######## design 1 ########
design_1/power_grid.png
Scale bar: 20 µm. Pins as bars on the die edge.
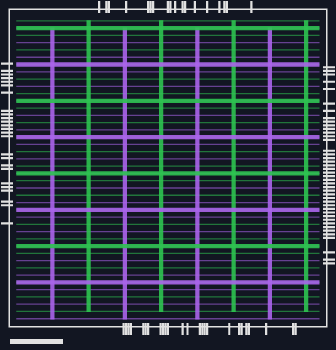
design_1/placement_by_type.png
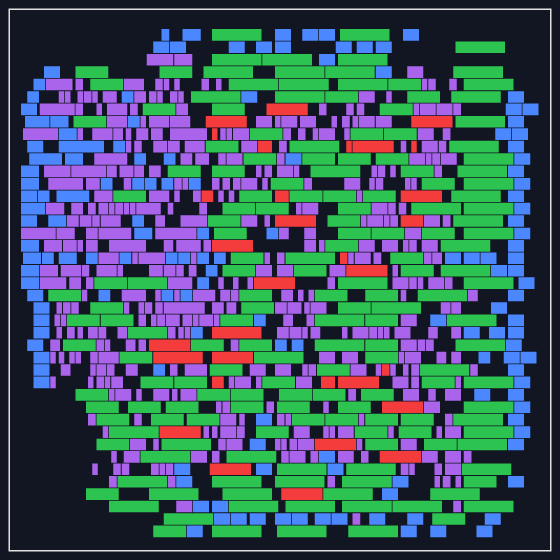
$ cat src/rtl/window_fetcher.sv
// Gathers the 3x3 neighbourhood of one pixel from a column-major 64x64 image RAM,
// substituting PAD_VALUE for out-of-image neighbours, and presents it with a valid pulse.
module window_fetcher #(
  parameter int                DATA_W    = 8,
  parameter int                MEM_LAT   = 1,
  parameter logic [DATA_W-1:0] PAD_VALUE = '0
) (
  input  logic              iClk,
  input  logic              iRst,
  input  logic              iStart,
  input  logic [5:0]        iStartRow,
  input  logic [5:0]        iStartCol,
  output logic              oBusy,
  output logic              oMemRe,
  output logic [11:0]       oMemAddr,
  input  logic [DATA_W-1:0] iMemData,
  output logic              oValid,
  output logic [DATA_W-1:0] oP11,
  output logic [DATA_W-1:0] oP12,
  output logic [DATA_W-1:0] oP13,
  output logic [DATA_W-1:0] oP21,
  output logic [DATA_W-1:0] oP22,
  output logic [DATA_W-1:0] oP23,
  output logic [DATA_W-1:0] oP31,
  output logic [DATA_W-1:0] oP32,
  output logic [DATA_W-1:0] oP33
);

  // state  | meaning
  // IDLE   | waiting for iStart; centre coordinates latched on accept
  // ISSUE  | one neighbour slot per cycle, read issued unless padded
  // DRAIN  | waiting MEM_LAT cycles for the last read to return
  // DONE   | window outputs hold the new window; oValid high
  typedef enum logic [1:0] {S_IDLE, S_ISSUE, S_DRAIN, S_DONE} state_t;

  state_t            r_state;
  state_t            w_state_nxt;
  logic [5:0]        r_row;
  logic [5:0]        r_col;
  logic [3:0]        r_slot;
  logic [1:0]        r_drain_cnt;
  logic [6:0]        w_dr;
  logic [6:0]        w_dc;
  logic [6:0]        w_r;
  logic [6:0]        w_c;
  logic              w_pad;
  logic              w_issue;
  logic [MEM_LAT-1:0] r_tag_vld;
  logic [MEM_LAT-1:0] r_tag_pad;
  logic [3:0]        r_tag_slot [MEM_LAT];
  logic [DATA_W-1:0] r_shadow     [9];
  logic [DATA_W-1:0] w_shadow_nxt [9];
  logic [DATA_W-1:0] r_win        [9];

  always_ff @(posedge iClk) begin
    if (iRst) r_state <= S_IDLE;
    else      r_state <= w_state_nxt;
  end

  always_comb begin
    w_state_nxt = r_state;
    oBusy       = 1'b1;
    oValid      = 1'b0;
    case (r_state)
      S_IDLE: begin
        oBusy = 1'b0;
        if (iStart) w_state_nxt = S_ISSUE;
      end
      S_ISSUE: if (r_slot == 4'd8) w_state_nxt = S_DRAIN;
      S_DRAIN: if (r_drain_cnt == 2'd0) w_state_nxt = S_DONE;
      S_DONE: begin
        oValid      = 1'b1;
        w_state_nxt = S_IDLE;
      end
      default: w_state_nxt = S_IDLE;
    endcase
  end

  // Slot k walks the window row-major: row offset k/3-1, column offset k%3-1.
  always_comb begin
    w_dr = 7'h7F;
    w_dc = 7'h7F;
    case (r_slot)
      4'd0, 4'd1, 4'd2: w_dr = 7'h7F;
      4'd3, 4'd4, 4'd5: w_dr = 7'h00;
      default:          w_dr = 7'h01;
    endcase
    case (r_slot)
      4'd0, 4'd3, 4'd6: w_dc = 7'h7F;
      4'd1, 4'd4, 4'd7: w_dc = 7'h00;
      default:          w_dc = 7'h01;
    endcase
  end

  // Bit 6 of the 7-bit sum flags both -1 and 64, i.e. any step off the image.
  assign w_r      = {1'b0, r_row} + w_dr;
  assign w_c      = {1'b0, r_col} + w_dc;
  assign w_pad    = w_r[6] | w_c[6];
  assign w_issue  = (r_state == S_ISSUE);
  assign oMemRe   = w_issue & ~w_pad;
  assign oMemAddr = oMemRe ? {w_c[5:0], w_r[5:0]} : 12'd0;

  always_ff @(posedge iClk) begin
    if (iRst) begin
      r_row       <= '0;
      r_col       <= '0;
      r_slot      <= '0;
      r_drain_cnt <= '0;
    end else begin
      if (r_state == S_IDLE && iStart) begin
        r_row  <= iStartRow;
        r_col  <= iStartCol;
        r_slot <= '0;
      end
      if (w_issue) begin
        r_slot <= r_slot + 4'd1;
        if (r_slot == 4'd8) r_drain_cnt <= 2'(MEM_LAT - 1);
      end
      if (r_state == S_DRAIN && r_drain_cnt != 2'd0) r_drain_cnt <= r_drain_cnt - 2'd1;
    end
  end

  always_ff @(posedge iClk) begin
    if (iRst) begin
      r_tag_vld <= '0;
      r_tag_pad <= '0;
      for (int i = 0; i < MEM_LAT; i++) r_tag_slot[i] <= '0;
    end else begin
      r_tag_vld[0]  <= w_issue;
      r_tag_pad[0]  <= w_pad;
      r_tag_slot[0] <= r_slot;
      for (int i = 1; i < MEM_LAT; i++) begin
        r_tag_vld[i]  <= r_tag_vld[i-1];
        r_tag_pad[i]  <= r_tag_pad[i-1];
        r_tag_slot[i] <= r_tag_slot[i-1];
      end
    end
  end

  always_comb begin
    for (int i = 0; i < 9; i++) w_shadow_nxt[i] = r_shadow[i];
    if (r_tag_vld[MEM_LAT-1])
      w_shadow_nxt[r_tag_slot[MEM_LAT-1]] = r_tag_pad[MEM_LAT-1] ? PAD_VALUE : iMemData;
  end

  // The last capture and the copy to the outputs share one edge, so copy the next-shadow value.
  always_ff @(posedge iClk) begin
    if (iRst) begin
      for (int i = 0; i < 9; i++) begin
        r_shadow[i] <= '0;
        r_win[i]    <= '0;
      end
    end else begin
      for (int i = 0; i < 9; i++) r_shadow[i] <= w_shadow_nxt[i];
      if (r_state == S_DRAIN && w_state_nxt == S_DONE)
        for (int i = 0; i < 9; i++) r_win[i] <= w_shadow_nxt[i];
    end
  end

  assign oP11 = r_win[0];
  assign oP12 = r_win[1];
  assign oP13 = r_win[2];
  assign oP21 = r_win[3];
  assign oP22 = r_win[4];
  assign oP23 = r_win[5];
  assign oP31 = r_win[6];
  assign oP32 = r_win[7];
  assign oP33 = r_win[8];

endmodule

$ cat config.mk
export PLATFORM = sky130hd
export DESIGN_NAME = window_fetcher
export DESIGN_NICKNAME = d
export VERILOG_FILES = /design/src/rtl/window_fetcher.sv
export SDC_FILE = /design/constraint.sdc
export NUM_CORES = 1
export LEC_CHECK = 0
export CAP_MARGIN = 20
export CORE_MARGIN = 2
export CORE_UTILIZATION = 53
export DETAILED_ROUTE_END_ITERATION = 16
export GPL_ROUTABILITY_DRIVEN = 0
export HOLD_SLACK_MARGIN = 0.03
export PLACE_DENSITY = 0.78
export SETUP_SLACK_MARGIN = 0.5
export SLEW_MARGIN = 15
export SYNTH_ARGS = -nofsm -noshare
export SYNTH_HDL_FRONTEND = slang
export SYNTH_SLANG_ARGS = --single-unit
export TNS_END_PERCENT = 100
$ cat constraint.sdc
create_clock -name iClk -period 3.8 [get_ports iClk]
set_input_delay 0.38 -clock iClk [delete_from_list [all_inputs] [get_ports iClk]]
set_output_delay 0.38 -clock iClk [all_outputs]
set_load 0.02 [all_outputs]
==> run_results.csv <==
group,metric,value,unit
status,status,"finished, violations left",
status,violations,"negative setup slack",
synth,yosysTopAreaCellShare,31.2,%
floorplan,io_pins,110,
timing,setup_slack,-0.269,ns
synth,top_cells_by_area,"edfxtp_1 31%, dfxtp_1 28%, mux2i_1 10%",
cts,post-cts-setup-buffers,10,
setup_path,worstSetupPathType,"register to output port",
synth,synth-simple-area-share,17.5,%
timing,min_period,4.07,ns
setup_path,path_cells,"inv_4, ha_4, or4b_4, o21ai_2, nand2b_1, ha_2, fa_2, a211oi_2, buf_4, buf_4, buf_4, buf_4, buf_4, buf_4, nor2_1, nor4_4, buf_4",
finish,n_fill_cell,887,
floorplan,die-area,14000,µm²
routing,wl_met3,918,µm
finish,clock_tree_area_fraction,6.38,%
cts,h-tree-depth,4,
floorplan,fp_util,54.7,%
finish,final-nonclk-buf-share,15.8,%
worst_hold_path,hold_class,"primary input to register",
routing,dr_wl_met2,8030,µm
timing,finalSetupViolations,13,
setup_path,worstSetupEndpointType,"output port",
synth,synthArstFlopShare,0,%
finish,logic_gates,401,
placement,dp_cells,884,
Notes on design_1/power_grid.png above:
- VSS: purple
- VDD: green
- met1 rails: 42
- signal pins: 110
- met5 straps: 8
- rows: 41
- met4 straps: 8
worst vdd ir: 0.000326 V
Core Footprint: 12700 µm²
DIE WIDTH: 118 µm
die y size: 118 µm

Notes on design_1/placement_by_type.png above:
- combinational and other logic: purple (cells 406; share of their area 31%)
- remaining buffers and delay cells: blue (cells 148; share of their area 16%)
- sequential cells: green (cells 170; share of their area 46%)
- clock drivers and dummy loads: red (cells 31; share of their area 6.5%)
design area: 9200 µm²
Util after Layout: 72.6%
num rows: 41
Seq area share: 44.9%

worst paths after layout:
check	start	endpoint	slack, ns
worst max-delay path	r_slot[0]	oMemAddr[4]	-0.27
worst min-delay path	iRst	r_shadow[0][62]	0.38
worst max register to register	r_slot[0]	r_tag_pad	0.64
worst min register to register	r_row[0]	r_row[0]	0.47
stage by stage:
step	utilization [%]	hold slack (ns)	power (µW)
6_report	72.6	0.383	4280
2_1_floorplan	-	0.441	2340
3_3_place_gp	66.5	0.450	2510
4_1_cts	72.2	0.370	4260
3_5_place_dp	66.5	0.457	2530
5_1_grt	72.6	0.396	4410

######## design 2 ########
design_2/power_grid.png
Scale bar: 20 µm. Pins as bars on the die edge.
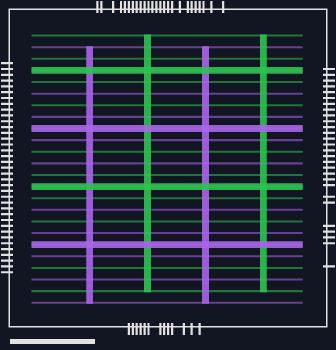
design_2/placement_by_type.png
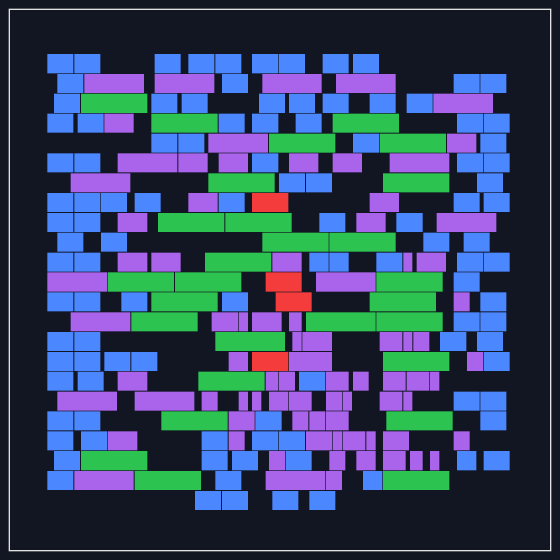
### config.mk
export PLATFORM = sky130hd
export DESIGN_NAME = async_fifo_rd_arbiter
export DESIGN_NICKNAME = d
export VERILOG_FILES = /design/src/rtl/async_fifo_pkg.sv /design/src/rtl/async_fifo_rr_pick.sv /design/src/rtl/async_fifo_rd_arbiter.sv
export SDC_FILE = /design/constraint.sdc
export NUM_CORES = 1
export LEC_CHECK = 0
export CORE_MARGIN = 5
export CORE_UTILIZATION = 40
export CTS_CLUSTER_SIZE = 30
export DETAILED_ROUTE_END_ITERATION = 10
export HOLD_SLACK_MARGIN = 0.12
export PLACE_DENSITY_LB_ADDON = 0.15
export SKIP_LAST_GASP = 1
export SLEW_MARGIN = 10
export SYNTH_ARGS = -nofsm -noshare
export SYNTH_HDL_FRONTEND = slang
export SYNTH_SLANG_ARGS = --single-unit
### constraint.sdc
create_clock -name clk_i -period 4.2 [get_ports clk_i]
set_clock_uncertainty 0.15 [all_clocks]
set_input_delay 0.84 -clock clk_i [delete_from_list [all_inputs] [get_ports clk_i]]
set_output_delay 0.84 -clock clk_i [all_outputs]
set_load 0.01 [all_outputs]
### src/rtl/async_fifo_pkg.sv
// async_fifo_pkg: shared scheduler state encoding and width helper for the async FIFO blocks
package async_fifo_pkg;
  typedef enum logic {ST_IDLE = 1'b0, ST_BURST = 1'b1} state_t;
  function automatic int clog2(input int n);
    int w;
    w = 0;
    while ((1 << w) < n) w++;
    return w;
  endfunction
endpackage

### src/rtl/async_fifo_rr_pick.sv
// async_fifo_rr_pick: combinational round-robin picker searching rr_ptr+1, rr_ptr+2, ... modulo N
module async_fifo_rr_pick #(
  parameter int N  = 4,
  parameter int IW = 2
) (
  input  logic [N-1:0]  req,
  input  logic [IW-1:0] rr_ptr,
  output logic [N-1:0]  grant,
  output logic [IW-1:0] idx,
  output logic          any
);
  logic [IW-1:0] k;
  always_comb begin
    k = '0;
    idx = '0;
    for (int i = N; i >= 1; i--) begin
      k = IW'((int'(rr_ptr) + i) % N);
      if (req[k]) idx = k;
    end
    any = |req;
    grant = any ? N'(1) << idx : '0;
  end
endmodule

### src/rtl/async_fifo_rd_arbiter.sv
// async_fifo_rd_arbiter: round-robin burst/packet scheduler draining NUM_CH FWFT FIFOs into one stream
module async_fifo_rd_arbiter
  import async_fifo_pkg::*;
#(
  parameter int NUM_CH     = 4,
  parameter int DATA_WIDTH = 16,
  parameter int MAX_BURST  = 8,
  parameter bit PKT_MODE   = 1'b1,
  localparam int CW = clog2(NUM_CH),
  localparam int BW = clog2(MAX_BURST + 1)
) (
  input  logic                         clk_i,
  input  logic                         reset_n_i,
  input  logic [NUM_CH-1:0]            ch_enable_i,
  input  logic [NUM_CH-1:0]            fifo_rempty_i,
  input  logic [NUM_CH*DATA_WIDTH-1:0] fifo_rdata_i,
  output logic [NUM_CH-1:0]            fifo_rd_en_o,
  output logic                         out_valid_o,
  input  logic                         out_ready_i,
  output logic [DATA_WIDTH-1:0]        out_data_o,
  output logic [CW-1:0]                out_ch_o,
  output logic                         busy_o,
  output logic [NUM_CH-1:0]            grant_o
);
  state_t state, state_d;
  logic [CW-1:0] g, rr_ptr, pick_idx;
  logic [NUM_CH-1:0] req, pick_grant;
  logic [BW-1:0] beat_cnt;
  logic [DATA_WIDTH-1:0] g_data;
  logic pick_any, out_free, g_empty, pop, last, cnt_hit, rel;

  assign req      = ~fifo_rempty_i & ch_enable_i;
  assign busy_o   = state == ST_BURST;
  assign g_empty  = fifo_rempty_i[g];
  assign g_data   = fifo_rdata_i[int'(g)*DATA_WIDTH +: DATA_WIDTH];
  assign out_free = !out_valid_o || out_ready_i;
  assign pop      = busy_o && !g_empty && out_free;
  assign fifo_rd_en_o = pop ? grant_o : '0;
  assign last     = PKT_MODE && g_data[DATA_WIDTH-1];
  assign cnt_hit  = !PKT_MODE && beat_cnt == BW'(MAX_BURST - 1);
  assign rel      = busy_o && ((pop && (last || cnt_hit)) ||
                    (!PKT_MODE && out_free && (g_empty || !ch_enable_i[g])));

  async_fifo_rr_pick #(.N(NUM_CH), .IW(CW)) u_pick (
    .req   (req),
    .rr_ptr(rr_ptr),
    .grant (pick_grant),
    .idx   (pick_idx),
    .any   (pick_any)
  );

  always_comb state_d = busy_o ? (rel ? ST_IDLE : ST_BURST) : (pick_any ? ST_BURST : ST_IDLE);

  always_ff @(posedge clk_i or negedge reset_n_i)
    if (!reset_n_i) state <= ST_IDLE;
    else state <= state_d;

  always_ff @(posedge clk_i or negedge reset_n_i) begin
    if (!reset_n_i) begin
      g           <= '0;
      rr_ptr      <= CW'(NUM_CH - 1);
      beat_cnt    <= '0;
      grant_o     <= '0;
      out_valid_o <= 1'b0;
      out_data_o  <= '0;
      out_ch_o    <= '0;
    end else begin
      if (!busy_o && pick_any) begin
        g        <= pick_idx;
        grant_o  <= pick_grant;
        beat_cnt <= '0;
      end
      if (pop && beat_cnt != BW'(MAX_BURST)) beat_cnt <= beat_cnt + BW'(1);
      if (rel) begin
        grant_o <= '0;
        rr_ptr  <= g;
      end
      if (pop) begin
        out_data_o  <= g_data;
        out_ch_o    <= g;
        out_valid_o <= 1'b1;
      end else if (out_ready_i) out_valid_o <= 1'b0;
    end
  end
endmodule

==> run_results.csv <==
group,metric,value,unit
setup_path,critPathBufInv,2,
synth,mux_share,36.4,%
setup_path,crit_family,"buffers and inverters",
floorplan,fp_util,41.2,%
finish,final_common_cell,"clkdlybuf4s50_1",
routing,dr_total_vias,1439,
synth,syn_nets,192,
routing,firstDrtPassIters,4,
finish,buffers,106,
global_route,use_met3,4.46,%
power_and_ir_drop,p_comb,955,µW
setup_path,critPathLaunchType,"primary input",
global_route,met2_usage,29.8,%
global_route,met1_usage,21.3,%
setup_path,rrSetupSlack,1.67,ns
worst_hold_path,hold_depth,1,
cts,cts.path.max_buffers,2,
routing,dr_wl_met2,2360,µm
finish,comb_area,880,µm²
synth,ys_warn_count,0,
global_route,grt_antenna_before_repair,0,
timing,tightest_slew,0.389,ns
floorplan,nWellTaps,50,
power_and_ir_drop,p_comb_share,59.4,%
routing,drc_errors,0,
timing,finalSetupViolations,0,
finish,clockBufferCount,4,
global_route,busiest_layer,"met2",
floorplan,io_pins,103,
routing,via_per_inst,5.35,
global_route,grt_start_max_net_pins,29,
timing,min_period,3.95,ns
power_and_ir_drop,top_power_group,"combinational cells",
power_and_ir_drop,swShare,33.3,%
synth,ys_seq_share,42.9,%
floorplan,die-area,5470,µm²
routing,wl_met3,458,µm
synth,ys_cells,117,
placement,hpwl,3730,µm
power_and_ir_drop,pg_seq,490,µW
finish,sh_comb_area,31.8,%
routing,top_layer,"met4",
timing,relSlewSlack,74.0,%
finish,stdcell_count,269,
finish,largest_class,"buffers",
setup_path,crit_required,3.21,ns
synth,ys_sh_adder,0,%
cts,cts_buffers,3,
worst_hold_path,holdPathEnd,"out_ch_o[1]",
power_and_ir_drop,power,1610,µW
finish,reg.largest.list,"out_data_o (16), grant_o (4)",
finish,top_register,"out_data_o",
status,status,"finished, final reports clean",
finish,finalNetCount,295,
setup_path,worstSetupPathType,"primary input to output port",
synth,ys_sh_aoi,8.79,%
cts,clock_latency,0.27,ns
routing,drt_wl_total,4650,µm
## Picture notes: design_2/power_grid.png
- VDD: green
- VSS: purple
- met4 straps: 4
- met5 straps: 4
- signal pins: 103
- rows: 23
- met1 rails: 24
Core Footprint: 3970 µm²
die y size: 74.0 µm
worst vdd ir: 0.000287 V
DIE WIDTH: 74.0 µm

## Picture notes: design_2/placement_by_type.png
- remaining buffers and delay cells: blue (cells 106; share of their area 39%)
- combinational and other logic: purple (cells 81; share of their area 33%)
- sequential cells: green (cells 28; share of their area 26%)
- clock drivers and dummy loads: red (cells 4; share of their area 2.0%)
Util after Layout: 69.6%
design area: 2760 µm²
Seq area share: 25.5%
num rows: 23

-- cells in the mapped netlist, drive strengths merged --
library cell	n	area, µm²
o21ai	3	15.0
nor2	1	3.75
mux4	17	383
dfrtp	26	651
o221ai	1	8.76
nand2b	4	25.0
a21o	1	7.51
mux2	18	203
a32o	2	20.0
a31oi	1	6.26
inv	3	11.3
or3b	1	8.76
dfstp	2	52.6
o32ai	5	43.8
nor2b	4	25.0
and2	5	31.3
nand2	8	30.0
nor3	1	16.3
o211ai	1	7.51
a31o	1	8.76
a41o	1	10.0
o21bai	1	7.51
clkbuf	3	11.3
buf	5	32.5
a32oi	1	8.76
mux2i	1	10.0

######## design 3 ########
design_3/power_grid.png
Scale bar: 50 µm. Pins as bars on the die edge.
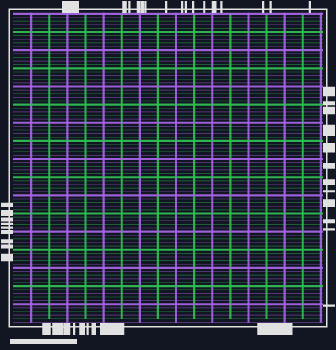
==> src/rtl/cordic_rotation_engine.sv <==
// cordic_rotation_engine
// Iterative rotation-mode CORDIC. Rotates (x_in, y_in) by the binary angle angle_in
// (2^32 = 360 degrees). The angle is first folded into [-90, +90) degrees by a +/-90
// degree pre-rotation of the vector, then ITERS micro-rotations drive the residual to 0.
//
// Optional feature macro: CORDIC_GAIN_COMP_EN
//   defined   : adds a GAIN state that scales x/y by K = 0.6072529350 (rounded),
//               latency ITERS+2 edges from the accepting edge to done.
//   undefined : outputs carry the CORDIC gain (~1.6468), latency ITERS+1 edges.
//
// Ports
//   clk       in   system clock, rising edge
//   rst_n     in   asynchronous active-low reset
//   start     in   request pulse, sampled only while idle
//   x_in      in   [31:0] signed x operand
//   y_in      in   [31:0] signed y operand
//   angle_in  in   [31:0] binary angle
//   busy      out  high from the accepting edge until done
//   done      out  one-cycle pulse, x_out/y_out valid
//   x_out     out  [31:0] signed rotated x (saturated), held until next result
//   y_out     out  [31:0] signed rotated y (saturated), held until next result
module cordic_rotation_engine #(
  parameter int unsigned ITERS = 24,
  parameter int unsigned GUARD = 2
) (
  input  logic        clk,
  input  logic        rst_n,
  input  logic        start,
  input  logic [31:0] x_in,
  input  logic [31:0] y_in,
  input  logic [31:0] angle_in,
  output logic        busy,
  output logic        done,
  output logic [31:0] x_out,
  output logic [31:0] y_out
);

  localparam int unsigned W = 32 + GUARD;
  localparam logic [4:0]  LastIter = 5'(ITERS - 1);

  typedef enum logic [1:0] {StIdle, StRot, StGain, StOut} state_e;

  state_e              r_state, w_state_d;
  logic signed [W-1:0] r_x, r_y, w_x_d, w_y_d;
  logic signed [31:0]  r_z, w_z_d;
  logic [4:0]          r_iter, w_iter_d;
  logic                r_busy, w_busy_d;
  logic                r_done, w_done_d;
  logic [31:0]         r_x_out, r_y_out, w_x_out_d, w_y_out_d;

  // Clamp a W-bit signed value into the 32-bit signed range.
  function automatic logic [31:0] sat32(input logic signed [W-1:0] v);
    if ((&v[W-1:31]) || ~(|v[W-1:31])) return v[31:0];
    return v[W-1] ? 32'h8000_0000 : 32'h7FFF_FFFF;
  endfunction

  // atan(2^-i) in the same binary-angle unit.
  logic signed [31:0] w_atan;
  always_comb begin
    w_atan = '0;
    unique case (r_iter)
      5'd0:  w_atan = 32'h2000_0000;
      5'd1:  w_atan = 32'h12E4_051D;
      5'd2:  w_atan = 32'h09FB_385B;
      5'd3:  w_atan = 32'h0511_11D4;
      5'd4:  w_atan = 32'h028B_0D43;
      5'd5:  w_atan = 32'h0145_D7E1;
      5'd6:  w_atan = 32'h00A2_F61E;
      5'd7:  w_atan = 32'h0051_7C55;
      5'd8:  w_atan = 32'h0028_BE53;
      5'd9:  w_atan = 32'h0014_5F2F;
      5'd10: w_atan = 32'h000A_2F98;
      5'd11: w_atan = 32'h0005_17CC;
      5'd12: w_atan = 32'h0002_8BE6;
      5'd13: w_atan = 32'h0001_45F3;
      5'd14: w_atan = 32'h0000_A2FA;
      5'd15: w_atan = 32'h0000_517D;
      5'd16: w_atan = 32'h0000_28BE;
      5'd17: w_atan = 32'h0000_145F;
      5'd18: w_atan = 32'h0000_0A30;
      5'd19: w_atan = 32'h0000_0518;
      5'd20: w_atan = 32'h0000_028C;
      5'd21: w_atan = 32'h0000_0146;
      5'd22: w_atan = 32'h0000_00A3;
      5'd23: w_atan = 32'h0000_0051;
      5'd24: w_atan = 32'h0000_0029;
      5'd25: w_atan = 32'h0000_0014;
      5'd26: w_atan = 32'h0000_000A;
      5'd27: w_atan = 32'h0000_0005;
      5'd28: w_atan = 32'h0000_0003;
      5'd29: w_atan = 32'h0000_0001;
      5'd30: w_atan = 32'h0000_0001;
      default: w_atan = '0;
    endcase
  end

  // Pre-rotation. Operands are widened first so negating 0x80000000 cannot overflow.
  logic signed [W-1:0] w_xin_ext, w_yin_ext, w_pre_x, w_pre_y;
  logic signed [31:0]  w_pre_z;
  assign w_xin_ext = {{GUARD{x_in[31]}}, x_in};
  assign w_yin_ext = {{GUARD{y_in[31]}}, y_in};

  always_comb begin
    w_pre_x = w_xin_ext;
    w_pre_y = w_yin_ext;
    w_pre_z = angle_in;
    unique case (angle_in[31:30])
      2'b01: begin
        w_pre_x = -w_yin_ext;
        w_pre_y = w_xin_ext;
        w_pre_z = angle_in - 32'h4000_0000;
      end
      2'b10: begin
        w_pre_x = w_yin_ext;
        w_pre_y = -w_xin_ext;
        w_pre_z = angle_in + 32'h4000_0000;
      end
      default: ;
    endcase
  end

  // One micro-rotation; direction follows the sign of the residual angle.
  logic signed [W-1:0] w_xs, w_ys, w_rot_x, w_rot_y;
  logic signed [31:0]  w_rot_z;
  logic                w_dpos;
  assign w_xs    = r_x >>> r_iter;
  assign w_ys    = r_y >>> r_iter;
  assign w_dpos  = ~r_z[31];
  assign w_rot_x = w_dpos ? (r_x - w_ys) : (r_x + w_ys);
  assign w_rot_y = w_dpos ? (r_y + w_xs) : (r_y - w_xs);
  assign w_rot_z = w_dpos ? (r_z - w_atan) : (r_z + w_atan);

`ifdef CORDIC_GAIN_COMP_EN
  // x*K with K in Q0.32, rounded half-up; |x*K| is far below the W-bit range.
  localparam int unsigned PW = W + 33;
  localparam logic [32:0] KGain = 33'h0_9B74_EDA8;
  logic signed [PW-1:0] w_gx_p, w_gy_p, w_gx_r, w_gy_r;
  logic signed [W-1:0]  w_gain_x, w_gain_y;
  assign w_gx_p   = $signed(PW'(r_x)) * $signed(PW'(KGain));
  assign w_gy_p   = $signed(PW'(r_y)) * $signed(PW'(KGain));
  assign w_gx_r   = w_gx_p + $signed(PW'(33'h0_8000_0000));
  assign w_gy_r   = w_gy_p + $signed(PW'(33'h0_8000_0000));
  assign w_gain_x = w_gx_r[W+31:32];
  assign w_gain_y = w_gy_r[W+31:32];
`endif

  always_comb begin
    w_state_d = r_state;
    w_x_d     = r_x;
    w_y_d     = r_y;
    w_z_d     = r_z;
    w_iter_d  = r_iter;
    w_busy_d  = r_busy;
    w_done_d  = 1'b0;
    w_x_out_d = r_x_out;
    w_y_out_d = r_y_out;
    unique case (r_state)
      StIdle: begin
        if (start) begin
          w_x_d     = w_pre_x;
          w_y_d     = w_pre_y;
          w_z_d     = w_pre_z;
          w_iter_d  = '0;
          w_busy_d  = 1'b1;
          w_state_d = StRot;
        end
      end
      StRot: begin
        w_x_d = w_rot_x;
        w_y_d = w_rot_y;
        w_z_d = w_rot_z;
        if (r_iter == LastIter) begin
`ifdef CORDIC_GAIN_COMP_EN
          w_state_d = StGain;
`else
          w_state_d = StOut;
`endif
        end else begin
          w_iter_d = r_iter + 5'd1;
        end
      end
`ifdef CORDIC_GAIN_COMP_EN
      StGain: begin
        w_x_d     = w_gain_x;
        w_y_d     = w_gain_y;
        w_state_d = StOut;
      end
`endif
      StOut: begin
        w_x_out_d = sat32(r_x);
        w_y_out_d = sat32(r_y);
        w_done_d  = 1'b1;
        w_busy_d  = 1'b0;
        w_state_d = StIdle;
      end
      default: w_state_d = StIdle;
    endcase
  end

  always_ff @(posedge clk or negedge rst_n) begin
    if (!rst_n) begin
      r_state <= StIdle;
      r_x     <= '0;
      r_y     <= '0;
      r_z     <= '0;
      r_iter  <= '0;
      r_busy  <= 1'b0;
      r_done  <= 1'b0;
      r_x_out <= '0;
      r_y_out <= '0;
    end else begin
      r_state <= w_state_d;
      r_x     <= w_x_d;
      r_y     <= w_y_d;
      r_z     <= w_z_d;
      r_iter  <= w_iter_d;
      r_busy  <= w_busy_d;
      r_done  <= w_done_d;
      r_x_out <= w_x_out_d;
      r_y_out <= w_y_out_d;
    end
  end

  assign busy  = r_busy;
  assign done  = r_done;
  assign x_out = r_x_out;
  assign y_out = r_y_out;

endmodule

==> config.mk <==
export PLATFORM = sky130hd
export DESIGN_NAME = cordic_rotation_engine
export DESIGN_NICKNAME = d
export VERILOG_FILES = /design/src/rtl/cordic_rotation_engine.sv
export SDC_FILE = /design/constraint.sdc
export NUM_CORES = 1
export LEC_CHECK = 0
export CORE_MARGIN = 2
export CORE_UTILIZATION = 39
export DETAILED_ROUTE_END_ITERATION = 16
export GPL_TIMING_DRIVEN = 0
export SYNTH_ARGS = -nofsm -noshare
export SYNTH_HDL_FRONTEND = slang
export SYNTH_SLANG_ARGS = --single-unit
==> constraint.sdc <==
create_clock -name clk -period 9.2 [get_ports clk]
set_input_delay 1.84 -clock clk [delete_from_list [all_inputs] [get_ports clk]]
set_output_delay 1.84 -clock clk [all_outputs]
set_load 0.05 [all_outputs]
==> run_results.csv <==
group,metric,value,unit
cts,post-cts-setup-buffers,0,
setup_path,crit_required,9.56,ns
finish,sh_comb_area,64.7,%
synth,common_cells,"318 x nand2_1, 292 x nor2_1, 264 x a21oi_1",
finish,buffers,345,
timing,min_period,8.69,ns
cts,root_buffer,"clkbuf_16",
global_route,grt_start_max_net_pins,105,
finish,design_area,24300,µm²
flow_run,drv_cap,0,
worst_hold_path,hold_depth,2,
status,status,"finished, final reports clean",
synth,synthArstFlopShare,100,%
timing,drv_slew,0,
finish,final_common_cell,"nand2_1",
setup_path,cp_num_cells,27,
routing,dr_total_vias,24300,
About design_3/power_grid.png:
- VSS: purple
- VDD: green
- rows: 85
- met4 straps: 17
DIE WIDTH: 237 µm
Core Footprint: 53700 µm²
die y size: 237 µm

==> per-layer routing <==
metal,GRT usage (%),vias up
li1,-,10500
met1,54.0,11900
met2,61.6,1643
met3,9.71,307
met4,25.3,4
met5,0,-
==> kinds of logic (layout without fill, tap and decap cells) <==
group,after synthesis,after routing,synth area share (%)
compound gates,940,940,28.3
xor+xnor,194,194,8.04
fa+ha+maj,114,114,6.85
buf+inv,251,446,5.22
flops,173,173,20.5
mux,158,158,11.6
other cells,0,1,0
simple gates,897,897,19.5

######## design 4 ########
design_4/power_grid.png
Scale bar: 20 µm. Pins as bars on the die edge.
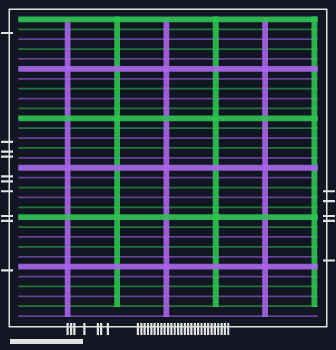
### src/rtl/memory_playback_sequencer.sv
// Memory read-side sequencer: fetches notes, times them per beat (autoplay) or waits for the matching key (learning).
// Optional macro SEQ_LOOP_EN: autoplay songs repeat from note 0 instead of ending with a done pulse.
module memory_playback_sequencer #(
  parameter int DATA_WIDTH  = 8,
  parameter int DEPTH_BIT   = 8,
  parameter int STATE_WIDTH = 2,
  parameter int BEAT_CYCLES = 25_000_000
) (
  input  logic                   clk,
  input  logic                   rst,
  input  logic [STATE_WIDTH-1:0] current_state,
  input  logic                   start,
  input  logic                   stop,
  input  logic                   key_valid,
  input  logic [DATA_WIDTH-3:0]  key_code,
  input  logic [DATA_WIDTH-1:0]  mem_data,
  input  logic                   mem_ready,
  input  logic [DEPTH_BIT-1:0]   mem_count,
  output logic                   mem_read_en,
  output logic                   mem_read_rst,
  output logic [DATA_WIDTH-3:0]  note_out,
  output logic                   note_valid,
  output logic [DEPTH_BIT-1:0]   note_index,
  output logic                   busy,
  output logic                   done,
  output logic                   miss
);

  localparam int CW = (BEAT_CYCLES > 1) ? $clog2(BEAT_CYCLES) : 1;
  localparam logic [CW-1:0] CYC_LAST = CW'(BEAT_CYCLES - 1);
  localparam logic [STATE_WIDTH-1:0] MODE_AUTO  = STATE_WIDTH'(0);
  localparam logic [STATE_WIDTH-1:0] MODE_LEARN = STATE_WIDTH'(1);

  typedef enum logic [2:0] {
    S_IDLE, S_REWIND, S_FETCH, S_WAIT, S_PLAY, S_DONE
  } state_t;

  state_t                 state_q, state_d;
  logic [STATE_WIDTH-1:0] mode_q, mode_d;
  logic [DATA_WIDTH-3:0]  note_q, note_d;
  logic [2:0]             beats_q, beats_d;
  logic [2:0]             beat_q, beat_d;
  logic [CW-1:0]          cyc_q, cyc_d;
  logic [DEPTH_BIT-1:0]   idx_q, idx_d;
  logic                   miss_q, miss_d;

  logic                   abort;
  logic                   is_auto;
  logic                   note_done;
  logic [DEPTH_BIT-1:0]   last_idx;

  always_ff @(posedge clk) begin
    if (rst) begin
      state_q <= S_IDLE;
      mode_q  <= '0;
      note_q  <= '0;
      beats_q <= '0;
      beat_q  <= '0;
      cyc_q   <= '0;
      idx_q   <= '0;
      miss_q  <= 1'b0;
    end else begin
      state_q <= state_d;
      mode_q  <= mode_d;
      note_q  <= note_d;
      beats_q <= beats_d;
      beat_q  <= beat_d;
      cyc_q   <= cyc_d;
      idx_q   <= idx_d;
      miss_q  <= miss_d;
    end
  end

  always_comb begin
    state_d   = state_q;
    mode_d    = mode_q;
    note_d    = note_q;
    beats_d   = beats_q;
    beat_d    = beat_q;
    cyc_d     = cyc_q;
    idx_d     = idx_q;
    miss_d    = 1'b0;
    note_done = 1'b0;
    is_auto   = (mode_q == MODE_AUTO);
    last_idx  = mem_count - DEPTH_BIT'(1);
    // The mode latched at start is the reference for detecting a mode change.
    abort     = (state_q != S_IDLE) && (stop || (current_state != mode_q));

    case (state_q)
      S_IDLE: begin
        if (start && !stop && (current_state == MODE_AUTO || current_state == MODE_LEARN)) begin
          state_d = S_REWIND;
          mode_d  = current_state;
        end
      end
      S_REWIND: begin
        idx_d   = '0;
        state_d = (mem_count == '0) ? S_DONE : S_FETCH;
      end
      S_FETCH: state_d = S_WAIT;
      S_WAIT: begin
        if (mem_ready) begin
          note_d  = mem_data[DATA_WIDTH-1:2];
          beats_d = {1'b0, mem_data[1:0]} + 3'd1;
          cyc_d   = '0;
          beat_d  = '0;
          state_d = S_PLAY;
        end
      end
      S_PLAY: begin
        if (is_auto) begin
          if (cyc_q == CYC_LAST) begin
            cyc_d = '0;
            if (beat_q == beats_q - 3'd1) note_done = 1'b1;
            else                          beat_d    = beat_q + 3'd1;
          end else begin
            cyc_d = cyc_q + CW'(1);
          end
        end else if (key_valid) begin
          if (key_code == note_q) note_done = 1'b1;
          else                    miss_d    = 1'b1;
        end
        if (note_done) begin
          if (idx_q >= last_idx) begin
            state_d = S_DONE;
          end else begin
            idx_d   = idx_q + DEPTH_BIT'(1);
            state_d = S_FETCH;
          end
        end
      end
      S_DONE: begin
`ifdef SEQ_LOOP_EN
        state_d = is_auto ? S_REWIND : S_IDLE;
`else
        state_d = S_IDLE;
`endif
      end
      default: state_d = S_IDLE;
    endcase

    if (state_d == S_IDLE) begin
      note_d = '0;
      idx_d  = '0;
    end

    if (abort) begin
      state_d = S_IDLE;
      note_d  = '0;
      idx_d   = '0;
      cyc_d   = '0;
      beat_d  = '0;
      miss_d  = 1'b0;
    end
  end

  assign mem_read_en  = (state_q == S_FETCH);
  assign mem_read_rst = (state_q == S_REWIND);
  assign note_valid   = (state_q == S_PLAY);
  assign note_out     = note_q;
  assign note_index   = idx_q;
  assign busy         = (state_q != S_IDLE);
  assign miss         = miss_q;
`ifdef SEQ_LOOP_EN
  assign done         = (state_q == S_DONE) && !is_auto && !abort;
`else
  assign done         = (state_q == S_DONE) && !abort;
`endif

endmodule

### config.mk
export PLATFORM = sky130hd
export DESIGN_NAME = memory_playback_sequencer
export DESIGN_NICKNAME = d
export VERILOG_FILES = /design/src/rtl/memory_playback_sequencer.sv
export SDC_FILE = /design/constraint.sdc
export NUM_CORES = 1
export LEC_CHECK = 0
export ABC_AREA = 1
export CAP_MARGIN = 0
export CORE_MARGIN = 2
export CORE_UTILIZATION = 49
export DETAILED_ROUTE_END_ITERATION = 6
export PLACE_DENSITY = 0.76
export SLEW_MARGIN = 20
export SYNTH_ARGS = -nofsm -noshare
export SYNTH_HDL_FRONTEND = slang
export SYNTH_SLANG_ARGS = --single-unit
### constraint.sdc
create_clock -name clk -period 2.7 [get_ports clk]
set_input_delay 0.405 -clock clk [delete_from_list [all_inputs] [get_ports clk]]
set_output_delay 0.405 -clock clk [all_outputs]
set_load 0.01 [all_outputs]
==> run_results.csv <==
group,metric,value,unit
status,status,"finished, final reports clean",
setup_path,worstSetupEndpointType,"register",
finish,stdcell_count,623,
setup_path,worstSetupEndpoint,"note_index[6]",
synth,ys_sh_adder,5.57,%
finish,clock_tree_area_fraction,2.32,%
timing,finalSetupViolations,0,
finish,drive_above_1_share,16.6,%
global_route,grt_overflow,0,
finish,final-nonclk-buf-share,14.8,%
setup_path,slowest_delay,0.42,ns
power_and_ir_drop,clockPowerShare,33.0,%
setup_path,worst_r2r_path_depth,10,
synth,yosysUniqueCellTypes,40,
floorplan,std_cell_rows,30,
synth,most_common_cell,"nand2_1",
floorplan,fp_util,50.1,%
finish,logic_gates,350,
synth,ys_warn_count,0,
synth,yosysTopAreaCellShare,30.3,%
power_and_ir_drop,p_leak,0.00177,µW
Notes on design_4/power_grid.png above:
- VDD: green
- VSS: purple
- met1 rails: 31
- rows: 30
worst vdd ir: 0.000172 V
Core Footprint: 6720 µm²
DIE WIDTH: 86.9 µm

[metal layers]
layer  global-route usage (%)  share of wire (%)  up-vias
met3                     3.22                3.7        7
li1                         -                  -     1687
met4                     4.40               0.75        0
met2                     38.5                 50       72
met1                     29.1                 46     1519
met5                        0                  0        -
[through the flow]
stage	hold slack, ns	utilization (%)	instance area (µm²)	total power [µW]	setup WS, ns
finish	0.471	63.4	4260	1450	0.139
global placement	0.451	59.9	4030	966	-0.313
detailed placement	0.457	59.9	4030	969	-0.345
CTS	0.473	61.6	4140	1440	0.00832
floorplan	0.435	-	3370	878	0.192
global route	0.499	63.4	4260	1510	-0.0220

######## design 5 ########
design_5/power_grid.png
Scale bar: 50 µm. Pins as bars on the die edge.
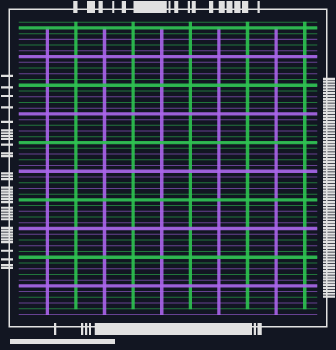
design_5/placement_by_type.png
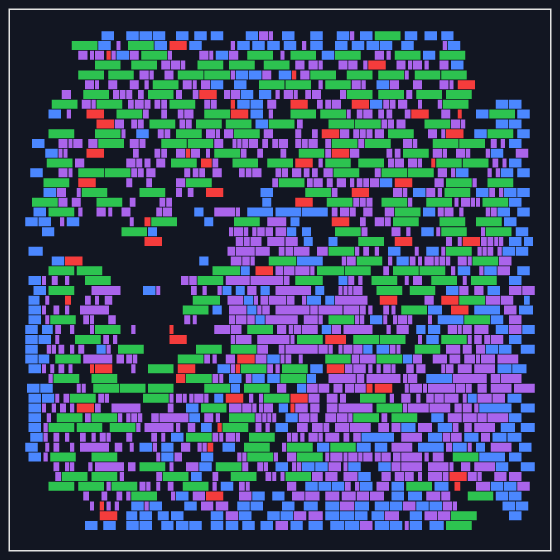
===== config.mk =====
export PLATFORM = sky130hd
export DESIGN_NAME = mem_ctrl
export DESIGN_NICKNAME = d
export VERILOG_FILES = /design/src/rtl/mem_ctrl.sv
export SDC_FILE = /design/constraint.sdc
export NUM_CORES = 1
export LEC_CHECK = 0
export CAP_MARGIN = 20
export CORE_MARGIN = 4
export CORE_UTILIZATION = 45
export CTS_BUF_LIST = sky130_fd_sc_hd__clkbuf_8
export DETAILED_ROUTE_END_ITERATION = 16
export PLACE_DENSITY = 0.76
export SLEW_MARGIN = 20
export SYNTH_ARGS = -nofsm -noshare
export SYNTH_HDL_FRONTEND = slang
export SYNTH_SLANG_ARGS = --single-unit

===== constraint.sdc =====
create_clock -name clk -period 3 [get_ports clk]
set_input_delay 0.6 -clock clk [delete_from_list [all_inputs] [get_ports clk]]
set_output_delay 0.6 -clock clk [all_outputs]
set_load 0.03 [all_outputs]

===== src/rtl/mem_ctrl.sv =====
// Byte-serial memory controller: one FSM services instruction fetches and data loads/stores
// over an 8-bit RAM port. Define MEM_CTRL_DATA_PRIORITY_EN to let data requests win ties.
module mem_ctrl (
  input  logic        clk,
  input  logic        rst,
  input  logic        inst_req,
  input  logic [31:0] inst_addr,
  output logic        instruction_flag,
  output logic [31:0] instruction_read_address,
  output logic [31:0] instruction,
  input  logic        data_req,
  input  logic        data_we,
  input  logic [31:0] data_addr,
  input  logic [1:0]  data_size,
  input  logic [31:0] data_wdata,
  output logic [31:0] data_rdata,
  output logic        data_done,
  output logic [31:0] mem_a,
  output logic [7:0]  mem_dout,
  input  logic [7:0]  mem_din,
  output logic        mem_wr
);

  typedef enum logic [2:0] {
    IDLE,
    IREAD,
    DREAD,
    DWRITE,
    DONE
  } state_t;

  state_t      state;
  state_t      next_state;
  logic [2:0]  cnt;
  logic [31:0] base;
  logic [1:0]  size;
  logic [31:0] wdata;
  logic [31:0] buffer;
  logic        is_inst;

  logic        take_inst;
  logic        take_data;
  logic [2:0]  n;
  logic [4:0]  shamt;
  logic [31:0] assembled;
  logic [7:0]  wbyte;

  // Arbitration between simultaneous requests
  always_comb begin
`ifdef MEM_CTRL_DATA_PRIORITY_EN
    take_data = data_req;
    take_inst = inst_req && !data_req;
`else
    take_inst = inst_req;
    take_data = data_req && !inst_req;
`endif
  end

  // Transfer length, and merging of the byte arriving this cycle (byte cnt-1)
  always_comb begin
    n = 3'd4;
    if (state == DREAD || state == DWRITE) begin
      case (size)
        2'b00:   n = 3'd1;
        2'b01:   n = 3'd2;
        default: n = 3'd4;
      endcase
    end
    shamt     = {cnt[1:0] - 2'd1, 3'b000};
    assembled = buffer | ({24'd0, mem_din} << shamt);
    wbyte     = wdata[{cnt[1:0], 3'b000} +: 8];
  end

  always_comb begin
    next_state       = state;
    mem_a            = 32'd0;
    mem_dout         = 8'd0;
    mem_wr           = 1'b0;
    instruction_flag = 1'b0;
    data_done        = 1'b0;
    case (state)
      IDLE: begin
        if (take_inst) begin
          next_state = IREAD;
        end else if (take_data) begin
          next_state = data_we ? DWRITE : DREAD;
        end
      end
      IREAD, DREAD: begin
        if (cnt < n) begin
          mem_a = base + {29'd0, cnt};
        end
        if (cnt == n) begin
          next_state = DONE;
        end
      end
      DWRITE: begin
        // A write never commits while reset is being applied
        mem_a    = base + {29'd0, cnt};
        mem_dout = wbyte;
        mem_wr   = !rst;
        if (cnt == n - 3'd1) begin
          next_state = DONE;
        end
      end
      DONE: begin
        instruction_flag = is_inst;
        data_done        = !is_inst;
        next_state       = IDLE;
      end
      default: next_state = IDLE;
    endcase
  end

  always_ff @(posedge clk) begin
    if (rst) begin
      state                    <= IDLE;
      cnt                      <= 3'd0;
      base                     <= 32'd0;
      size                     <= 2'd0;
      wdata                    <= 32'd0;
      buffer                   <= 32'd0;
      is_inst                  <= 1'b0;
      instruction              <= 32'd0;
      instruction_read_address <= 32'd0;
      data_rdata               <= 32'd0;
    end else begin
      state <= next_state;
      case (state)
        IDLE: begin
          cnt <= 3'd0;
          if (take_inst || take_data) begin
            base    <= take_inst ? inst_addr : data_addr;
            size    <= data_size;
            wdata   <= data_wdata;
            buffer  <= 32'd0;
            is_inst <= take_inst;
          end
        end
        IREAD, DREAD: begin
          // Results are published only when the whole word is in hand
          if (cnt == n) begin
            cnt <= 3'd0;
            if (is_inst) begin
              instruction              <= assembled;
              instruction_read_address <= base;
            end else begin
              data_rdata <= assembled;
            end
          end else begin
            cnt <= cnt + 3'd1;
            if (cnt != 3'd0) begin
              buffer <= assembled;
            end
          end
        end
        DWRITE: begin
          cnt <= (cnt == n - 3'd1) ? 3'd0 : cnt + 3'd1;
        end
        default: cnt <= 3'd0;
      endcase
    end
  end

endmodule


==> run_results.csv <==
group,metric,value,unit
timing,min_period,3.33,ns
setup_path,worstSetupEndpoint,"mem_a[24]",
finish,final_common_cell,"clkdlybuf4s50_1",
timing,hold-worst-slack,0.373,ns
cts,clock_latency,0.52,ns
finish,clock_tree_area_fraction,5.07,%
timing,setup_slack,-0.333,ns
finish,antenna_cells,0,
placement,dp_cells,1514,
cts,h-tree-depth,2,
status,violations,"negative setup slack",
setup_path,worst_r2r_path_depth,8,
floorplan,die-area,22500,µm²
timing,totalNegativeSetupSlack,-8.34,ns
setup_path,cp_slowest_cell,"or4_4",
setup_path,critPathBufInv,2,
placement,portBuffers,249,
timing,finalSetupViolations,32,
finish,finalNetCount,1420,
routing,drt_iter0_drc,622,
synth,avgSynthCellArea,8.50,µm²
setup_path,path_cells,"ha_4, inv_2, fa_2, and2b_4, o2111ai_4, or4_4, a21oi_4, buf_6",
status,status,"finished, violations left",
synth,synth-simple-area-share,21.5,%
cts,ctsHoldBuffers,0,
synth,ys_sh_aoi,19.7,%
cts,root_buffer,"clkbuf_8",
## Picture notes: design_5/power_grid.png
- VSS: purple
- VDD: green
- met1 rails: 52
- met4 straps: 10
- met5 straps: 10
- rows: 51
- signal pins: 250
die y size: 150 µm
Core Footprint: 19700 µm²
DIE WIDTH: 150 µm
worst vdd ir: 0.000507 V

## Picture notes: design_5/placement_by_type.png
- clock drivers and dummy loads: red (cells 61; share of their area 5.2%)
- combinational and other logic: purple (cells 767; share of their area 40%)
- sequential cells: green (cells 201; share of their area 31%)
- remaining buffers and delay cells: blue (cells 294; share of their area 23%)
design area: 13200 µm²
Seq area share: 30.6%
Util after Layout: 67.0%
num rows: 51

==> repair_timing <==
item,in CTS,in global routing
endpoints found under the setup margin,40,33
gates cloned,3,0
pin swaps,20,20
gates resized,86,40
buffers inserted,11,1
==> power groups by stage <==
stage / clock [µW] / sequential (µW) / combinational (µW)
final: 2370 / 3800 / 5440
after floorplan: 0 / 3810 / 2920
after global routing: 2550 / 3860 / 5830
after CTS: 2420 / 3770 / 5180
after detailed placement: 0 / 3800 / 4480
after global placement: 0 / 3780 / 4430

######## design 6 ########
design_6/power_grid.png
Scale bar: 50 µm. Pins as bars on the die edge.
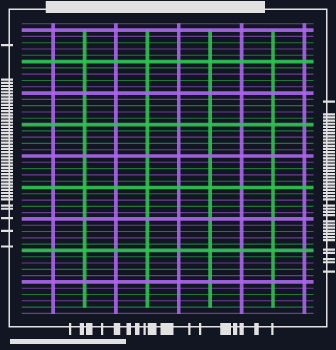
$ cat config.mk
export PLATFORM = sky130hd
export DESIGN_NAME = fetch_unit
export DESIGN_NICKNAME = d
export VERILOG_FILES = /design/src/rtl/fetch_unit.sv
export SDC_FILE = /design/constraint.sdc
export NUM_CORES = 1
export LEC_CHECK = 0
export ABC_AREA = 1
export CAP_MARGIN = 20
export CORE_MARGIN = 5
export CORE_UTILIZATION = 35
export CTS_BUF_LIST = sky130_fd_sc_hd__clkbuf_4 sky130_fd_sc_hd__clkbuf_8 sky130_fd_sc_hd__clkbuf_16
export DETAILED_ROUTE_END_ITERATION = 16
export GPL_TIMING_DRIVEN = 1
export PLACE_DENSITY = 0.7
export SETUP_SLACK_MARGIN = 0.3
export SLEW_MARGIN = 30
export SYNTH_ARGS = -nofsm -noshare
export SYNTH_HDL_FRONTEND = slang
export SYNTH_SLANG_ARGS = --single-unit
$ cat constraint.sdc
create_clock -name clk -period 1.97 [get_ports clk]
set_clock_uncertainty 0.15 [all_clocks]
set_input_delay 0.591 -clock clk [delete_from_list [all_inputs] [get_ports clk]]
set_output_delay 0.591 -clock clk [all_outputs]
set_load 0.05 [all_outputs]
$ cat src/rtl/fetch_unit.sv
// Instruction fetch stage: holds the PC, fetches one word per req/ack handshake, holds it for decode.
// Optional: define FETCH_ALIGN_CHECK_EN to word-align misaligned redirects and flag them on align_err.
module fetch_unit #(
  parameter logic [31:0] RESET_PC = 32'h0000_0000,
  parameter int unsigned PC_STEP  = 4
) (
  input  logic        clk,
  input  logic        rst,
  output logic        imem_req,
  output logic [31:0] imem_addr,
  input  logic        imem_ack,
  input  logic [31:0] imem_rdata,
  input  logic        stall,
  input  logic        PCSrc,
  input  logic [31:0] branch_target,
  output logic        instr_valid,
  output logic [31:0] Instr,
  output logic [3:0]  Cond,
  output logic [1:0]  Op,
  output logic [5:0]  Funct,
  output logic [3:0]  Rn,
  output logic [3:0]  Rd,
  output logic [11:0] Src2,
  output logic [31:0] pc_out,
  output logic [31:0] pc_plus8,
  output logic        align_err
);

  typedef enum logic [1:0] {
    StRst,
    StFetch,
    StHold
  } state_e;

  state_e      state_q, state_d;
  logic [31:0] pc_q, pc_d;
  logic [31:0] instr_q, instr_d;
  logic [31:0] pc_out_q, pc_out_d;
  logic        valid_q, valid_d;
  logic        align_err_q, align_err_d;

  always_comb begin
    state_d     = state_q;
    pc_d        = pc_q;
    instr_d     = instr_q;
    pc_out_d    = pc_out_q;
    valid_d     = valid_q;
    align_err_d = align_err_q;
    case (state_q)
      StRst: begin
        state_d = StFetch;
      end
      StFetch: begin
        if (imem_ack) begin
          instr_d  = imem_rdata;
          pc_out_d = pc_q;
          valid_d  = 1'b1;
          state_d  = StHold;
        end
      end
      StHold: begin
        // Redirect inputs only matter on the consume edge.
        if (valid_q && !stall) begin
          valid_d = 1'b0;
          state_d = StFetch;
          if (PCSrc) begin
            pc_d = branch_target;
`ifdef FETCH_ALIGN_CHECK_EN
            if (branch_target[1:0] != 2'b00) begin
              pc_d        = {branch_target[31:2], 2'b00};
              align_err_d = 1'b1;
            end
`endif
          end else begin
            pc_d = pc_q + PC_STEP;
          end
        end
      end
      default: begin
        state_d = StRst;
      end
    endcase
  end

  always_ff @(posedge clk) begin
    if (rst) begin
      state_q     <= StRst;
      pc_q        <= RESET_PC;
      instr_q     <= 32'h0;
      pc_out_q    <= RESET_PC;
      valid_q     <= 1'b0;
      align_err_q <= 1'b0;
    end else begin
      state_q     <= state_d;
      pc_q        <= pc_d;
      instr_q     <= instr_d;
      pc_out_q    <= pc_out_d;
      valid_q     <= valid_d;
      align_err_q <= align_err_d;
    end
  end

  assign imem_req    = (state_q == StFetch);
  assign imem_addr   = pc_q;
  assign instr_valid = valid_q;
  assign Instr       = instr_q;
  assign Cond        = instr_q[31:28];
  assign Op          = instr_q[27:26];
  assign Funct       = instr_q[25:20];
  assign Rn          = instr_q[19:16];
  assign Rd          = instr_q[15:12];
  assign Src2        = instr_q[11:0];
  assign pc_out      = pc_out_q;
  assign pc_plus8    = pc_out_q + 32'd8;

`ifdef FETCH_ALIGN_CHECK_EN
  assign align_err = align_err_q;
`else
  assign align_err = 1'b0;
`endif

endmodule

==> run_results.csv <==
group,metric,value,unit
synth,ys_cells,847,
power_and_ir_drop,swShare,32.4,%
finish,post-route-util,80.2,%
synth,top_cells_by_area,"dfxtp_1 35%, nand2_1 14%, nand3_1 8.1%",
placement,hpwl,17100,µm
synth,most_common_cell,"nand2_1",
global_route,met1_usage,29.8,%
timing,drv_slew,0,
routing,drc_errors,0,
global_route,grt_antenna_before_repair,1,
synth,ys_warn_count,0,
placement,pre_cts_slack,-0.302,ns
synth,top_logic_kind,"simple AND/OR/NAND/NOR gates",
setup_path,worstSetupEndpoint,"pc_plus8[23]",
status,status,"finished, violations left",
timing,finalSetupViolations,28,
global_route,use_met3,4.30,%
setup_path,crit_required,1.23,ns
timing,hold-worst-slack,0.360,ns
status,violations,"negative setup slack",
finish,drive_above_1_share,51.8,%
global_route,grt_start_max_net_pins,68,
timing,max_freq,378,MHz
floorplan,fp_util,35.5,%
timing,setup_slack,-0.674,ns
routing,firstDrtPassIters,6,
timing,tightest_slew,0.570,ns
synth,synthArstFlopShare,0,%
setup_path,cp_num_cells,8,
cts,h-tree-depth,3,
routing,wl_met1,9690,µm
## Picture notes: design_6/power_grid.png
- VDD: green
- VSS: purple
- met4 straps: 9
- rows: 46
DIE WIDTH: 137 µm
worst vdd ir: 0.000400 V

cell type report:
type / count / area (µm²) / share of cell area, %
diodes: 1 / 2.50 / 0.0198
repair inverters: 1 / 7.51 / 0.0593
inverters: 67 / 278 / 2.20
clock inverters: 3 / 22.5 / 0.178
multi-input cells: 605 / 4130 / 32.6
repair buffers: 381 / 5400 / 42.7
clock buffers: 13 / 297 / 2.34
well taps: 216 / 270 / 2.14
flip-flops and latches: 99 / 2250 / 17.8
flip-flops by register name, indices dropped and copies added, names as in the netlist:
name and cells:
pc_out 32, imem_addr 32, state_q 2, instr_valid 1, Instr 32

######## design 7 ########
**config.mk**
```make
export PLATFORM = sky130hd
export DESIGN_NAME = uart_tx_fifo
export DESIGN_NICKNAME = d
export VERILOG_FILES = /design/src/rtl/uart_pkg.sv /design/src/rtl/byte_fifo_ram.sv /design/src/rtl/uart_tx_fifo.sv
export SDC_FILE = /design/constraint.sdc
export NUM_CORES = 1
export LEC_CHECK = 0
export CAP_MARGIN = 25
export CELL_PAD_IN_SITES_DETAIL_PLACEMENT = 0
export CELL_PAD_IN_SITES_GLOBAL_PLACEMENT = 1
export CORE_MARGIN = 2
export CORE_UTILIZATION = 52
export CTS_CLUSTER_SIZE = 24
export DETAILED_ROUTE_END_ITERATION = 6
export HOLD_SLACK_MARGIN = 0.02
export MAX_ROUTING_LAYER = met4
export PLACE_DENSITY = 0.78
export RECOVER_POWER = 100
export SYNTH_ARGS = -nofsm -noshare
export SYNTH_HDL_FRONTEND = slang
export SYNTH_HIERARCHICAL = 1
export SYNTH_SLANG_ARGS = --single-unit
```
**constraint.sdc**
```tcl
create_clock -name clock -period 2.8 [get_ports clock]
set_input_delay 0.42 -clock clock [delete_from_list [all_inputs] [get_ports clock]]
set_output_delay 0.42 -clock clock [all_outputs]
set_load 0.02 [all_outputs]
```
**src/rtl/uart_pkg.sv**
```systemverilog
// Shared types and constants for the UART transmit buffer.
package uart_pkg;

    localparam int UART_BYTE_W = 8;

    typedef enum logic [1:0] {
        IDLE  = 2'd0,
        GUARD = 2'd1,
        WAIT  = 2'd2
    } tx_drain_state_t;

endpackage

```
**src/rtl/byte_fifo_ram.sv**
```systemverilog
// Byte storage for the transmit queue: registered write, combinational read.
module byte_fifo_ram
    import uart_pkg::*;
#(
    parameter int DEPTH = 16,
    localparam int AW = $clog2(DEPTH)
) (
    input  logic                   clock,
    input  logic                   we,
    input  logic [AW-1:0]          wr_addr,
    input  logic [UART_BYTE_W-1:0] wr_data,
    input  logic [AW-1:0]          rd_addr,
    output logic [UART_BYTE_W-1:0] rd_data
);

    logic [UART_BYTE_W-1:0] mem [DEPTH];

    always_ff @(posedge clock) begin
        if (we) begin
            mem[wr_addr] <= wr_data;
        end
    end

    assign rd_data = mem[rd_addr];

endmodule

```
**src/rtl/uart_tx_fifo.sv**
```systemverilog
// Byte queue feeding UartTx through a start/busy handshake.
module uart_tx_fifo
    import uart_pkg::*;
#(
    parameter int DEPTH = 16,
    localparam int AW = $clog2(DEPTH)
) (
    input  logic                   clock,
    input  logic                   reset,
    input  logic                   push,
    input  logic [UART_BYTE_W-1:0] push_data,
    output logic                   full,
    output logic                   empty,
    output logic [AW:0]            count,
    output logic                   overflow,
    input  logic                   clear_overflow,
    input  logic                   tx_busy,
    output logic                   tx_start,
    output logic [UART_BYTE_W-1:0] sdata
);

    localparam logic [AW:0] FULL_CNT = (AW+1)'(DEPTH);

    logic [AW-1:0]          wr_ptr;
    logic [AW-1:0]          rd_ptr;
    logic [UART_BYTE_W-1:0] rd_data;
    logic                   do_push;
    logic                   do_pop;
    tx_drain_state_t        state;

    assign full    = (count == FULL_CNT);
    assign empty   = (count == '0);
    assign do_push = push && !full;
    assign do_pop  = (state == IDLE) && !empty && !tx_busy;

    byte_fifo_ram #(
        .DEPTH (DEPTH)
    ) u_ram (
        .clock   (clock),
        .we      (do_push),
        .wr_addr (wr_ptr),
        .wr_data (push_data),
        .rd_addr (rd_ptr),
        .rd_data (rd_data)
    );

    always_ff @(posedge clock or posedge reset) begin
        if (reset) begin
            wr_ptr   <= '0;
            rd_ptr   <= '0;
            count    <= '0;
            overflow <= 1'b0;
        end else begin
            if (do_push) begin
                wr_ptr <= wr_ptr + 1'b1;
            end
            if (do_pop) begin
                rd_ptr <= rd_ptr + 1'b1;
            end
            if (do_push && !do_pop) begin
                count <= count + 1'b1;
            end else if (!do_push && do_pop) begin
                count <= count - 1'b1;
            end
            // A dropped push outranks a same-cycle clear.
            if (push && full) begin
                overflow <= 1'b1;
            end else if (clear_overflow) begin
                overflow <= 1'b0;
            end
        end
    end

    // GUARD ignores tx_busy for one cycle to cover UartTx busy lag.
    always_ff @(posedge clock or posedge reset) begin
        if (reset) begin
            state    <= IDLE;
            tx_start <= 1'b0;
            sdata    <= '0;
        end else begin
            tx_start <= 1'b0;
            unique case (state)
                IDLE: begin
                    if (do_pop) begin
                        sdata    <= rd_data;
                        tx_start <= 1'b1;
                        state    <= GUARD;
                    end
                end
                GUARD: begin
                    state <= WAIT;
                end
                WAIT: begin
                    if (!tx_busy) begin
                        state <= IDLE;
                    end
                end
                default: begin
                    state <= IDLE;
                end
            endcase
        end
    end

endmodule

```
design_7/power_grid.png
Scale bar: 20 µm. Pins as bars on the die edge.
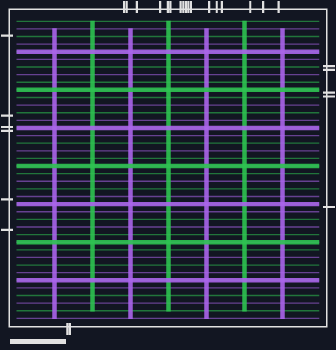
- VSS: purple
- VDD: green
- met5 straps: 7
- signal pins: 30
- met1 rails: 40
- rows: 39
- met4 straps: 7
DIE WIDTH: 113 µm
worst vdd ir: 0.000663 V

design_7/placement_by_type.png
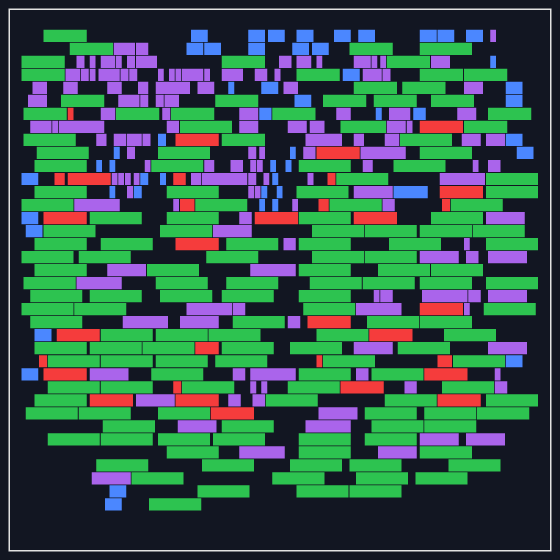
- clock drivers and dummy loads: red (cells 32; share of their area 8.2%)
- remaining buffers and delay cells: blue (cells 51; share of their area 5.7%)
- combinational and other logic: purple (cells 145; share of their area 22%)
- sequential cells: green (cells 153; share of their area 64%)
Core Footprint: 11500 µm²
design area: 7200 µm²
Util after Layout: 62.8%
Seq area share: 62.1%

==> run_results.csv <==
group,metric,value,unit
status,status,"finished, final reports clean",
routing,drc_errors,0,
timing,drv_slew,0,
setup_path,cp_num_cells,6,
power_and_ir_drop,p_comb,2330,µW
cts,h-tree-depth,4,
setup_path,cp.arrival,2.63,ns
power_and_ir_drop,clockPowerShare,28.4,%
global_route,use_met3,5.09,%
routing,wl_met1,5150,µm
routing,via_per_inst,5.84,
timing,min_period,2.59,ns
global_route,grt_overflow,0,
cts,cts_buffers,17,
timing,hold-worst-slack,0.278,ns
global_route,met2_usage,27.9,%
cts,cts.path.max_buffers,2,
routing,avgRoutedWirePerCell,21.5,µm
cts,post-cts-setup-buffers,0,
floorplan,fp_util,53.7,%
global_route,met1_usage,26.9,%
synth,synth-edff-count,128,
placement,hpwl,7260,µm
timing,tightest_slew,1.30,ns
synth,synthArstFlopShare,16.3,%
placement,pre_cts_slack,0.0383,ns
==> flip-flops by register name, indices dropped and copies added, names as in the netlist <==
signal	cells
count	5
state	2
sdata	8
tx_start	1
overflow	1
rd_ptr	4
u_ram/mem	128
wr_ptr	4
==> cell type report <==
| type | count | area share (%) |
|---|---|---|
| multi-input combinational | 136 | 21.4 |
| clock inverter | 9 | 0.799 |
| tap | 143 | 2.48 |
| inverter | 9 | 0.486 |
| sequential | 153 | 62.1 |
| clock buffer | 23 | 7.24 |
| timing repair buffer | 51 | 5.56 |

######## design 8 ########
===== src/rtl/sdrc_bank_fsm_if.sv =====
// rtl/sdrc_bank_fsm_if.sv - request, command and row-status bundle between bank FSM and its neighbours
interface sdrc_bank_fsm_if #(
    parameter int APP_RW = 9
) ();
    logic              r2b_req;
    logic [11:0]       r2b_raddr;
    logic [11:0]       r2b_caddr;
    logic [APP_RW-1:0] r2b_len;
    logic              r2b_write;
    logic              b2r_ack;
    logic              b2x_req;
    logic [1:0]        b2x_cmd;
    logic [11:0]       b2x_addr;
    logic [APP_RW-1:0] b2x_len;
    logic              x2b_ack;
    logic              x2b_pre_all;
    logic              b2x_idle;
    logic              row_open;
    logic [11:0]       open_row;

    modport slave (
        input  r2b_req, r2b_raddr, r2b_caddr, r2b_len, r2b_write,
        input  x2b_ack, x2b_pre_all,
        output b2r_ack, b2x_req, b2x_cmd, b2x_addr, b2x_len,
        output b2x_idle, row_open, open_row
    );

    modport master (
        output r2b_req, r2b_raddr, r2b_caddr, r2b_len, r2b_write,
        output x2b_ack, x2b_pre_all,
        input  b2r_ack, b2x_req, b2x_cmd, b2x_addr, b2x_len,
        input  b2x_idle, row_open, open_row
    );
endinterface


===== src/rtl/sdrc_bank_fsm.sv =====
// rtl/sdrc_bank_fsm.sv - per-bank SDRAM FSM: row hit/miss resolution, PRE/ACT sequencing and tRP/tRCD timing
module sdrc_bank_fsm #(
    parameter int APP_RW = 9
) (
    input  logic                 clk,
    input  logic                 reset,
    input  logic [3:0]           cfg_trp_d,
    input  logic [3:0]           cfg_trcd_d,
    sdrc_bank_fsm_if.slave       bus
);
    typedef enum logic [2:0] {
        S_IDLE,
        S_PRE,
        S_TRP,
        S_ACT,
        S_TRCD,
        S_XFR
    } state_e;

    state_e      state_q, state_d;
    logic [3:0]  cnt_q, cnt_d;
    logic        row_open_q, row_open_d;
    logic [11:0] open_row_q, open_row_d;
    logic [3:0]  trp_n, trcd_n, cnt_dec;
    logic        row_valid;

    always_comb begin
        trp_n      = (cfg_trp_d == 4'd0) ? 4'd1 : cfg_trp_d;
        trcd_n     = (cfg_trcd_d == 4'd0) ? 4'd1 : cfg_trcd_d;
        cnt_dec    = cnt_q - 4'd1;
        row_valid  = row_open_q & ~bus.x2b_pre_all;
        state_d    = state_q;
        cnt_d      = cnt_q;
        row_open_d = row_open_q;
        open_row_d = open_row_q;
        case (state_q)
            S_IDLE: begin
                if (bus.x2b_pre_all) row_open_d = 1'b0;
                if (bus.r2b_req) begin
                    if (!row_valid)                        state_d = S_ACT;
                    else if (open_row_q == bus.r2b_raddr)  state_d = S_XFR;
                    else                                   state_d = S_PRE;
                end
            end
            S_PRE: begin
                if (bus.x2b_ack) begin
                    row_open_d = 1'b0;
                    cnt_d      = trp_n;
                    // a one-cycle delay is fully covered by the ack cycle itself
                    state_d    = (trp_n == 4'd1) ? S_ACT : S_TRP;
                end
            end
            S_TRP: begin
                cnt_d = cnt_dec;
                if (cnt_dec == 4'd1) state_d = S_ACT;
            end
            S_ACT: begin
                if (bus.x2b_ack) begin
                    row_open_d = 1'b1;
                    open_row_d = bus.r2b_raddr;
                    cnt_d      = trcd_n;
                    state_d    = (trcd_n == 4'd1) ? S_XFR : S_TRCD;
                end
            end
            S_TRCD: begin
                cnt_d = cnt_dec;
                if (cnt_dec == 4'd1) state_d = S_XFR;
            end
            S_XFR: begin
                if (bus.x2b_ack) state_d = S_IDLE;
            end
            default: state_d = S_IDLE;
        endcase
    end

    always_ff @(posedge clk) begin
        if (reset) begin
            state_q    <= S_IDLE;
            cnt_q      <= 4'd0;
            row_open_q <= 1'b0;
            open_row_q <= 12'd0;
        end else begin
            state_q    <= state_d;
            cnt_q      <= cnt_d;
            row_open_q <= row_open_d;
            open_row_q <= open_row_d;
        end
    end

    // command fields follow the held request inputs, so they stay stable under backpressure
    always_comb begin
        bus.b2x_req  = 1'b0;
        bus.b2x_cmd  = 2'b00;
        bus.b2x_addr = 12'd0;
        bus.b2x_len  = '0;
        case (state_q)
            S_PRE: bus.b2x_req = 1'b1;
            S_ACT: begin
                bus.b2x_req  = 1'b1;
                bus.b2x_cmd  = 2'b01;
                bus.b2x_addr = bus.r2b_raddr;
            end
            S_XFR: begin
                bus.b2x_req  = 1'b1;
                bus.b2x_cmd  = {1'b1, bus.r2b_write};
                bus.b2x_addr = bus.r2b_caddr;
                bus.b2x_len  = bus.r2b_len;
            end
            default: ;
        endcase
        if (reset) begin
            bus.b2x_req  = 1'b0;
            bus.b2x_cmd  = 2'b00;
            bus.b2x_addr = 12'd0;
            bus.b2x_len  = '0;
        end
    end

    assign bus.b2r_ack  = ~reset & (state_q == S_XFR) & bus.x2b_ack;
    assign bus.b2x_idle = (reset | (state_q == S_IDLE)) & ~bus.r2b_req;
    assign bus.row_open = row_open_q;
    assign bus.open_row = open_row_q;
endmodule

===== src/flat_wrapper.sv =====
// flat-port wrapper written by rule: the top's interface ports become plain ports
module sdrc_bank_fsm_flat 
#(
    parameter int APP_RW = 9
)
  (clk, reset, cfg_trp_d, cfg_trcd_d, bus_r2b_req, bus_r2b_raddr, bus_r2b_caddr, bus_r2b_len, bus_r2b_write, bus_x2b_ack, bus_x2b_pre_all, bus_b2r_ack, bus_b2x_req, bus_b2x_cmd, bus_b2x_addr, bus_b2x_len, bus_b2x_idle, bus_row_open, bus_open_row);
  sdrc_bank_fsm_if #(.APP_RW(APP_RW)) bus_i ();
  input  logic clk;
  input  logic reset;
  input  logic [3:0] cfg_trp_d;
  input  logic [3:0] cfg_trcd_d;
  input wire logic [$bits(bus_i.r2b_req)-1:0] bus_r2b_req;
  input wire logic [$bits(bus_i.r2b_raddr)-1:0] bus_r2b_raddr;
  input wire logic [$bits(bus_i.r2b_caddr)-1:0] bus_r2b_caddr;
  input wire logic [$bits(bus_i.r2b_len)-1:0] bus_r2b_len;
  input wire logic [$bits(bus_i.r2b_write)-1:0] bus_r2b_write;
  input wire logic [$bits(bus_i.x2b_ack)-1:0] bus_x2b_ack;
  input wire logic [$bits(bus_i.x2b_pre_all)-1:0] bus_x2b_pre_all;
  output wire logic [$bits(bus_i.b2r_ack)-1:0] bus_b2r_ack;
  output wire logic [$bits(bus_i.b2x_req)-1:0] bus_b2x_req;
  output wire logic [$bits(bus_i.b2x_cmd)-1:0] bus_b2x_cmd;
  output wire logic [$bits(bus_i.b2x_addr)-1:0] bus_b2x_addr;
  output wire logic [$bits(bus_i.b2x_len)-1:0] bus_b2x_len;
  output wire logic [$bits(bus_i.b2x_idle)-1:0] bus_b2x_idle;
  output wire logic [$bits(bus_i.row_open)-1:0] bus_row_open;
  output wire logic [$bits(bus_i.open_row)-1:0] bus_open_row;
  assign bus_i.r2b_req = bus_r2b_req;
  assign bus_i.r2b_raddr = bus_r2b_raddr;
  assign bus_i.r2b_caddr = bus_r2b_caddr;
  assign bus_i.r2b_len = bus_r2b_len;
  assign bus_i.r2b_write = bus_r2b_write;
  assign bus_i.x2b_ack = bus_x2b_ack;
  assign bus_i.x2b_pre_all = bus_x2b_pre_all;
  assign bus_b2r_ack = bus_i.b2r_ack;
  assign bus_b2x_req = bus_i.b2x_req;
  assign bus_b2x_cmd = bus_i.b2x_cmd;
  assign bus_b2x_addr = bus_i.b2x_addr;
  assign bus_b2x_len = bus_i.b2x_len;
  assign bus_b2x_idle = bus_i.b2x_idle;
  assign bus_row_open = bus_i.row_open;
  assign bus_open_row = bus_i.open_row;
  sdrc_bank_fsm #(.APP_RW(APP_RW)) u_core (.clk(clk), .reset(reset), .cfg_trp_d(cfg_trp_d), .cfg_trcd_d(cfg_trcd_d), .bus(bus_i));
endmodule

===== config.mk =====
export PLATFORM = sky130hd
export DESIGN_NAME = sdrc_bank_fsm_flat
export DESIGN_NICKNAME = d
export VERILOG_FILES = /design/src/rtl/sdrc_bank_fsm_if.sv /design/src/rtl/sdrc_bank_fsm.sv /design/src/flat_wrapper.sv
export SDC_FILE = /design/constraint.sdc
export NUM_CORES = 1
export LEC_CHECK = 0
export CORE_ASPECT_RATIO = 1.1
export CORE_MARGIN = 2
export CORE_UTILIZATION = 63
export CTS_BUF_LIST = sky130_fd_sc_hd__clkbuf_4
export CTS_CLUSTER_DIAMETER = 30
export CTS_CLUSTER_SIZE = 12
export DETAILED_ROUTE_END_ITERATION = 7
export DONT_BUFFER_PORTS = 1
export PLACE_DENSITY = 0.81
export SYNTH_ARGS = -nofsm -noshare
export SYNTH_HDL_FRONTEND = slang
export SYNTH_SLANG_ARGS = --single-unit

===== constraint.sdc =====
create_clock -name clk -period 4.7 [get_ports clk]
set_clock_uncertainty 0.15 [all_clocks]
set_input_delay 0.47 -clock clk [delete_from_list [all_inputs] [get_ports clk]]
set_output_delay 0.47 -clock clk [all_outputs]
set_load 0.01 [all_outputs]

design_8/power_grid.png
Scale bar: 10 µm. Pins as bars on the die edge.
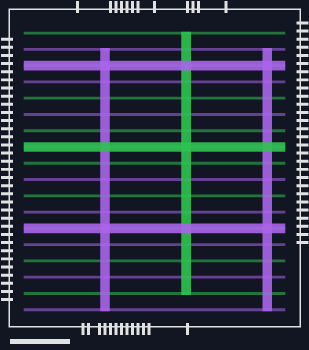
- VSS: purple
- VDD: green
- met1 rails: 18
- met4 straps: 3
- met5 straps: 3
- rows: 17
Core Footprint: 2020 µm²
worst vdd ir: 0.000183 V
die y size: 52.8 µm
DIE WIDTH: 48.4 µm

==> run_results.csv <==
group,metric,value,unit
flow_run,drv_cap,0,
setup_path,critPathLaunchType,"register",
global_route,busiest_layer,"met2",
status,status,"finished, final reports clean",
global_route,grt_antenna_before_repair,0,
setup_path,worstSetupPathType,"register to output port",
synth,yosysTopAreaCellShare,29.3,%
placement,routabilityCongestion,0.960,
power_and_ir_drop,p_leak,0.000482,µW
synth,top_logic_kind,"simple AND/OR/NAND/NOR gates",
synth,synth-edff-count,0,
routing,drc_errors,0,
timing,hold_viol,0,
power_and_ir_drop,swShare,35.2,%
finish,largest_register_ffs,12,
design_8/placement_by_type.png
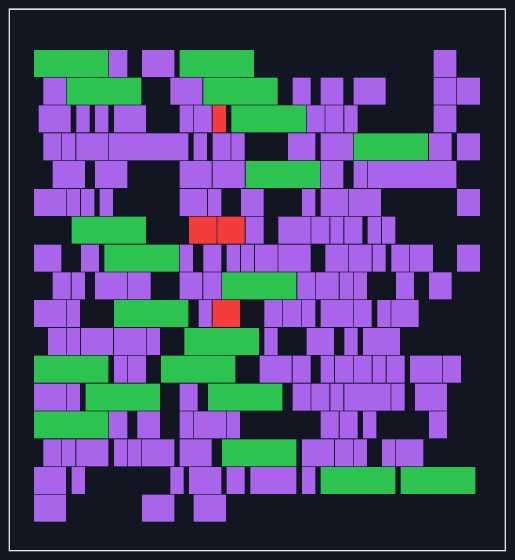
- combinational and other logic: purple (cells 152; share of their area 68%)
- clock drivers and dummy loads: red (cells 4; share of their area 1.9%)
- sequential cells: green (cells 20; share of their area 30%)
Util after Layout: 68.7%
num rows: 17
design area: 1390 µm²

-- per-stage QoR --
step	setup slack, ns	util (%)
after global routing	1.66	68.7
after floorplan	2.69	-
after detailed placement	2.14	67.4
after global placement	2.23	67.4
final	1.81	68.7
after CTS	1.82	68.7
-- final cells by class --
| cell class | instances | area [µm²] | area share (%) |
|---|---|---|---|
| multi-input combinational | 147 | 908 | 65.4 |
| sequential | 20 | 400 | 28.8 |
| tap | 28 | 35.0 | 2.52 |
| clock buffer | 3 | 22.5 | 1.62 |
| inverter | 5 | 18.8 | 1.35 |
| clock inverter | 1 | 3.75 | 0.270 |

######## design 9 ########
$ cat src/rtl/uart_core.sv
// Full-duplex 8N1 UART: one transmitter and one receiver sharing the tck domain.
// Bit timing is tck_freq / baud_rate clocks per bit; the receiver samples mid-bit.
module uart_core #(
  parameter int baud_rate = 9600,
  parameter int tck_freq  = 100_000_000
) (
  input  logic       tck,
  input  logic       reset,
  input  logic       TxEnable,
  input  logic [7:0] TxData,
  output logic       TxD,
  output logic       TxDone,
  input  logic       RxD,
  output logic [7:0] RxData
);

  localparam int CLKS_PER_BIT = tck_freq / baud_rate;
  localparam int HALF_BIT     = CLKS_PER_BIT / 2;
  localparam int CW           = $clog2(CLKS_PER_BIT + 1);
  localparam logic [CW-1:0] BIT_LAST  = CW'(CLKS_PER_BIT - 1);
  localparam logic [CW-1:0] HALF_LAST = CW'(HALF_BIT - 1);
  localparam logic [CW-1:0] CNT_ZERO  = {CW{1'b0}};
  localparam logic [CW-1:0] CNT_ONE   = CW'(1'b1);

  typedef enum logic [1:0] {TX_IDLE = 2'd0, TX_START = 2'd1, TX_DATA = 2'd2, TX_STOP = 2'd3} tx_state_t;
  typedef enum logic [1:0] {RX_IDLE = 2'd0, RX_START = 2'd1, RX_DATA = 2'd2, RX_STOP = 2'd3} rx_state_t;

  tx_state_t       tx_state_r, tx_state_s;
  logic [CW-1:0]   tx_cnt_r, tx_cnt_s;
  logic [2:0]      tx_bit_r, tx_bit_s;
  logic [7:0]      tx_shift_r, tx_shift_s;
  logic            txd_r, txd_s, txdone_r, txdone_s;

  rx_state_t       rx_state_r, rx_state_s;
  logic [CW-1:0]   rx_cnt_r, rx_cnt_s;
  logic [2:0]      rx_bit_r, rx_bit_s;
  logic [7:0]      rx_shift_r, rx_shift_s;
  logic [7:0]      rxdata_r, rxdata_s;
  logic            wait_high_r, wait_high_s;
  logic [1:0]      sync_r;
  logic            rx_line_s;

  assign TxD       = txd_r;
  assign TxDone    = txdone_r;
  assign RxData    = rxdata_r;
  assign rx_line_s = sync_r[1];

  // Transmit next-state: the last stop cycle doubles as an idle slot so held requests run back-to-back.
  always_comb begin
    tx_state_s = tx_state_r;
    tx_cnt_s   = tx_cnt_r + CNT_ONE;
    tx_bit_s   = tx_bit_r;
    tx_shift_s = tx_shift_r;
    txd_s      = txd_r;
    case (tx_state_r)
      TX_IDLE: begin
        tx_cnt_s = CNT_ZERO;
        if (TxEnable) begin
          tx_state_s = TX_START;
          tx_shift_s = TxData;
          tx_bit_s   = 3'd0;
          txd_s      = 1'b0;
        end else begin
          txd_s = 1'b1;
        end
      end
      TX_START: begin
        if (tx_cnt_r == BIT_LAST) begin
          tx_cnt_s   = CNT_ZERO;
          tx_state_s = TX_DATA;
          txd_s      = tx_shift_r[0];
        end else begin
          txd_s = 1'b0;
        end
      end
      TX_DATA: begin
        if (tx_cnt_r == BIT_LAST) begin
          tx_cnt_s = CNT_ZERO;
          if (tx_bit_r == 3'd7) begin
            tx_state_s = TX_STOP;
            txd_s      = 1'b1;
          end else begin
            tx_bit_s   = tx_bit_r + 3'd1;
            tx_shift_s = {1'b0, tx_shift_r[7:1]};
            txd_s      = tx_shift_r[1];
          end
        end else begin
          txd_s = tx_shift_r[0];
        end
      end
      TX_STOP: begin
        if (tx_cnt_r == BIT_LAST) begin
          tx_cnt_s = CNT_ZERO;
          if (TxEnable) begin
            tx_state_s = TX_START;
            tx_shift_s = TxData;
            tx_bit_s   = 3'd0;
            txd_s      = 1'b0;
          end else begin
            tx_state_s = TX_IDLE;
            txd_s      = 1'b1;
          end
        end else begin
          txd_s = 1'b1;
        end
      end
      default: begin
        tx_state_s = TX_IDLE;
        tx_cnt_s   = CNT_ZERO;
        txd_s      = 1'b1;
      end
    endcase
    txdone_s = (tx_state_s == TX_STOP) && (tx_cnt_s == BIT_LAST);
  end

  // Transmit state and registered serial outputs.
  always_ff @(posedge tck or negedge reset) begin
    if (!reset) begin
      tx_state_r <= TX_IDLE;
      tx_cnt_r   <= CNT_ZERO;
      tx_bit_r   <= 3'd0;
      tx_shift_r <= 8'h00;
      txd_r      <= 1'b1;
      txdone_r   <= 1'b0;
    end else begin
      tx_state_r <= tx_state_s;
      tx_cnt_r   <= tx_cnt_s;
      tx_bit_r   <= tx_bit_s;
      tx_shift_r <= tx_shift_s;
      txd_r      <= txd_s;
      txdone_r   <= txdone_s;
    end
  end

  // Receive next-state: after a bad stop bit the line must go high again before a new start counts.
  always_comb begin
    rx_state_s  = rx_state_r;
    rx_cnt_s    = rx_cnt_r + CNT_ONE;
    rx_bit_s    = rx_bit_r;
    rx_shift_s  = rx_shift_r;
    rxdata_s    = rxdata_r;
    wait_high_s = wait_high_r;
    case (rx_state_r)
      RX_IDLE: begin
        rx_cnt_s = CNT_ZERO;
        if (wait_high_r) begin
          wait_high_s = !rx_line_s;
        end else if (!rx_line_s) begin
          rx_state_s = RX_START;
        end else begin
          rx_state_s = RX_IDLE;
        end
      end
      RX_START: begin
        if (rx_cnt_r == HALF_LAST) begin
          rx_cnt_s   = CNT_ZERO;
          rx_bit_s   = 3'd0;
          rx_state_s = rx_line_s ? RX_IDLE : RX_DATA;
        end else begin
          rx_state_s = RX_START;
        end
      end
      RX_DATA: begin
        if (rx_cnt_r == BIT_LAST) begin
          rx_cnt_s   = CNT_ZERO;
          rx_shift_s = {rx_line_s, rx_shift_r[7:1]};
          rx_bit_s   = rx_bit_r + 3'd1;
          rx_state_s = (rx_bit_r == 3'd7) ? RX_STOP : RX_DATA;
        end else begin
          rx_state_s = RX_DATA;
        end
      end
      RX_STOP: begin
        if (rx_cnt_r == BIT_LAST) begin
          rx_cnt_s   = CNT_ZERO;
          rx_state_s = RX_IDLE;
          if (rx_line_s) begin
            rxdata_s = rx_shift_r;
          end else begin
            wait_high_s = 1'b1;
          end
        end else begin
          rx_state_s = RX_STOP;
        end
      end
      default: begin
        rx_state_s = RX_IDLE;
        rx_cnt_s   = CNT_ZERO;
      end
    endcase
  end

  // Receive state, synchroniser and received-byte register.
  always_ff @(posedge tck or negedge reset) begin
    if (!reset) begin
      sync_r      <= 2'b11;
      rx_state_r  <= RX_IDLE;
      rx_cnt_r    <= CNT_ZERO;
      rx_bit_r    <= 3'd0;
      rx_shift_r  <= 8'h00;
      rxdata_r    <= 8'h00;
      wait_high_r <= 1'b0;
    end else begin
      sync_r      <= {sync_r[0], RxD};
      rx_state_r  <= rx_state_s;
      rx_cnt_r    <= rx_cnt_s;
      rx_bit_r    <= rx_bit_s;
      rx_shift_r  <= rx_shift_s;
      rxdata_r    <= rxdata_s;
      wait_high_r <= wait_high_s;
    end
  end

endmodule

$ cat config.mk
export PLATFORM = sky130hd
export DESIGN_NAME = uart_core
export DESIGN_NICKNAME = d
export VERILOG_FILES = /design/src/rtl/uart_core.sv
export SDC_FILE = /design/constraint.sdc
export NUM_CORES = 1
export LEC_CHECK = 0
export ABC_AREA = 1
export CAP_MARGIN = 25
export CORE_ASPECT_RATIO = 0.75
export CORE_MARGIN = 2
export CORE_UTILIZATION = 63
export CTS_CLUSTER_SIZE = 12
export DETAILED_ROUTE_END_ITERATION = 10
export GPL_ROUTABILITY_DRIVEN = 0
export GPL_TIMING_DRIVEN = 0
export MAX_ROUTING_LAYER = met4
export PLACE_DENSITY = 0.82
export SYNTH_ARGS = -nofsm -noshare
export SYNTH_HDL_FRONTEND = slang
export SYNTH_SLANG_ARGS = --single-unit
$ cat constraint.sdc
create_clock -name tck -period 3 [get_ports tck]
set_input_delay 0.6 -clock tck [delete_from_list [all_inputs] [get_ports tck]]
set_output_delay 0.6 -clock tck [all_outputs]
set_load 0.01 [all_outputs]
design_9/power_grid.png
Scale bar: 20 µm. Pins as bars on the die edge.
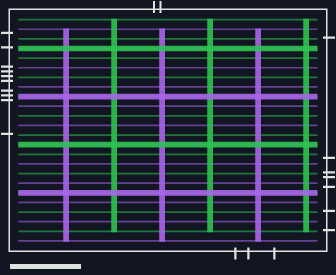
- VSS: purple
- VDD: green
- met1 rails: 24
- signal pins: 22
- met5 straps: 4
- rows: 23
- met4 straps: 6
die y size: 68 µm
worst vdd ir: 0.000306 V
Core Footprint: 5300 µm²

==> run_results.csv <==
group,metric,value,unit
synth,yosysTopAreaCellShare,46.5,%
placement,dpl_cell_area,3740,µm²
cts,clk_pin_slew,0.07,ns
cts,post-cts-setup-buffers,0,
worst_hold_path,hold_class,"primary input to async pin",
timing,fin_crit_sh,65.6,%
routing,drt_iter0_drc,180,
placement,pre_cts_slack,1.04,ns
cts,cts_buffers,9,
finish,finalNetCount,470,
cts,cts_tree,"yes",
floorplan,std_cell_rows,23,
setup_path,crit_path_max_fanout,1,
finish,design_area,3900,µm²
routing,drt_wl_total,6310,µm
setup_path,r2r-end,"rx_cnt_r[8]",
power_and_ir_drop,power,1580,µW
global_route,met1_usage,33.0,%
synth,avgSynthCellArea,8.19,µm²
timing,rsz0062_at_grt,"no",
setup_path,cp_num_cells,1,
synth,common_cells,"95 x nand2_1, 64 x dfrtp_1, 58 x inv_1, 58 x nor2_1, 29 x nand3_1",
cts,clock_latency,0.34,ns
power_and_ir_drop,power_density,405,nW/µm²
timing,relSlewSlack,46.4,%
floorplan,io_pins,22,
status,status,"finished, final reports clean",
finish,seq_area_share,43.1,%
power_and_ir_drop,pg_seq,907,µW
power_and_ir_drop,pwr-share-seq,57.4,%
power_and_ir_drop,power_clock,640,µW
synth,syn_nets,438,
synth,ys_seq_share,48.8,%
finish,n_fill_cell,430,
finish,clock_tree_area_fraction,4.10,%
synth,ys_sh_adder,2.18,%
floorplan,dieWidth,89.3,µm
global_route,grtUsageTotal,24.2,%
synth,ys_warn_count,0,
global_route,grt_pass1_wl,10800,µm
==> cells in the final DEF (no fill, tap or decap), drive strengths merged, types with 2 or more instances in the layout <==
master / count
nand2: 103
nor2: 65
dfrtp: 64
inv: 63
o21ai: 35
nand3: 30
clkdlybuf4s50: 20
clkbuf: 12
nor3: 9
a21oi: 8
nand4: 6
ha: 6
o211ai: 6
buf: 6
dfstp: 3
clkinv: 3
a31oi: 3
xor2: 2
o22ai: 2
==> layer usage <==
metal	part of all wire (%)	routed length, µm	up-vias
li1	-	-	1400
met1	51	3200	1210
met2	42	2680	65
met3	5.3	333	8
met4	1.5	93	0
met5	0	0	-

######## design 10 ########
design_10/power_grid.png
Scale bar: 20 µm. Pins as bars on the die edge.
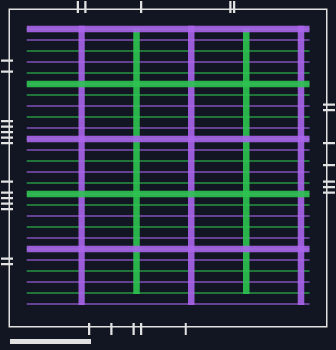
File: src/rtl/digit_serial_adder_if.sv
`default_nettype none
// ============================================================================
// Module   : digit_serial_adder_if
// Purpose  : Handshake/operand bundle for the digit-serial adder.
//            master : drives start, a, b, ci; observes busy, done, s, co
//            slave  : the adder side of the same signals
// Ports    : start (request), a/b (N-bit operands), ci (carry-in),
//            busy (in RUN), done (one-cycle result pulse),
//            s (N-bit sum), co (carry-out)
// Revision : 1.0 - initial release
// ============================================================================
interface digit_serial_adder_if #(
    parameter int N = 8
);
    logic         start;
    logic [N-1:0] a;
    logic [N-1:0] b;
    logic         ci;
    logic         busy;
    logic         done;
    logic [N-1:0] s;
    logic         co;

    modport master (
        output start, a, b, ci,
        input  busy, done, s, co
    );

    modport slave (
        input  start, a, b, ci,
        output busy, done, s, co
    );
endinterface
`default_nettype wire

File: src/rtl/digit_serial_adder.sv
`default_nettype none
// ============================================================================
// Module   : digit_serial_adder
// Purpose  : Adds two N-bit operands plus carry-in one 2-bit digit per clock,
//            LSB digit first, and presents {co, s} with a one-cycle done
//            pulse after N/2 digit cycles.
// Ports    : clk  - rising-edge clock
//            rst  - asynchronous active-high reset
//            bus  - digit_serial_adder_if.slave (start, a, b, ci in;
//                   busy, done, s, co out)
// Revision : 1.0 - initial release
// ============================================================================
module digit_serial_adder #(
    parameter int N = 8
) (
    input  wire logic             clk,
    input  wire logic             rst,
    digit_serial_adder_if.slave   bus
);

    localparam int c_D  = N / 2;
    localparam int c_KW = (c_D > 1) ? $clog2(c_D) : 1;

    localparam logic [1:0] c_IDLE = 2'd0;
    localparam logic [1:0] c_RUN  = 2'd1;
    localparam logic [1:0] c_DONE = 2'd2;

    logic [1:0]      r_state;
    logic [N-1:0]    r_a;
    logic [N-1:0]    r_b;
    logic            r_carry;
    logic [N-1:0]    r_psum;
    logic [c_KW-1:0] r_k;
    logic            r_busy;
    logic            r_done;
    logic [N-1:0]    r_s;
    logic            r_co;

    logic [1:0]      w_da;
    logic [1:0]      w_db;
    logic [2:0]      w_sum;
    logic [N-1:0]    w_psum_next;
    logic            w_last;

    // Digit k occupies bits [2k+1:2k]; {r_k,1'b0} is the bit offset 2k.
    always_comb begin
        w_da        = r_a[{r_k, 1'b0} +: 2];
        w_db        = r_b[{r_k, 1'b0} +: 2];
        w_sum       = 3'(w_da) + 3'(w_db) + 3'(r_carry);
        w_psum_next = r_psum;
        w_psum_next[{r_k, 1'b0} +: 2] = w_sum[1:0];
        w_last      = (r_k == c_KW'(c_D - 1));
    end

    always_ff @(posedge clk or posedge rst) begin
        if (rst) begin
            r_state <= c_IDLE;
            r_a     <= '0;
            r_b     <= '0;
            r_carry <= 1'b0;
            r_psum  <= '0;
            r_k     <= '0;
            r_busy  <= 1'b0;
            r_done  <= 1'b0;
            r_s     <= '0;
            r_co    <= 1'b0;
        end else begin
            case (r_state)
                c_RUN: begin
                    r_psum  <= w_psum_next;
                    r_carry <= w_sum[2];
                    r_k     <= r_k + c_KW'(1);
                    if (w_last) begin
                        // Results become visible only here, so s/co never
                        // show intermediate digits.
                        r_state <= c_DONE;
                        r_busy  <= 1'b0;
                        r_done  <= 1'b1;
                        r_s     <= w_psum_next;
                        r_co    <= w_sum[2];
                    end
                end
                // IDLE and DONE both accept a new start; DONE falls back to
                // IDLE after its single cycle. Unused encodings recover here.
                default: begin
                    r_done <= 1'b0;
                    if (bus.start) begin
                        r_a     <= bus.a;
                        r_b     <= bus.b;
                        r_carry <= bus.ci;
                        r_k     <= '0;
                        r_psum  <= '0;
                        r_busy  <= 1'b1;
                        r_state <= c_RUN;
                    end else begin
                        r_busy  <= 1'b0;
                        r_state <= c_IDLE;
                    end
                end
            endcase
        end
    end

    assign bus.busy = r_busy;
    assign bus.done = r_done;
    assign bus.s    = r_s;
    assign bus.co   = r_co;

endmodule
`default_nettype wire

File: src/flat_wrapper.sv
// flat-port wrapper written by rule: the top's interface ports become plain ports
module digit_serial_adder_flat 
#(
    parameter int N = 8
)
  (clk, rst, bus_start, bus_a, bus_b, bus_ci, bus_busy, bus_done, bus_s, bus_co);
  digit_serial_adder_if #(.N(N)) bus_i ();
  input  wire logic clk;
  input  wire logic rst;
  input wire logic [$bits(bus_i.start)-1:0] bus_start;
  input wire logic [$bits(bus_i.a)-1:0] bus_a;
  input wire logic [$bits(bus_i.b)-1:0] bus_b;
  input wire logic [$bits(bus_i.ci)-1:0] bus_ci;
  output wire logic [$bits(bus_i.busy)-1:0] bus_busy;
  output wire logic [$bits(bus_i.done)-1:0] bus_done;
  output wire logic [$bits(bus_i.s)-1:0] bus_s;
  output wire logic [$bits(bus_i.co)-1:0] bus_co;
  assign bus_i.start = bus_start;
  assign bus_i.a = bus_a;
  assign bus_i.b = bus_b;
  assign bus_i.ci = bus_ci;
  assign bus_busy = bus_i.busy;
  assign bus_done = bus_i.done;
  assign bus_s = bus_i.s;
  assign bus_co = bus_i.co;
  digit_serial_adder #(.N(N)) u_core (.clk(clk), .rst(rst), .bus(bus_i));
endmodule
File: config.mk
export PLATFORM = sky130hd
export DESIGN_NAME = digit_serial_adder_flat
export DESIGN_NICKNAME = d
export VERILOG_FILES = /design/src/rtl/digit_serial_adder_if.sv /design/src/rtl/digit_serial_adder.sv /design/src/flat_wrapper.sv
export SDC_FILE = /design/constraint.sdc
export NUM_CORES = 1
export LEC_CHECK = 0
export CELL_PAD_IN_SITES_DETAIL_PLACEMENT = 0
export CELL_PAD_IN_SITES_GLOBAL_PLACEMENT = 1
export CORE_MARGIN = 4
export CORE_UTILIZATION = 39
export DETAILED_ROUTE_END_ITERATION = 7
export GPL_TIMING_DRIVEN = 1
export PLACE_DENSITY_LB_ADDON = 0.1
export SLEW_MARGIN = 10
export SYNTH_ARGS = -nofsm -noshare
export SYNTH_HDL_FRONTEND = slang
export SYNTH_SLANG_ARGS = --single-unit
File: constraint.sdc
create_clock -name clk -period 2.7 [get_ports clk]
set_input_delay 0.405 -clock clk [delete_from_list [all_inputs] [get_ports clk]]
set_output_delay 0.405 -clock clk [all_outputs]
set_load 0.005 [all_outputs]
==> run_results.csv <==
group,metric,value,unit
cts,ctsHoldBuffers,0,
timing,tightest_slew,0.489,ns
finish,stdcell_count,246,
global_route,grt_pass1_wl,6190,µm
synth,ys_sh_aoi,8.87,%
routing,dr_total_vias,1188,
cts,post_cts_resize_count,0,
finish,logic_gates,93,
synth,top_cells_by_area,"dfrtp_1 50%, mux2_4 7.8%, a21oi_1 4.7%",
routing,firstDrtPassIters,2,
status,status,"finished, final reports clean",
synth,ys_seq_share,49.5,%
synth,synth-simple-area-share,10.8,%
routing,via_per_inst,4.83,
setup_path,worstSetupEndpoint,"u_core.r_psum[7]",
routing,drt_iter0_drc,40,
power_and_ir_drop,clockPowerShare,12.6,%
global_route,grt_start_max_net_pins,39,
timing,drv_slew,0,
power_and_ir_drop,pg_seq,1020,µW
setup_path,worstSetupEndpointType,"register",
synth,ys_warn_count,0,
power_and_ir_drop,p_leak,0.00106,µW
synth,ys_chip_area,1920,µm²
placement,dp_cells,238,
setup_path,critPathBufInv,0,
setup_path,crit_top_cell,"fa_1",
power_and_ir_drop,irDropWorstVdd,0.000530,V
Notes on design_10/power_grid.png above:
- VDD: green
- VSS: purple
- met1 rails: 26
- met5 straps: 5
- met4 straps: 5
- rows: 25
Core Footprint: 4750 µm²
die y size: 78.2 µm

[stage by stage]
step	hold WS [ns]	instance area, µm²
5_1_grt	0.507	2350
2_1_floorplan	0.458	1920
6_report	0.499	2350
3_5_place_dp	0.480	2250
3_3_place_gp	0.478	2250
4_1_cts	0.500	2350
[metal layers]
metal	track usage (%)	vias up	part of all wire (%)
met5	0	-	0
met4	6.82	0	1.9
met3	3.33	7	3.8
met2	22.0	30	50
met1	15.9	571	44
li1	-	580	-

######## design 11 ########
design_11/power_grid.png
Scale bar: 100 µm. Pins as bars on the die edge.
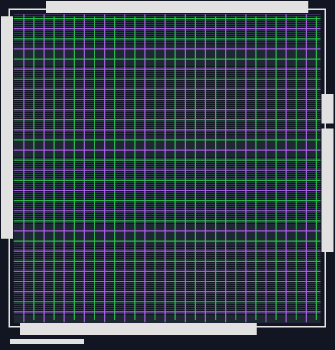
design_11/placement_by_type.png
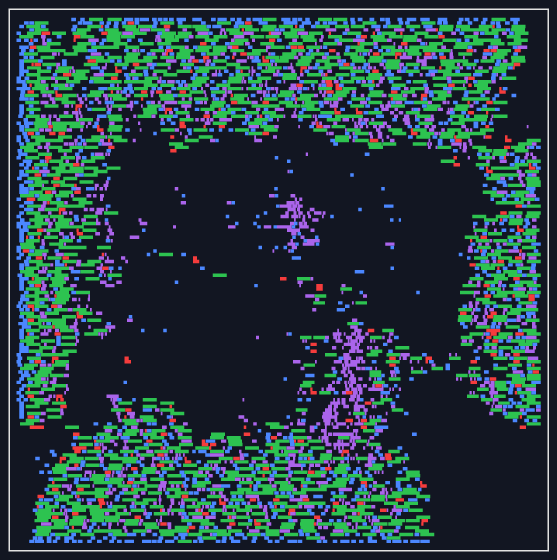
==> config.mk <==
export PLATFORM = sky130hd
export DESIGN_NAME = dft_bin_streamer
export DESIGN_NICKNAME = d
export VERILOG_FILES = /design/src/rtl/dft_bin_streamer_pkg.sv /design/src/rtl/dft_bin_streamer_cplx_abs_sum.sv /design/src/rtl/dft_bin_streamer.sv
export SDC_FILE = /design/constraint.sdc
export NUM_CORES = 1
export LEC_CHECK = 0
export CORE_AREA = 5 5 418 420
export CTS_BUF_LIST = sky130_fd_sc_hd__clkbuf_8
export DETAILED_ROUTE_END_ITERATION = 10
export DIE_AREA = 0 0 423 425
export SYNTH_ARGS = -nofsm -noshare
export SYNTH_HDL_FRONTEND = slang
export SYNTH_SLANG_ARGS = --single-unit
==> constraint.sdc <==
create_clock -name clk2 -period 54.7 [get_ports clk2]
set_input_delay 10.94 -clock clk2 [delete_from_list [all_inputs] [get_ports clk2]]
set_output_delay 10.94 -clock clk2 [all_outputs]
set_load 0.01 [all_outputs]
==> src/rtl/dft_bin_streamer_pkg.sv <==
// dft_bin_streamer_pkg: shared DFT defaults, FSM state encoding and index-width helper
package dft_bin_streamer_pkg;
    localparam int N_DEF   = 16;
    localparam int NPT_DEF = 32;
    function automatic int idx_w(input int npt);
        return $clog2(npt);
    endfunction
    localparam int IDX_W = idx_w(NPT_DEF);
    typedef enum logic {IDLE, STREAM} state_t;
endpackage

==> src/rtl/dft_bin_streamer_cplx_abs_sum.sv <==
// cplx_abs_sum: y = |a| + |b| for two's-complement a, b, widened to N+1 bits so nothing overflows
//   a, b : N-bit signed components
//   y    : N+1-bit unsigned magnitude sum
module cplx_abs_sum #(
    parameter int N = 16
) (
    input  logic [N-1:0] a,
    input  logic [N-1:0] b,
    output logic [N:0]   y
);
    logic [N:0] ea, eb;
    assign ea = {a[N-1], a};
    assign eb = {b[N-1], b};
    // negating in N+1 bits keeps |-2^(N-1)| exact
    assign y  = (a[N-1] ? -ea : ea) + (b[N-1] ? -eb : eb);
endmodule

==> src/rtl/dft_bin_streamer.sv <==
// dft_bin_streamer: captures a full DFT frame and streams its bins out one per handshake
//   clk2, rst          : clock, asynchronous active-low reset
//   frame_valid/ready  : frame strobe in, bins_r/bins_i packed NPT x N-bit components
//   out_valid/ready    : output beat handshake carrying out_r, out_i, out_mag, out_idx, out_last
//   drop_cnt           : saturating count of frames offered while busy
module dft_bin_streamer
    import dft_bin_streamer_pkg::*;
#(
    parameter int N   = N_DEF,
    parameter int Q   = 0,
    parameter int NPT = NPT_DEF
) (
    input  logic                    clk2,
    input  logic                    rst,
    input  logic                    frame_valid,
    input  logic [NPT*N-1:0]        bins_r,
    input  logic [NPT*N-1:0]        bins_i,
    output logic                    frame_ready,
    output logic                    out_valid,
    input  logic                    out_ready,
    output logic [N-1:0]            out_r,
    output logic [N-1:0]            out_i,
    output logic [N:0]              out_mag,
    output logic [idx_w(NPT)-1:0]   out_idx,
    output logic                    out_last,
    output logic [7:0]              drop_cnt
);
    localparam int IW = idx_w(NPT);
    localparam logic [IW-1:0] LAST = IW'(NPT - 1);
    // Q only describes the fixed-point format; the data path passes it through untouched
    if (Q < 0 || Q >= N) begin : g_q_out_of_range
        $error("dft_bin_streamer: Q must lie in [0, N)");
    end
    state_t          state;
    logic [NPT*N-1:0] buf_r, buf_i;
    logic            xfer, cap, load;
    logic [IW-1:0]   nxt_idx;
    logic [N-1:0]    nxt_r, nxt_i;
    logic [N:0]      nxt_mag;
    assign xfer        = out_valid & out_ready;
    assign frame_ready = (state == IDLE) | (xfer & out_last);
    assign cap         = frame_valid & frame_ready;
    assign load        = cap | (xfer & ~out_last);
    assign nxt_idx     = cap ? '0 : out_idx + IW'(1);
    // bin 0 of a fresh capture comes straight from the inputs, since the buffer fills on the same edge
    assign nxt_r       = cap ? bins_r[N-1:0] : buf_r[nxt_idx*N +: N];
    assign nxt_i       = cap ? bins_i[N-1:0] : buf_i[nxt_idx*N +: N];
    cplx_abs_sum #(.N(N)) u_abs (
        .a (nxt_r),
        .b (nxt_i),
        .y (nxt_mag)
    );
    always_ff @(posedge clk2) begin
        if (cap) begin
            buf_r <= bins_r;
            buf_i <= bins_i;
        end
    end
    always_ff @(posedge clk2 or negedge rst) begin
        if (!rst) begin
            state     <= IDLE;
            out_valid <= 1'b0;
            out_r     <= '0;
            out_i     <= '0;
            out_mag   <= '0;
            out_idx   <= '0;
            out_last  <= 1'b0;
            drop_cnt  <= '0;
        end else begin
            if (frame_valid && !frame_ready && drop_cnt != 8'hff)
                drop_cnt <= drop_cnt + 8'd1;
            if (load) begin
                state     <= STREAM;
                out_valid <= 1'b1;
                out_r     <= nxt_r;
                out_i     <= nxt_i;
                out_mag   <= nxt_mag;
                out_idx   <= nxt_idx;
                out_last  <= nxt_idx == LAST;
            end else if (xfer) begin
                state     <= IDLE;
                out_valid <= 1'b0;
            end
        end
    end
endmodule
==> run_results.csv <==
group,metric,value,unit
routing,drc_errors,0,
finish,largest_class,"registers",
timing,skew,0.0431,ns
timing,hold-worst-slack,0.476,ns
synth,synth-edff-count,1024,
finish,ff_latch_area,32400,µm²
timing,hold_viol,0,
power_and_ir_drop,p_leak,0.0208,µW
flow_run,log.warning_count,30,
worst_hold_path,hold_start,"out_mag[7]",
cts,cts.path.max_buffers,3,
timing,relSlewSlack,15.5,%
synth,avgSynthCellArea,15.8,µm²
finish,reg.largest.list,"buf_i (512), buf_r (512), out_mag (17)",
finish,logic_gates,1504,
timing,rsz0062_at_grt,"no",
routing,avgRoutedWirePerCell,33.2,µm
routing,drt_iter0_drc,3261,
finish,stdcell_count,6437,
synth,syn_nets,3834,
setup_path,crit_path_max_fanout,10,
setup_path,crit_top_cell,"clkdlybuf4s50_1",
setup_path,r2r_start,"out_last",
finish,buffers,1189,
synth,common_cells,"1024 x edfxtp_1, 309 x nand2_1, 157 x mux2i_1",
synth,yosysTopAreaCellShare,69.7,%
global_route,met1_usage,27.0,%
timing,tightest_slew,1.26,ns
global_route,met2_usage,39.7,%
timing,setup_slack,31.15,ns
placement,pre_cts_slack,31.15,ns
placement,dpl_cell_area,58000,µm²
placement,portBuffers,1092,
finish,final_common_cell,"clkdlybuf4s50_1",
status,status,"finished, final reports clean",
synth,mux_share,6.57,%
synth,synthArstFlopShare,5.88,%
global_route,use_met3,6.05,%
synth,numSynthFlops,1088,
finish,clockBufferCount,205,
setup_path,critPathBufInv,3,
finish,final_cell_mix,"1090 x clkdlybuf4s50_1, 1024 x edfxtp_1, 307 x nand2_1, 205 x clkbuf_8, 157 x mux2i_1",
About design_11/power_grid.png:
- VDD: green
- VSS: purple
- met4 straps: 30
- signal pins: 1093
- rows: 152
- met1 rails: 153
worst vdd ir: 0.0000466 V
DIE WIDTH: 423 µm
Core Footprint: 171000 µm²
die y size: 425 µm

About design_11/placement_by_type.png:
- combinational and other logic: purple (cells 1525; share of their area 19%)
- remaining buffers and delay cells: blue (cells 1189; share of their area 20%)
- clock drivers and dummy loads: red (cells 354; share of their area 6.1%)
- sequential cells: green (cells 1088; share of their area 55%)
Util after Layout: 36.2%
design area: 61700 µm²
num rows: 152
Seq area share: 52.5%

## worst paths after layout
| check | end | slack (ns) | cells after the start |
|---|---|---|---|
| setup / recovery | frame_ready | 31.15 | 4 |
| hold / removal | out_mag[7] | 0.48 | 2 |
| setup reg to reg | out_mag[14] | 46.44 | 23 |
| hold reg to reg | out_mag[7] | 0.48 | 2 |
| max in group asynchronous | out_idx[0] | 43.83 | 1 |
| min in group asynchronous | out_i[13] | 10.12 | 1 |
## power breakdown
group	internal, µW	switching, µW
sequential	957	26.3
combinational	590	1060
clock	357	359

######## design 12 ########
design_12/placement_by_type.png
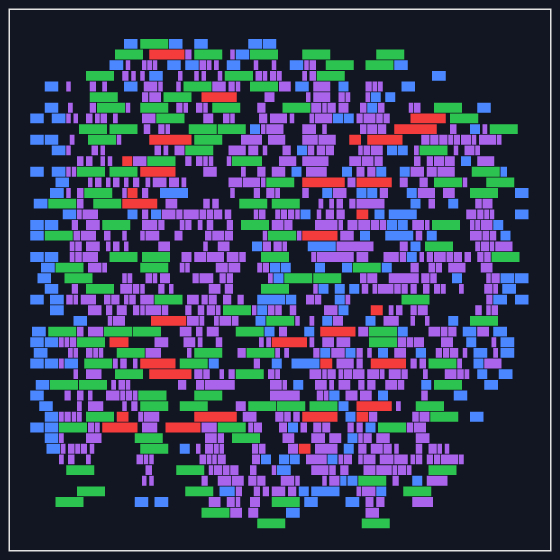
design_12/clocks.png
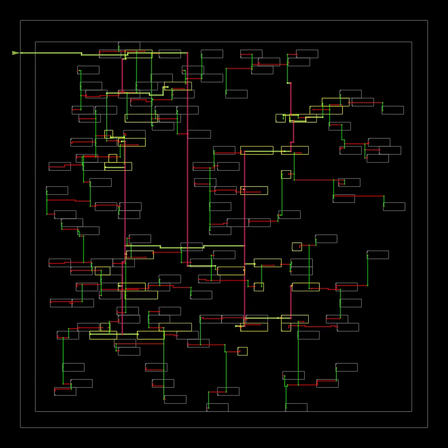
--- src/rtl/udp_tx_formatter.sv ---
// udp_tx_formatter: prepends the 8-byte UDP header to a payload stream and
// serialises WORD_BYTES-wide payload words MSB-first onto a registered
// 8-bit AXI stream toward the MAC.
module udp_tx_formatter #(
   parameter int WORD_BYTES  = 2,
   parameter int MAX_PAYLOAD = 1472
) (
   input  logic                    clk,
   input  logic                    rst,
   input  logic                    start,
   input  logic [15:0]             src_port,
   input  logic [15:0]             dst_port,
   input  logic [15:0]             payload_len,
   output logic                    busy,
   output logic                    done,
   output logic                    len_err,
   input  logic [8*WORD_BYTES-1:0] s_axis_tdata,
   input  logic                    s_axis_tvalid,
   output logic                    s_axis_tready,
   output logic [7:0]              m_axis_tdata,
   output logic                    m_axis_tvalid,
   input  logic                    m_axis_tready,
   output logic                    m_axis_tlast
);
   localparam int DW = 8*WORD_BYTES;
   localparam int IW = (WORD_BYTES > 1) ? $clog2(WORD_BYTES) : 1;
   localparam logic [IW-1:0] LAST_IDX = IW'(WORD_BYTES-1);
   localparam logic [15:0]   MAX_LEN  = 16'(MAX_PAYLOAD);

   localparam logic [1:0] S_IDLE = 2'd0;
   localparam logic [1:0] S_HDR  = 2'd1;
   localparam logic [1:0] S_PAY  = 2'd2;
   localparam logic [1:0] S_DONE = 2'd3;

   logic [1:0]    state_q, state_d;
   logic [15:0]   src_q, src_d, dst_q, dst_d, len_q, len_d;
   logic [15:0]   bleft_q, bleft_d;   // payload bytes not yet loaded into the output register
   logic [15:0]   wleft_q, wleft_d;   // payload words still to accept upstream
   logic [2:0]    hidx_q, hidx_d;     // header byte currently presented
   logic [DW-1:0] buf_q, buf_d;
   logic          bvld_q, bvld_d;
   logic [IW-1:0] bidx_q, bidx_d;
   logic [7:0]    tdata_q, tdata_d;
   logic          tvalid_q, tvalid_d, tlast_q, tlast_d;
   logic          done_q, done_d, lerr_q, lerr_d;

   logic          hs, out_adv, want_pay, take, take_last, s_rdy, s_acc;
   logic [DW-1:0] buf_sh;
   logic [7:0]    cur_byte;
   logic [15:0]   udp_len;

   function automatic logic [7:0] hdr_byte(input logic [2:0] i, input logic [15:0] s,
                                           input logic [15:0] d, input logic [15:0] l);
      case (i)
         3'd0:    hdr_byte = s[15:8];
         3'd1:    hdr_byte = s[7:0];
         3'd2:    hdr_byte = d[15:8];
         3'd3:    hdr_byte = d[7:0];
         3'd4:    hdr_byte = l[15:8];
         3'd5:    hdr_byte = l[7:0];
         default: hdr_byte = 8'h00;   // checksum disabled
      endcase
   endfunction

   // Next-state logic: packet FSM, output register loading and word buffer.
   always_comb begin
      hs        = tvalid_q & m_axis_tready;
      out_adv   = ~tvalid_q | m_axis_tready;
      // A payload byte is wanted whenever the output slot frees up in PAYLOAD,
      // or as header byte 7 leaves (first payload byte follows with no gap).
      want_pay  = ((state_q == S_PAY) && out_adv) ||
                  ((state_q == S_HDR) && hs && (hidx_q == 3'd7) && (len_q != 16'd0));
      take      = want_pay && bvld_q && (bleft_q != 16'd0);
      // Buffer frees on its final byte, or early when the packet ends mid-word.
      take_last = take && ((bidx_q == LAST_IDX) || (bleft_q == 16'd1));
      s_rdy     = ((state_q == S_HDR) || (state_q == S_PAY)) && (wleft_q != 16'd0) &&
                  (!bvld_q || take_last);
      s_acc     = s_rdy && s_axis_tvalid;
      buf_sh    = buf_q << {bidx_q, 3'b000};
      cur_byte  = buf_sh[DW-1 -: 8];
      udp_len   = len_q + 16'd8;

      state_d  = state_q;
      src_d    = src_q;
      dst_d    = dst_q;
      len_d    = len_q;
      bleft_d  = bleft_q;
      wleft_d  = wleft_q;
      hidx_d   = hidx_q;
      buf_d    = buf_q;
      bvld_d   = bvld_q;
      bidx_d   = bidx_q;
      tdata_d  = tdata_q;
      tvalid_d = tvalid_q;
      tlast_d  = tlast_q;
      done_d   = 1'b0;
      lerr_d   = 1'b0;

      case (state_q)
         S_IDLE: begin
            if (start) begin
               if (payload_len > MAX_LEN) begin
                  lerr_d = 1'b1;
               end else begin
                  state_d  = S_HDR;
                  src_d    = src_port;
                  dst_d    = dst_port;
                  len_d    = payload_len;
                  bleft_d  = payload_len;
                  wleft_d  = 16'(({1'b0, payload_len} + 17'(WORD_BYTES-1)) / 17'(WORD_BYTES));
                  hidx_d   = 3'd0;
                  bvld_d   = 1'b0;
                  bidx_d   = '0;
                  tdata_d  = src_port[15:8];
                  tvalid_d = 1'b1;
                  tlast_d  = 1'b0;
               end
            end
         end
         S_HDR: begin
            if (hs) begin
               if (hidx_q == 3'd7) begin
                  if (len_q == 16'd0) begin
                     state_d  = S_DONE;
                     tvalid_d = 1'b0;
                     tlast_d  = 1'b0;
                     done_d   = 1'b1;
                  end else begin
                     state_d  = S_PAY;
                     tvalid_d = take;
                     tlast_d  = take && (bleft_q == 16'd1);
                     if (take) begin
                        tdata_d = cur_byte;
                        bleft_d = bleft_q - 16'd1;
                     end
                  end
               end else begin
                  hidx_d  = hidx_q + 3'd1;
                  tdata_d = hdr_byte(hidx_q + 3'd1, src_q, dst_q, udp_len);
                  tlast_d = (hidx_q == 3'd6) && (len_q == 16'd0);
               end
            end
         end
         S_PAY: begin
            if (hs && tlast_q) begin
               state_d  = S_DONE;
               tvalid_d = 1'b0;
               tlast_d  = 1'b0;
               done_d   = 1'b1;
            end else if (out_adv) begin
               tvalid_d = take;   // empty buffer gives a bubble
               tlast_d  = take && (bleft_q == 16'd1);
               if (take) begin
                  tdata_d = cur_byte;
                  bleft_d = bleft_q - 16'd1;
               end
            end
         end
         S_DONE:  state_d = S_IDLE;
         default: state_d = S_IDLE;
      endcase

      if (take) begin
         if (take_last) begin
            bvld_d = 1'b0;
            bidx_d = '0;
         end else begin
            bidx_d = bidx_q + 1'b1;
         end
      end
      // A word accepted in the same cycle the old one drains refills the buffer.
      if (s_acc) begin
         buf_d   = s_axis_tdata;
         bvld_d  = 1'b1;
         bidx_d  = '0;
         wleft_d = wleft_q - 16'd1;
      end
   end

   // State and output registers with synchronous reset.
   always_ff @(posedge clk) begin
      if (rst) begin
         state_q  <= S_IDLE;
         src_q    <= '0;
         dst_q    <= '0;
         len_q    <= '0;
         bleft_q  <= '0;
         wleft_q  <= '0;
         hidx_q   <= '0;
         buf_q    <= '0;
         bvld_q   <= 1'b0;
         bidx_q   <= '0;
         tdata_q  <= '0;
         tvalid_q <= 1'b0;
         tlast_q  <= 1'b0;
         done_q   <= 1'b0;
         lerr_q   <= 1'b0;
      end else begin
         state_q  <= state_d;
         src_q    <= src_d;
         dst_q    <= dst_d;
         len_q    <= len_d;
         bleft_q  <= bleft_d;
         wleft_q  <= wleft_d;
         hidx_q   <= hidx_d;
         buf_q    <= buf_d;
         bvld_q   <= bvld_d;
         bidx_q   <= bidx_d;
         tdata_q  <= tdata_d;
         tvalid_q <= tvalid_d;
         tlast_q  <= tlast_d;
         done_q   <= done_d;
         lerr_q   <= lerr_d;
      end
   end

   assign busy          = (state_q == S_HDR) || (state_q == S_PAY);
   assign done          = done_q;
   assign len_err       = lerr_q;
   assign s_axis_tready = s_rdy;
   assign m_axis_tdata  = tdata_q;
   assign m_axis_tvalid = tvalid_q;
   assign m_axis_tlast  = tlast_q;

endmodule
--- config.mk ---
export PLATFORM = sky130hd
export DESIGN_NAME = udp_tx_formatter
export DESIGN_NICKNAME = d
export VERILOG_FILES = /design/src/rtl/udp_tx_formatter.sv
export SDC_FILE = /design/constraint.sdc
export NUM_CORES = 1
export LEC_CHECK = 0
export CAP_MARGIN = 10
export CORE_MARGIN = 5
export CORE_UTILIZATION = 40
export CTS_CLUSTER_DIAMETER = 60
export DETAILED_ROUTE_END_ITERATION = 12
export SYNTH_ARGS = -nofsm -noshare
export SYNTH_HDL_FRONTEND = slang
export SYNTH_SLANG_ARGS = --single-unit
--- constraint.sdc ---
create_clock -name clk -period 2.8 [get_ports clk]
set_clock_uncertainty 0.2 [all_clocks]
set_input_delay 0.28 -clock clk [delete_from_list [all_inputs] [get_ports clk]]
set_output_delay 0.28 -clock clk [all_outputs]
set_load 0.01 [all_outputs]
==> run_results.csv <==
group,metric,value,unit
floorplan,die_h,138,µm
finish,final_common_cell,"nand2_1",
setup_path,crit_start,"payload_len[1]",
finish,flops,114,
routing,top_layer,"met4",
routing,via_per_inst,5.70,
timing,hold_viol,0,
flow_run,drv_cap,0,
cts,cts.path.max_buffers,2,
setup_path,worstSetupEndpoint,"state_q[0]",
setup_path,worstSetupEndpointType,"register",
synth,ys_sh_aoi,24.1,%
worst_hold_path,holdPathEnd,"bleft_q[13]",
synth,top_logic_kind,"simple AND/OR/NAND/NOR gates",
synth,yosysTopAreaCell,"dfxtp_1",
finish,final-nonclk-buf-share,18.0,%
floorplan,nWellTaps,216,
routing,avgRoutedWirePerCell,17.7,µm
routing,drt_wl_total,21000,µm
synth,ys_sh_adder,3.25,%
worst_hold_path,hold_depth,4,
cts,post_cts_resize_count,6,
finish,final_cell_mix,"165 x nand2_1, 113 x dfxtp_1, 92 x a21oi_1, 84 x buf_4, 80 x clkdlybuf4s50_1",
synth,synthCells,824,
floorplan,std_cell_rows,46,
synth,top_cells_by_area,"dfxtp_1 35%, nand2_1 9.5%, a21oi_1 7.1%",
synth,ys_cells,824,
placement,routabilityCongestion,0.890,
power_and_ir_drop,power_density,642,nW/µm²
timing,finalSetupViolations,0,
setup_path,path_cells,"clkdlybuf4s50_1, inv_1, ha_1, or4b_1, o211a_1, buf_4, o32ai_2, and3_4, o21ai_0, a221oi_2",
power_and_ir_drop,irDropWorstVdd,0.000434,V
finish,sh_comb_area,44.6,%
setup_path,rrSetupSlack,0.14,ns
global_route,grtUsageTotal,22.7,%
finish,comb_area,3950,µm²
global_route,met2_usage,37.6,%
setup_path,worst_r2r_path_depth,11,
finish,logic_gates,629,
finish,inverters,23,
synth,syn_nets,910,
placement,pre_cts_slack,-0.325,ns
synth,mux_share,4.96,%
timing,min_period,2.66,ns
cts,post-cts-setup-buffers,0,
routing,drc_errors,0,
routing,wl_met3,1310,µm
setup_path,cp_slowest_cell,"or4b_1",
finish,layout-area-overhead-vs-synth,35.4,%
synth,flop_cell,"dfxtp_1",
synth,synthArstFlopShare,0,%
finish,buffers,174,
finish,ff_latch_area,2280,µm²
timing,setup_slack,0.140,ns
global_route,grt_start_max_net_pins,67,
routing,ant_nets,0,
timing,fin_crit_sh,95.0,%
worst_hold_path,hold_class,"primary input to register",
timing,hold-worst-slack,0.144,ns
placement,hpwl,15200,µm
global_route,met1_usage,29.1,%
setup_path,crit_path_max_fanout,3,
setup_path,critPathLaunchType,"primary input",
finish,clockBufferCount,18,
status,status,"finished, final reports clean",
synth,most_common_cell,"nand2_1",
global_route,grt_overflow,0,
floorplan,dieWidth,138,µm
routing,dr_total_vias,6775,
finish,n_fill_cell,1507,
Notes on design_12/placement_by_type.png above:
- remaining buffers and delay cells: blue (cells 174; share of their area 19%)
- combinational and other logic: purple (cells 652; share of their area 47%)
- clock drivers and dummy loads: red (cells 32; share of their area 7.8%)
- sequential cells: green (cells 114; share of their area 27%)
Seq area share: 25.8%
Util after Layout: 55.5%
design area: 8850 µm²

Notes on design_12/clocks.png above:
CTS buffer count: 17
Latency at later pin: 0.42 ns
clock sinks: 114
Power Clock: 2470 µW

-- worst reg2reg max path, cell delays in order, from the launching register on --
cell	delay, ns
dfxtp_2	0.35
ha_2	0.19
ha_1	0.18
a31oi_1	0.09
a21oi_1	0.12
buf_4	0.16
o2111ai_4	0.15
buf_4	0.20
a21o_1	0.19
buf_4	0.16
or4_1	0.40
a31oi_1	0.17
-- where the power goes --
part | internal (µW) | switching (µW) | leakage [µW]
clock network | 1620 | 854 | 0.000318
registers | 1700 | 77.4 | 0.000920
logic | 670 | 770 | 0.00213
total | 3980 | 1700 | 0.00337

######## design 13 ########
design_13/power_grid.png
Scale bar: 20 µm. Pins as bars on the die edge.
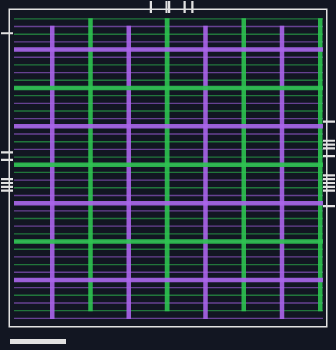
$ cat src/rtl/breath_led_multi.sv
// Multi-channel breathing-LED PWM generator: a shared prescaler and frame counter
// drive per-channel triangle-ramp brightness with breath/solid/off/blink modes.
module breath_led_multi #(
  parameter int NUM_CH     = 4,
  parameter int DIV_MAX    = 100,
  parameter int STEPS      = 1000,
  parameter int CNT_W      = 10,
  parameter bit ACTIVE_LOW = 1'b0
) (
  input  logic                  clk,
  input  logic                  rst,
  input  logic                  sync,
  input  logic [NUM_CH-1:0]     en,
  input  logic [2*NUM_CH-1:0]   mode,
  output logic [NUM_CH-1:0]     led,
  output logic [NUM_CH-1:0]     done
);

  localparam int DIV_W = (DIV_MAX > 1) ? $clog2(DIV_MAX) : 1;
  localparam logic [DIV_W-1:0]  DIV_LAST  = DIV_W'(DIV_MAX - 1);
  localparam logic [CNT_W-1:0]  STEP_LAST = CNT_W'(STEPS - 1);
  localparam logic [NUM_CH-1:0] POL       = ACTIVE_LOW ? '1 : '0;

  logic [DIV_W-1:0]  div_cnt;
  logic [CNT_W-1:0]  pwm_cnt;
  logic [CNT_W-1:0]  level [NUM_CH];
  logic [NUM_CH-1:0] dir;
  logic [NUM_CH-1:0] on;
  logic              tick;
  logic              frame_end;

  assign tick      = (div_cnt == DIV_LAST);
  assign frame_end = tick && (pwm_cnt == STEP_LAST);

  always_comb begin
    on = '0;
    for (int i = 0; i < NUM_CH; i++) begin
      case (mode[2*i +: 2])
        2'b00:   on[i] = (pwm_cnt < level[i]);
        2'b01:   on[i] = 1'b1;
        2'b10:   on[i] = 1'b0;
        default: on[i] = ~dir[i];
      endcase
    end
  end

  always_ff @(posedge clk) begin
    if (rst) begin
      div_cnt <= '0;
      pwm_cnt <= '0;
      dir     <= '0;
      done    <= '0;
      led     <= POL;
      for (int i = 0; i < NUM_CH; i++) level[i] <= '0;
    end else begin
      // Output always reflects the state before any sync/ramp update this edge.
      led <= (on & en) ^ POL;
      if (sync) begin
        div_cnt <= '0;
        pwm_cnt <= '0;
        dir     <= '0;
        done    <= '0;
        for (int i = 0; i < NUM_CH; i++) level[i] <= '0;
      end else begin
        div_cnt <= tick ? '0 : div_cnt + DIV_W'(1);
        if (tick) pwm_cnt <= (pwm_cnt == STEP_LAST) ? '0 : pwm_cnt + CNT_W'(1);
        for (int i = 0; i < NUM_CH; i++) begin
          done[i] <= 1'b0;
          if (!en[i]) begin
            level[i] <= '0;
            dir[i]   <= 1'b0;
          end else if (frame_end) begin
            if (!dir[i]) begin
              if (level[i] == STEP_LAST) dir[i] <= 1'b1;
              else                       level[i] <= level[i] + CNT_W'(1);
            end else begin
              if (level[i] == '0) begin
                dir[i]  <= 1'b0;
                done[i] <= 1'b1;
              end else begin
                level[i] <= level[i] - CNT_W'(1);
              end
            end
          end
        end
      end
    end
  end

endmodule

$ cat config.mk
export PLATFORM = sky130hd
export DESIGN_NAME = breath_led_multi
export DESIGN_NICKNAME = d
export VERILOG_FILES = /design/src/rtl/breath_led_multi.sv
export SDC_FILE = /design/constraint.sdc
export NUM_CORES = 1
export LEC_CHECK = 0
export CAP_MARGIN = 30
export CORE_MARGIN = 1
export CORE_UTILIZATION = 45
export CTS_CLUSTER_DIAMETER = 80
export DETAILED_ROUTE_END_ITERATION = 6
export MAX_ROUTING_LAYER = met4
export PLACE_DENSITY = 0.67
export SLEW_MARGIN = 20
export SYNTH_ARGS = -nofsm -noshare
export SYNTH_HDL_FRONTEND = slang
export SYNTH_SLANG_ARGS = --single-unit
export TNS_END_PERCENT = 10
$ cat constraint.sdc
create_clock -name clk -period 10.45 [get_ports clk]
set_clock_uncertainty 0.05 [all_clocks]
set_input_delay 2.09 -clock clk [delete_from_list [all_inputs] [get_ports clk]]
set_output_delay 2.09 -clock clk [all_outputs]
set_load 0.01 [all_outputs]
==> run_results.csv <==
group,metric,value,unit
global_route,grt_pass1_wl,23000,µm
routing,firstDrtPassIters,7,
routing,drt_iter0_drc,566,
synth,yosysTopAreaCell,"edfxtp_1",
synth,xor_share,3.54,%
timing,fin_crit_sh,50.2,%
timing,rsz0062_at_grt,"no",
setup_path,worstSetupEndpointType,"register",
global_route,met1_usage,30.1,%
routing,drc_errors,3,
global_route,grt_start_max_net_pins,20,
synth,syn_area,5440,µm²
timing,setup_slack,5.21,ns
cts,cts_buffers,9,
floorplan,die-area,12500,µm²
routing,via_per_inst,6.14,
floorplan,std_cell_rows,39,
cts,clk_pin_slew,0.06,ns
finish,n_fill_cell,1057,
cts,post-cts-setup-buffers,0,
routing,wl_met3,887,µm
synth,numSynthFlops,69,
placement,hpwl,10100,µm
global_route,grt_pass1_vias,4666,
placement,dp_cells,799,
status,violations,"design-rule violations",
synth,common_cells,"70 x nor2_1, 55 x inv_1, 53 x ha_1",
worst_hold_path,holdPathEnd,"div_cnt[0]",
placement,portBuffers,22,
status,status,"finished, violations left",
finish,flops,69,
routing,ant_nets,0,
finish,final-nonclk-buf-share,4.53,%
timing,min_period,5.24,ns
timing,drv_slew,0,
finish,drive_above_1_share,8.31,%
floorplan,io_pins,23,
setup_path,crit_path_max_fanout,9,
worst_hold_path,hold_class,"register to register",
synth,syn_nets,723,
synth,ys_warn_count,0,
finish,inverters,58,
finish,sh_comb_area,56.0,%
floorplan,nWellTaps,143,
global_route,use_met3,4.95,%
power_and_ir_drop,power_density,128,nW/µm²
synth,yosysUniqueCellTypes,78,
finish,finalNetCount,738,
cts,h-tree-depth,3,
routing,wl_met1,6270,µm
setup_path,rrSetupSlack,6.32,ns
cts,root_buffer,"clkbuf_16",
setup_path,r2r_start,"pwm_cnt[1]",
cts,clock_latency,0.34,ns
finish,clock_tree_area_fraction,5.41,%
finish,stdcell_count,817,
synth,flop_cell,"dfxtp_1",
About design_13/power_grid.png:
- VSS: purple
- VDD: green
- met5 straps: 7
- rows: 39
- met1 rails: 40
- met4 straps: 8
- signal pins: 23
worst vdd ir: 0.000117 V
DIE WIDTH: 112 µm
die y size: 112 µm

## worst max-delay path, cell delays in order
cell and delay (ns):
clkdlybuf4s50_1 0.58, nor2_1 0.24, nand3_1 0.14, nor3_2 0.52, ha_1 0.38, a211oi_1 0.25
nor2_1 0.11, or4_1 0.43, a311o_1 0.32, xnor2_1 0.16, nor2_1 0.05
## state kept, by name (all words and copies together) (netlist names)
signal,count
dir,4
led,4
done,4
div_cnt,7
pwm_cnt,10
level,40
## power breakdown
part	leakage, µW	internal (µW)	switching (µW)	total (µW)
Clock	0.000160	217	122	339
Sequential	0.000661	301	25.8	326
Combinational	0.00145	50.4	66.7	117


==> layout pictures side by side <==
Clock distribution.
picture 1
Scale bar: 20 µm.
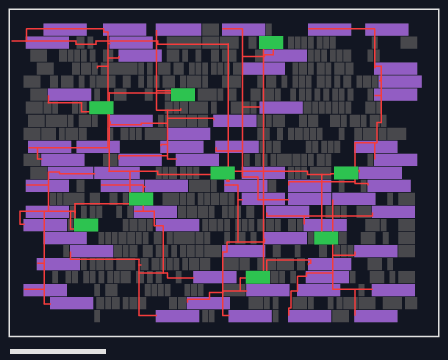
picture 2
Scale bar: 20 µm.
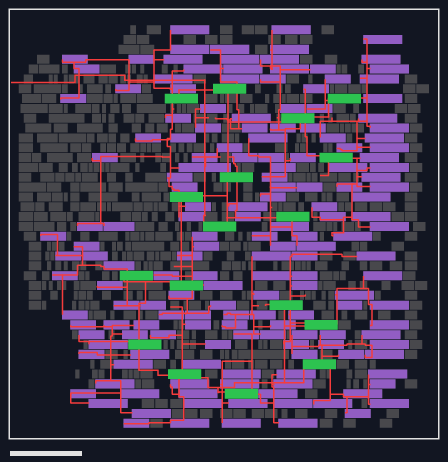
picture 3
Scale bar: 50 µm.
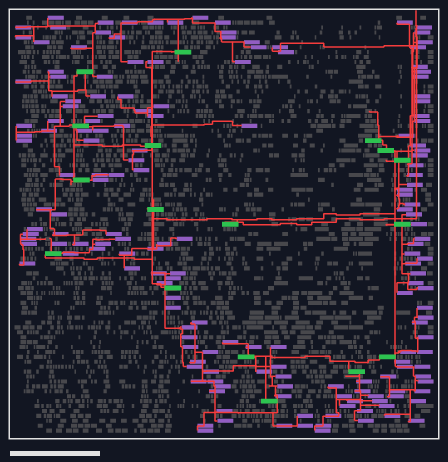
picture 4
Scale bar: 20 µm.
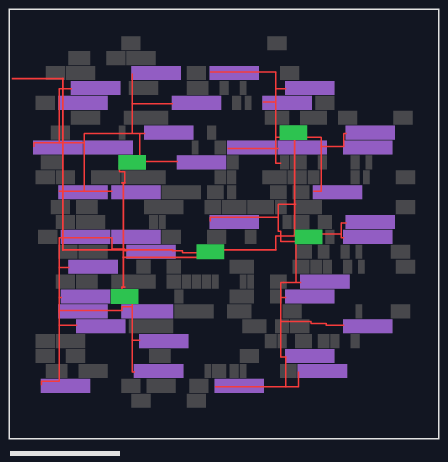
picture 5
Scale bar: 100 µm.
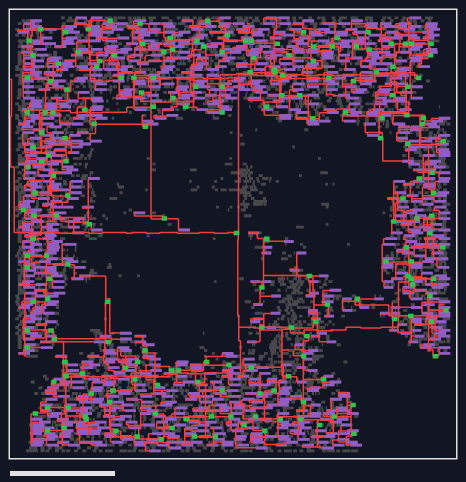
picture 6
Scale bar: 20 µm.
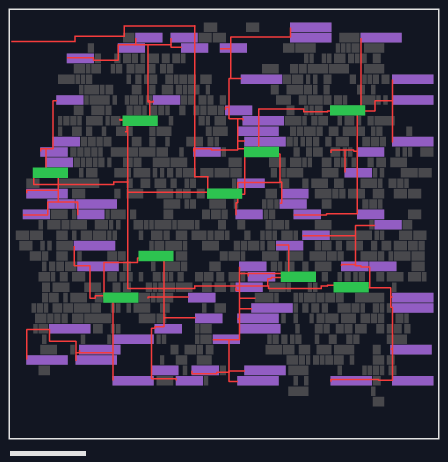
Of these, largest die: picture 5
Of these, most sequential cells: picture 5
- picture 2 = design 1
- picture 1 = design 9
- picture 3 = design 3
- picture 6 = design 13
- picture 4 = design 10
- picture 5 = design 11


==> gallery <==
Clock wiring as the flow saved it.
Plate I
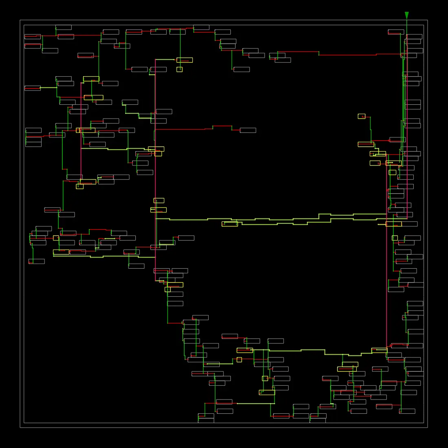
Plate II
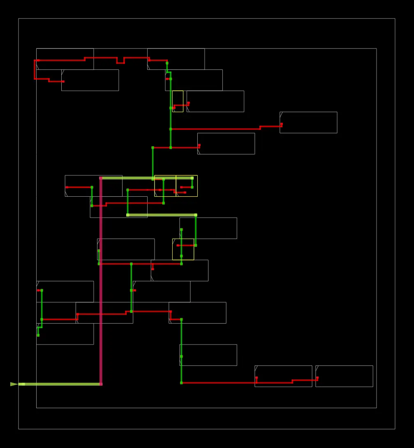
Plate III
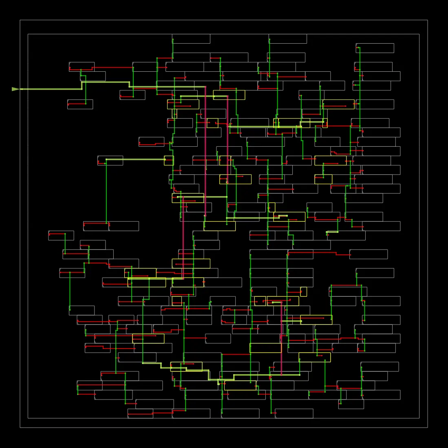
Plate IV
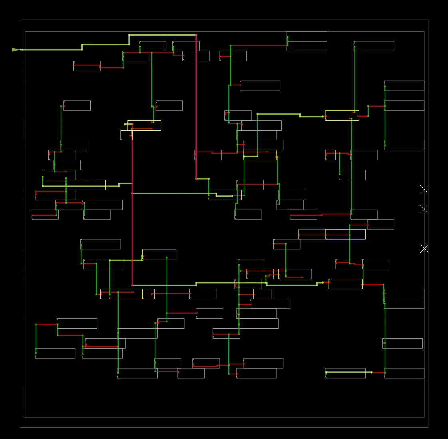
Plate V
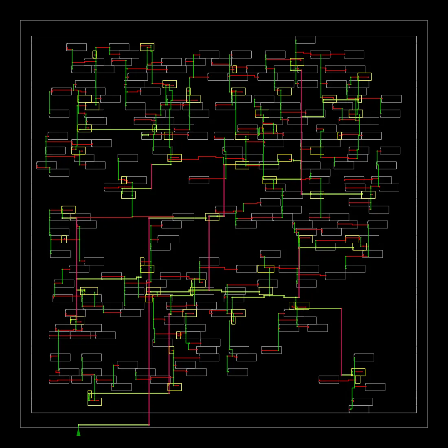
Plate VI
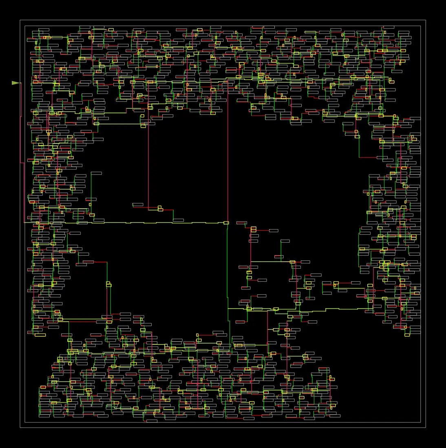
- Plate I = design 3
- Plate III = design 1
- Plate V = design 5
- Plate II = design 8
- Plate VI = design 11
- Plate IV = design 13
The one with the most sequential cells is Plate VI.

No activity file was given, so power comes from the tool's default toggle rates.
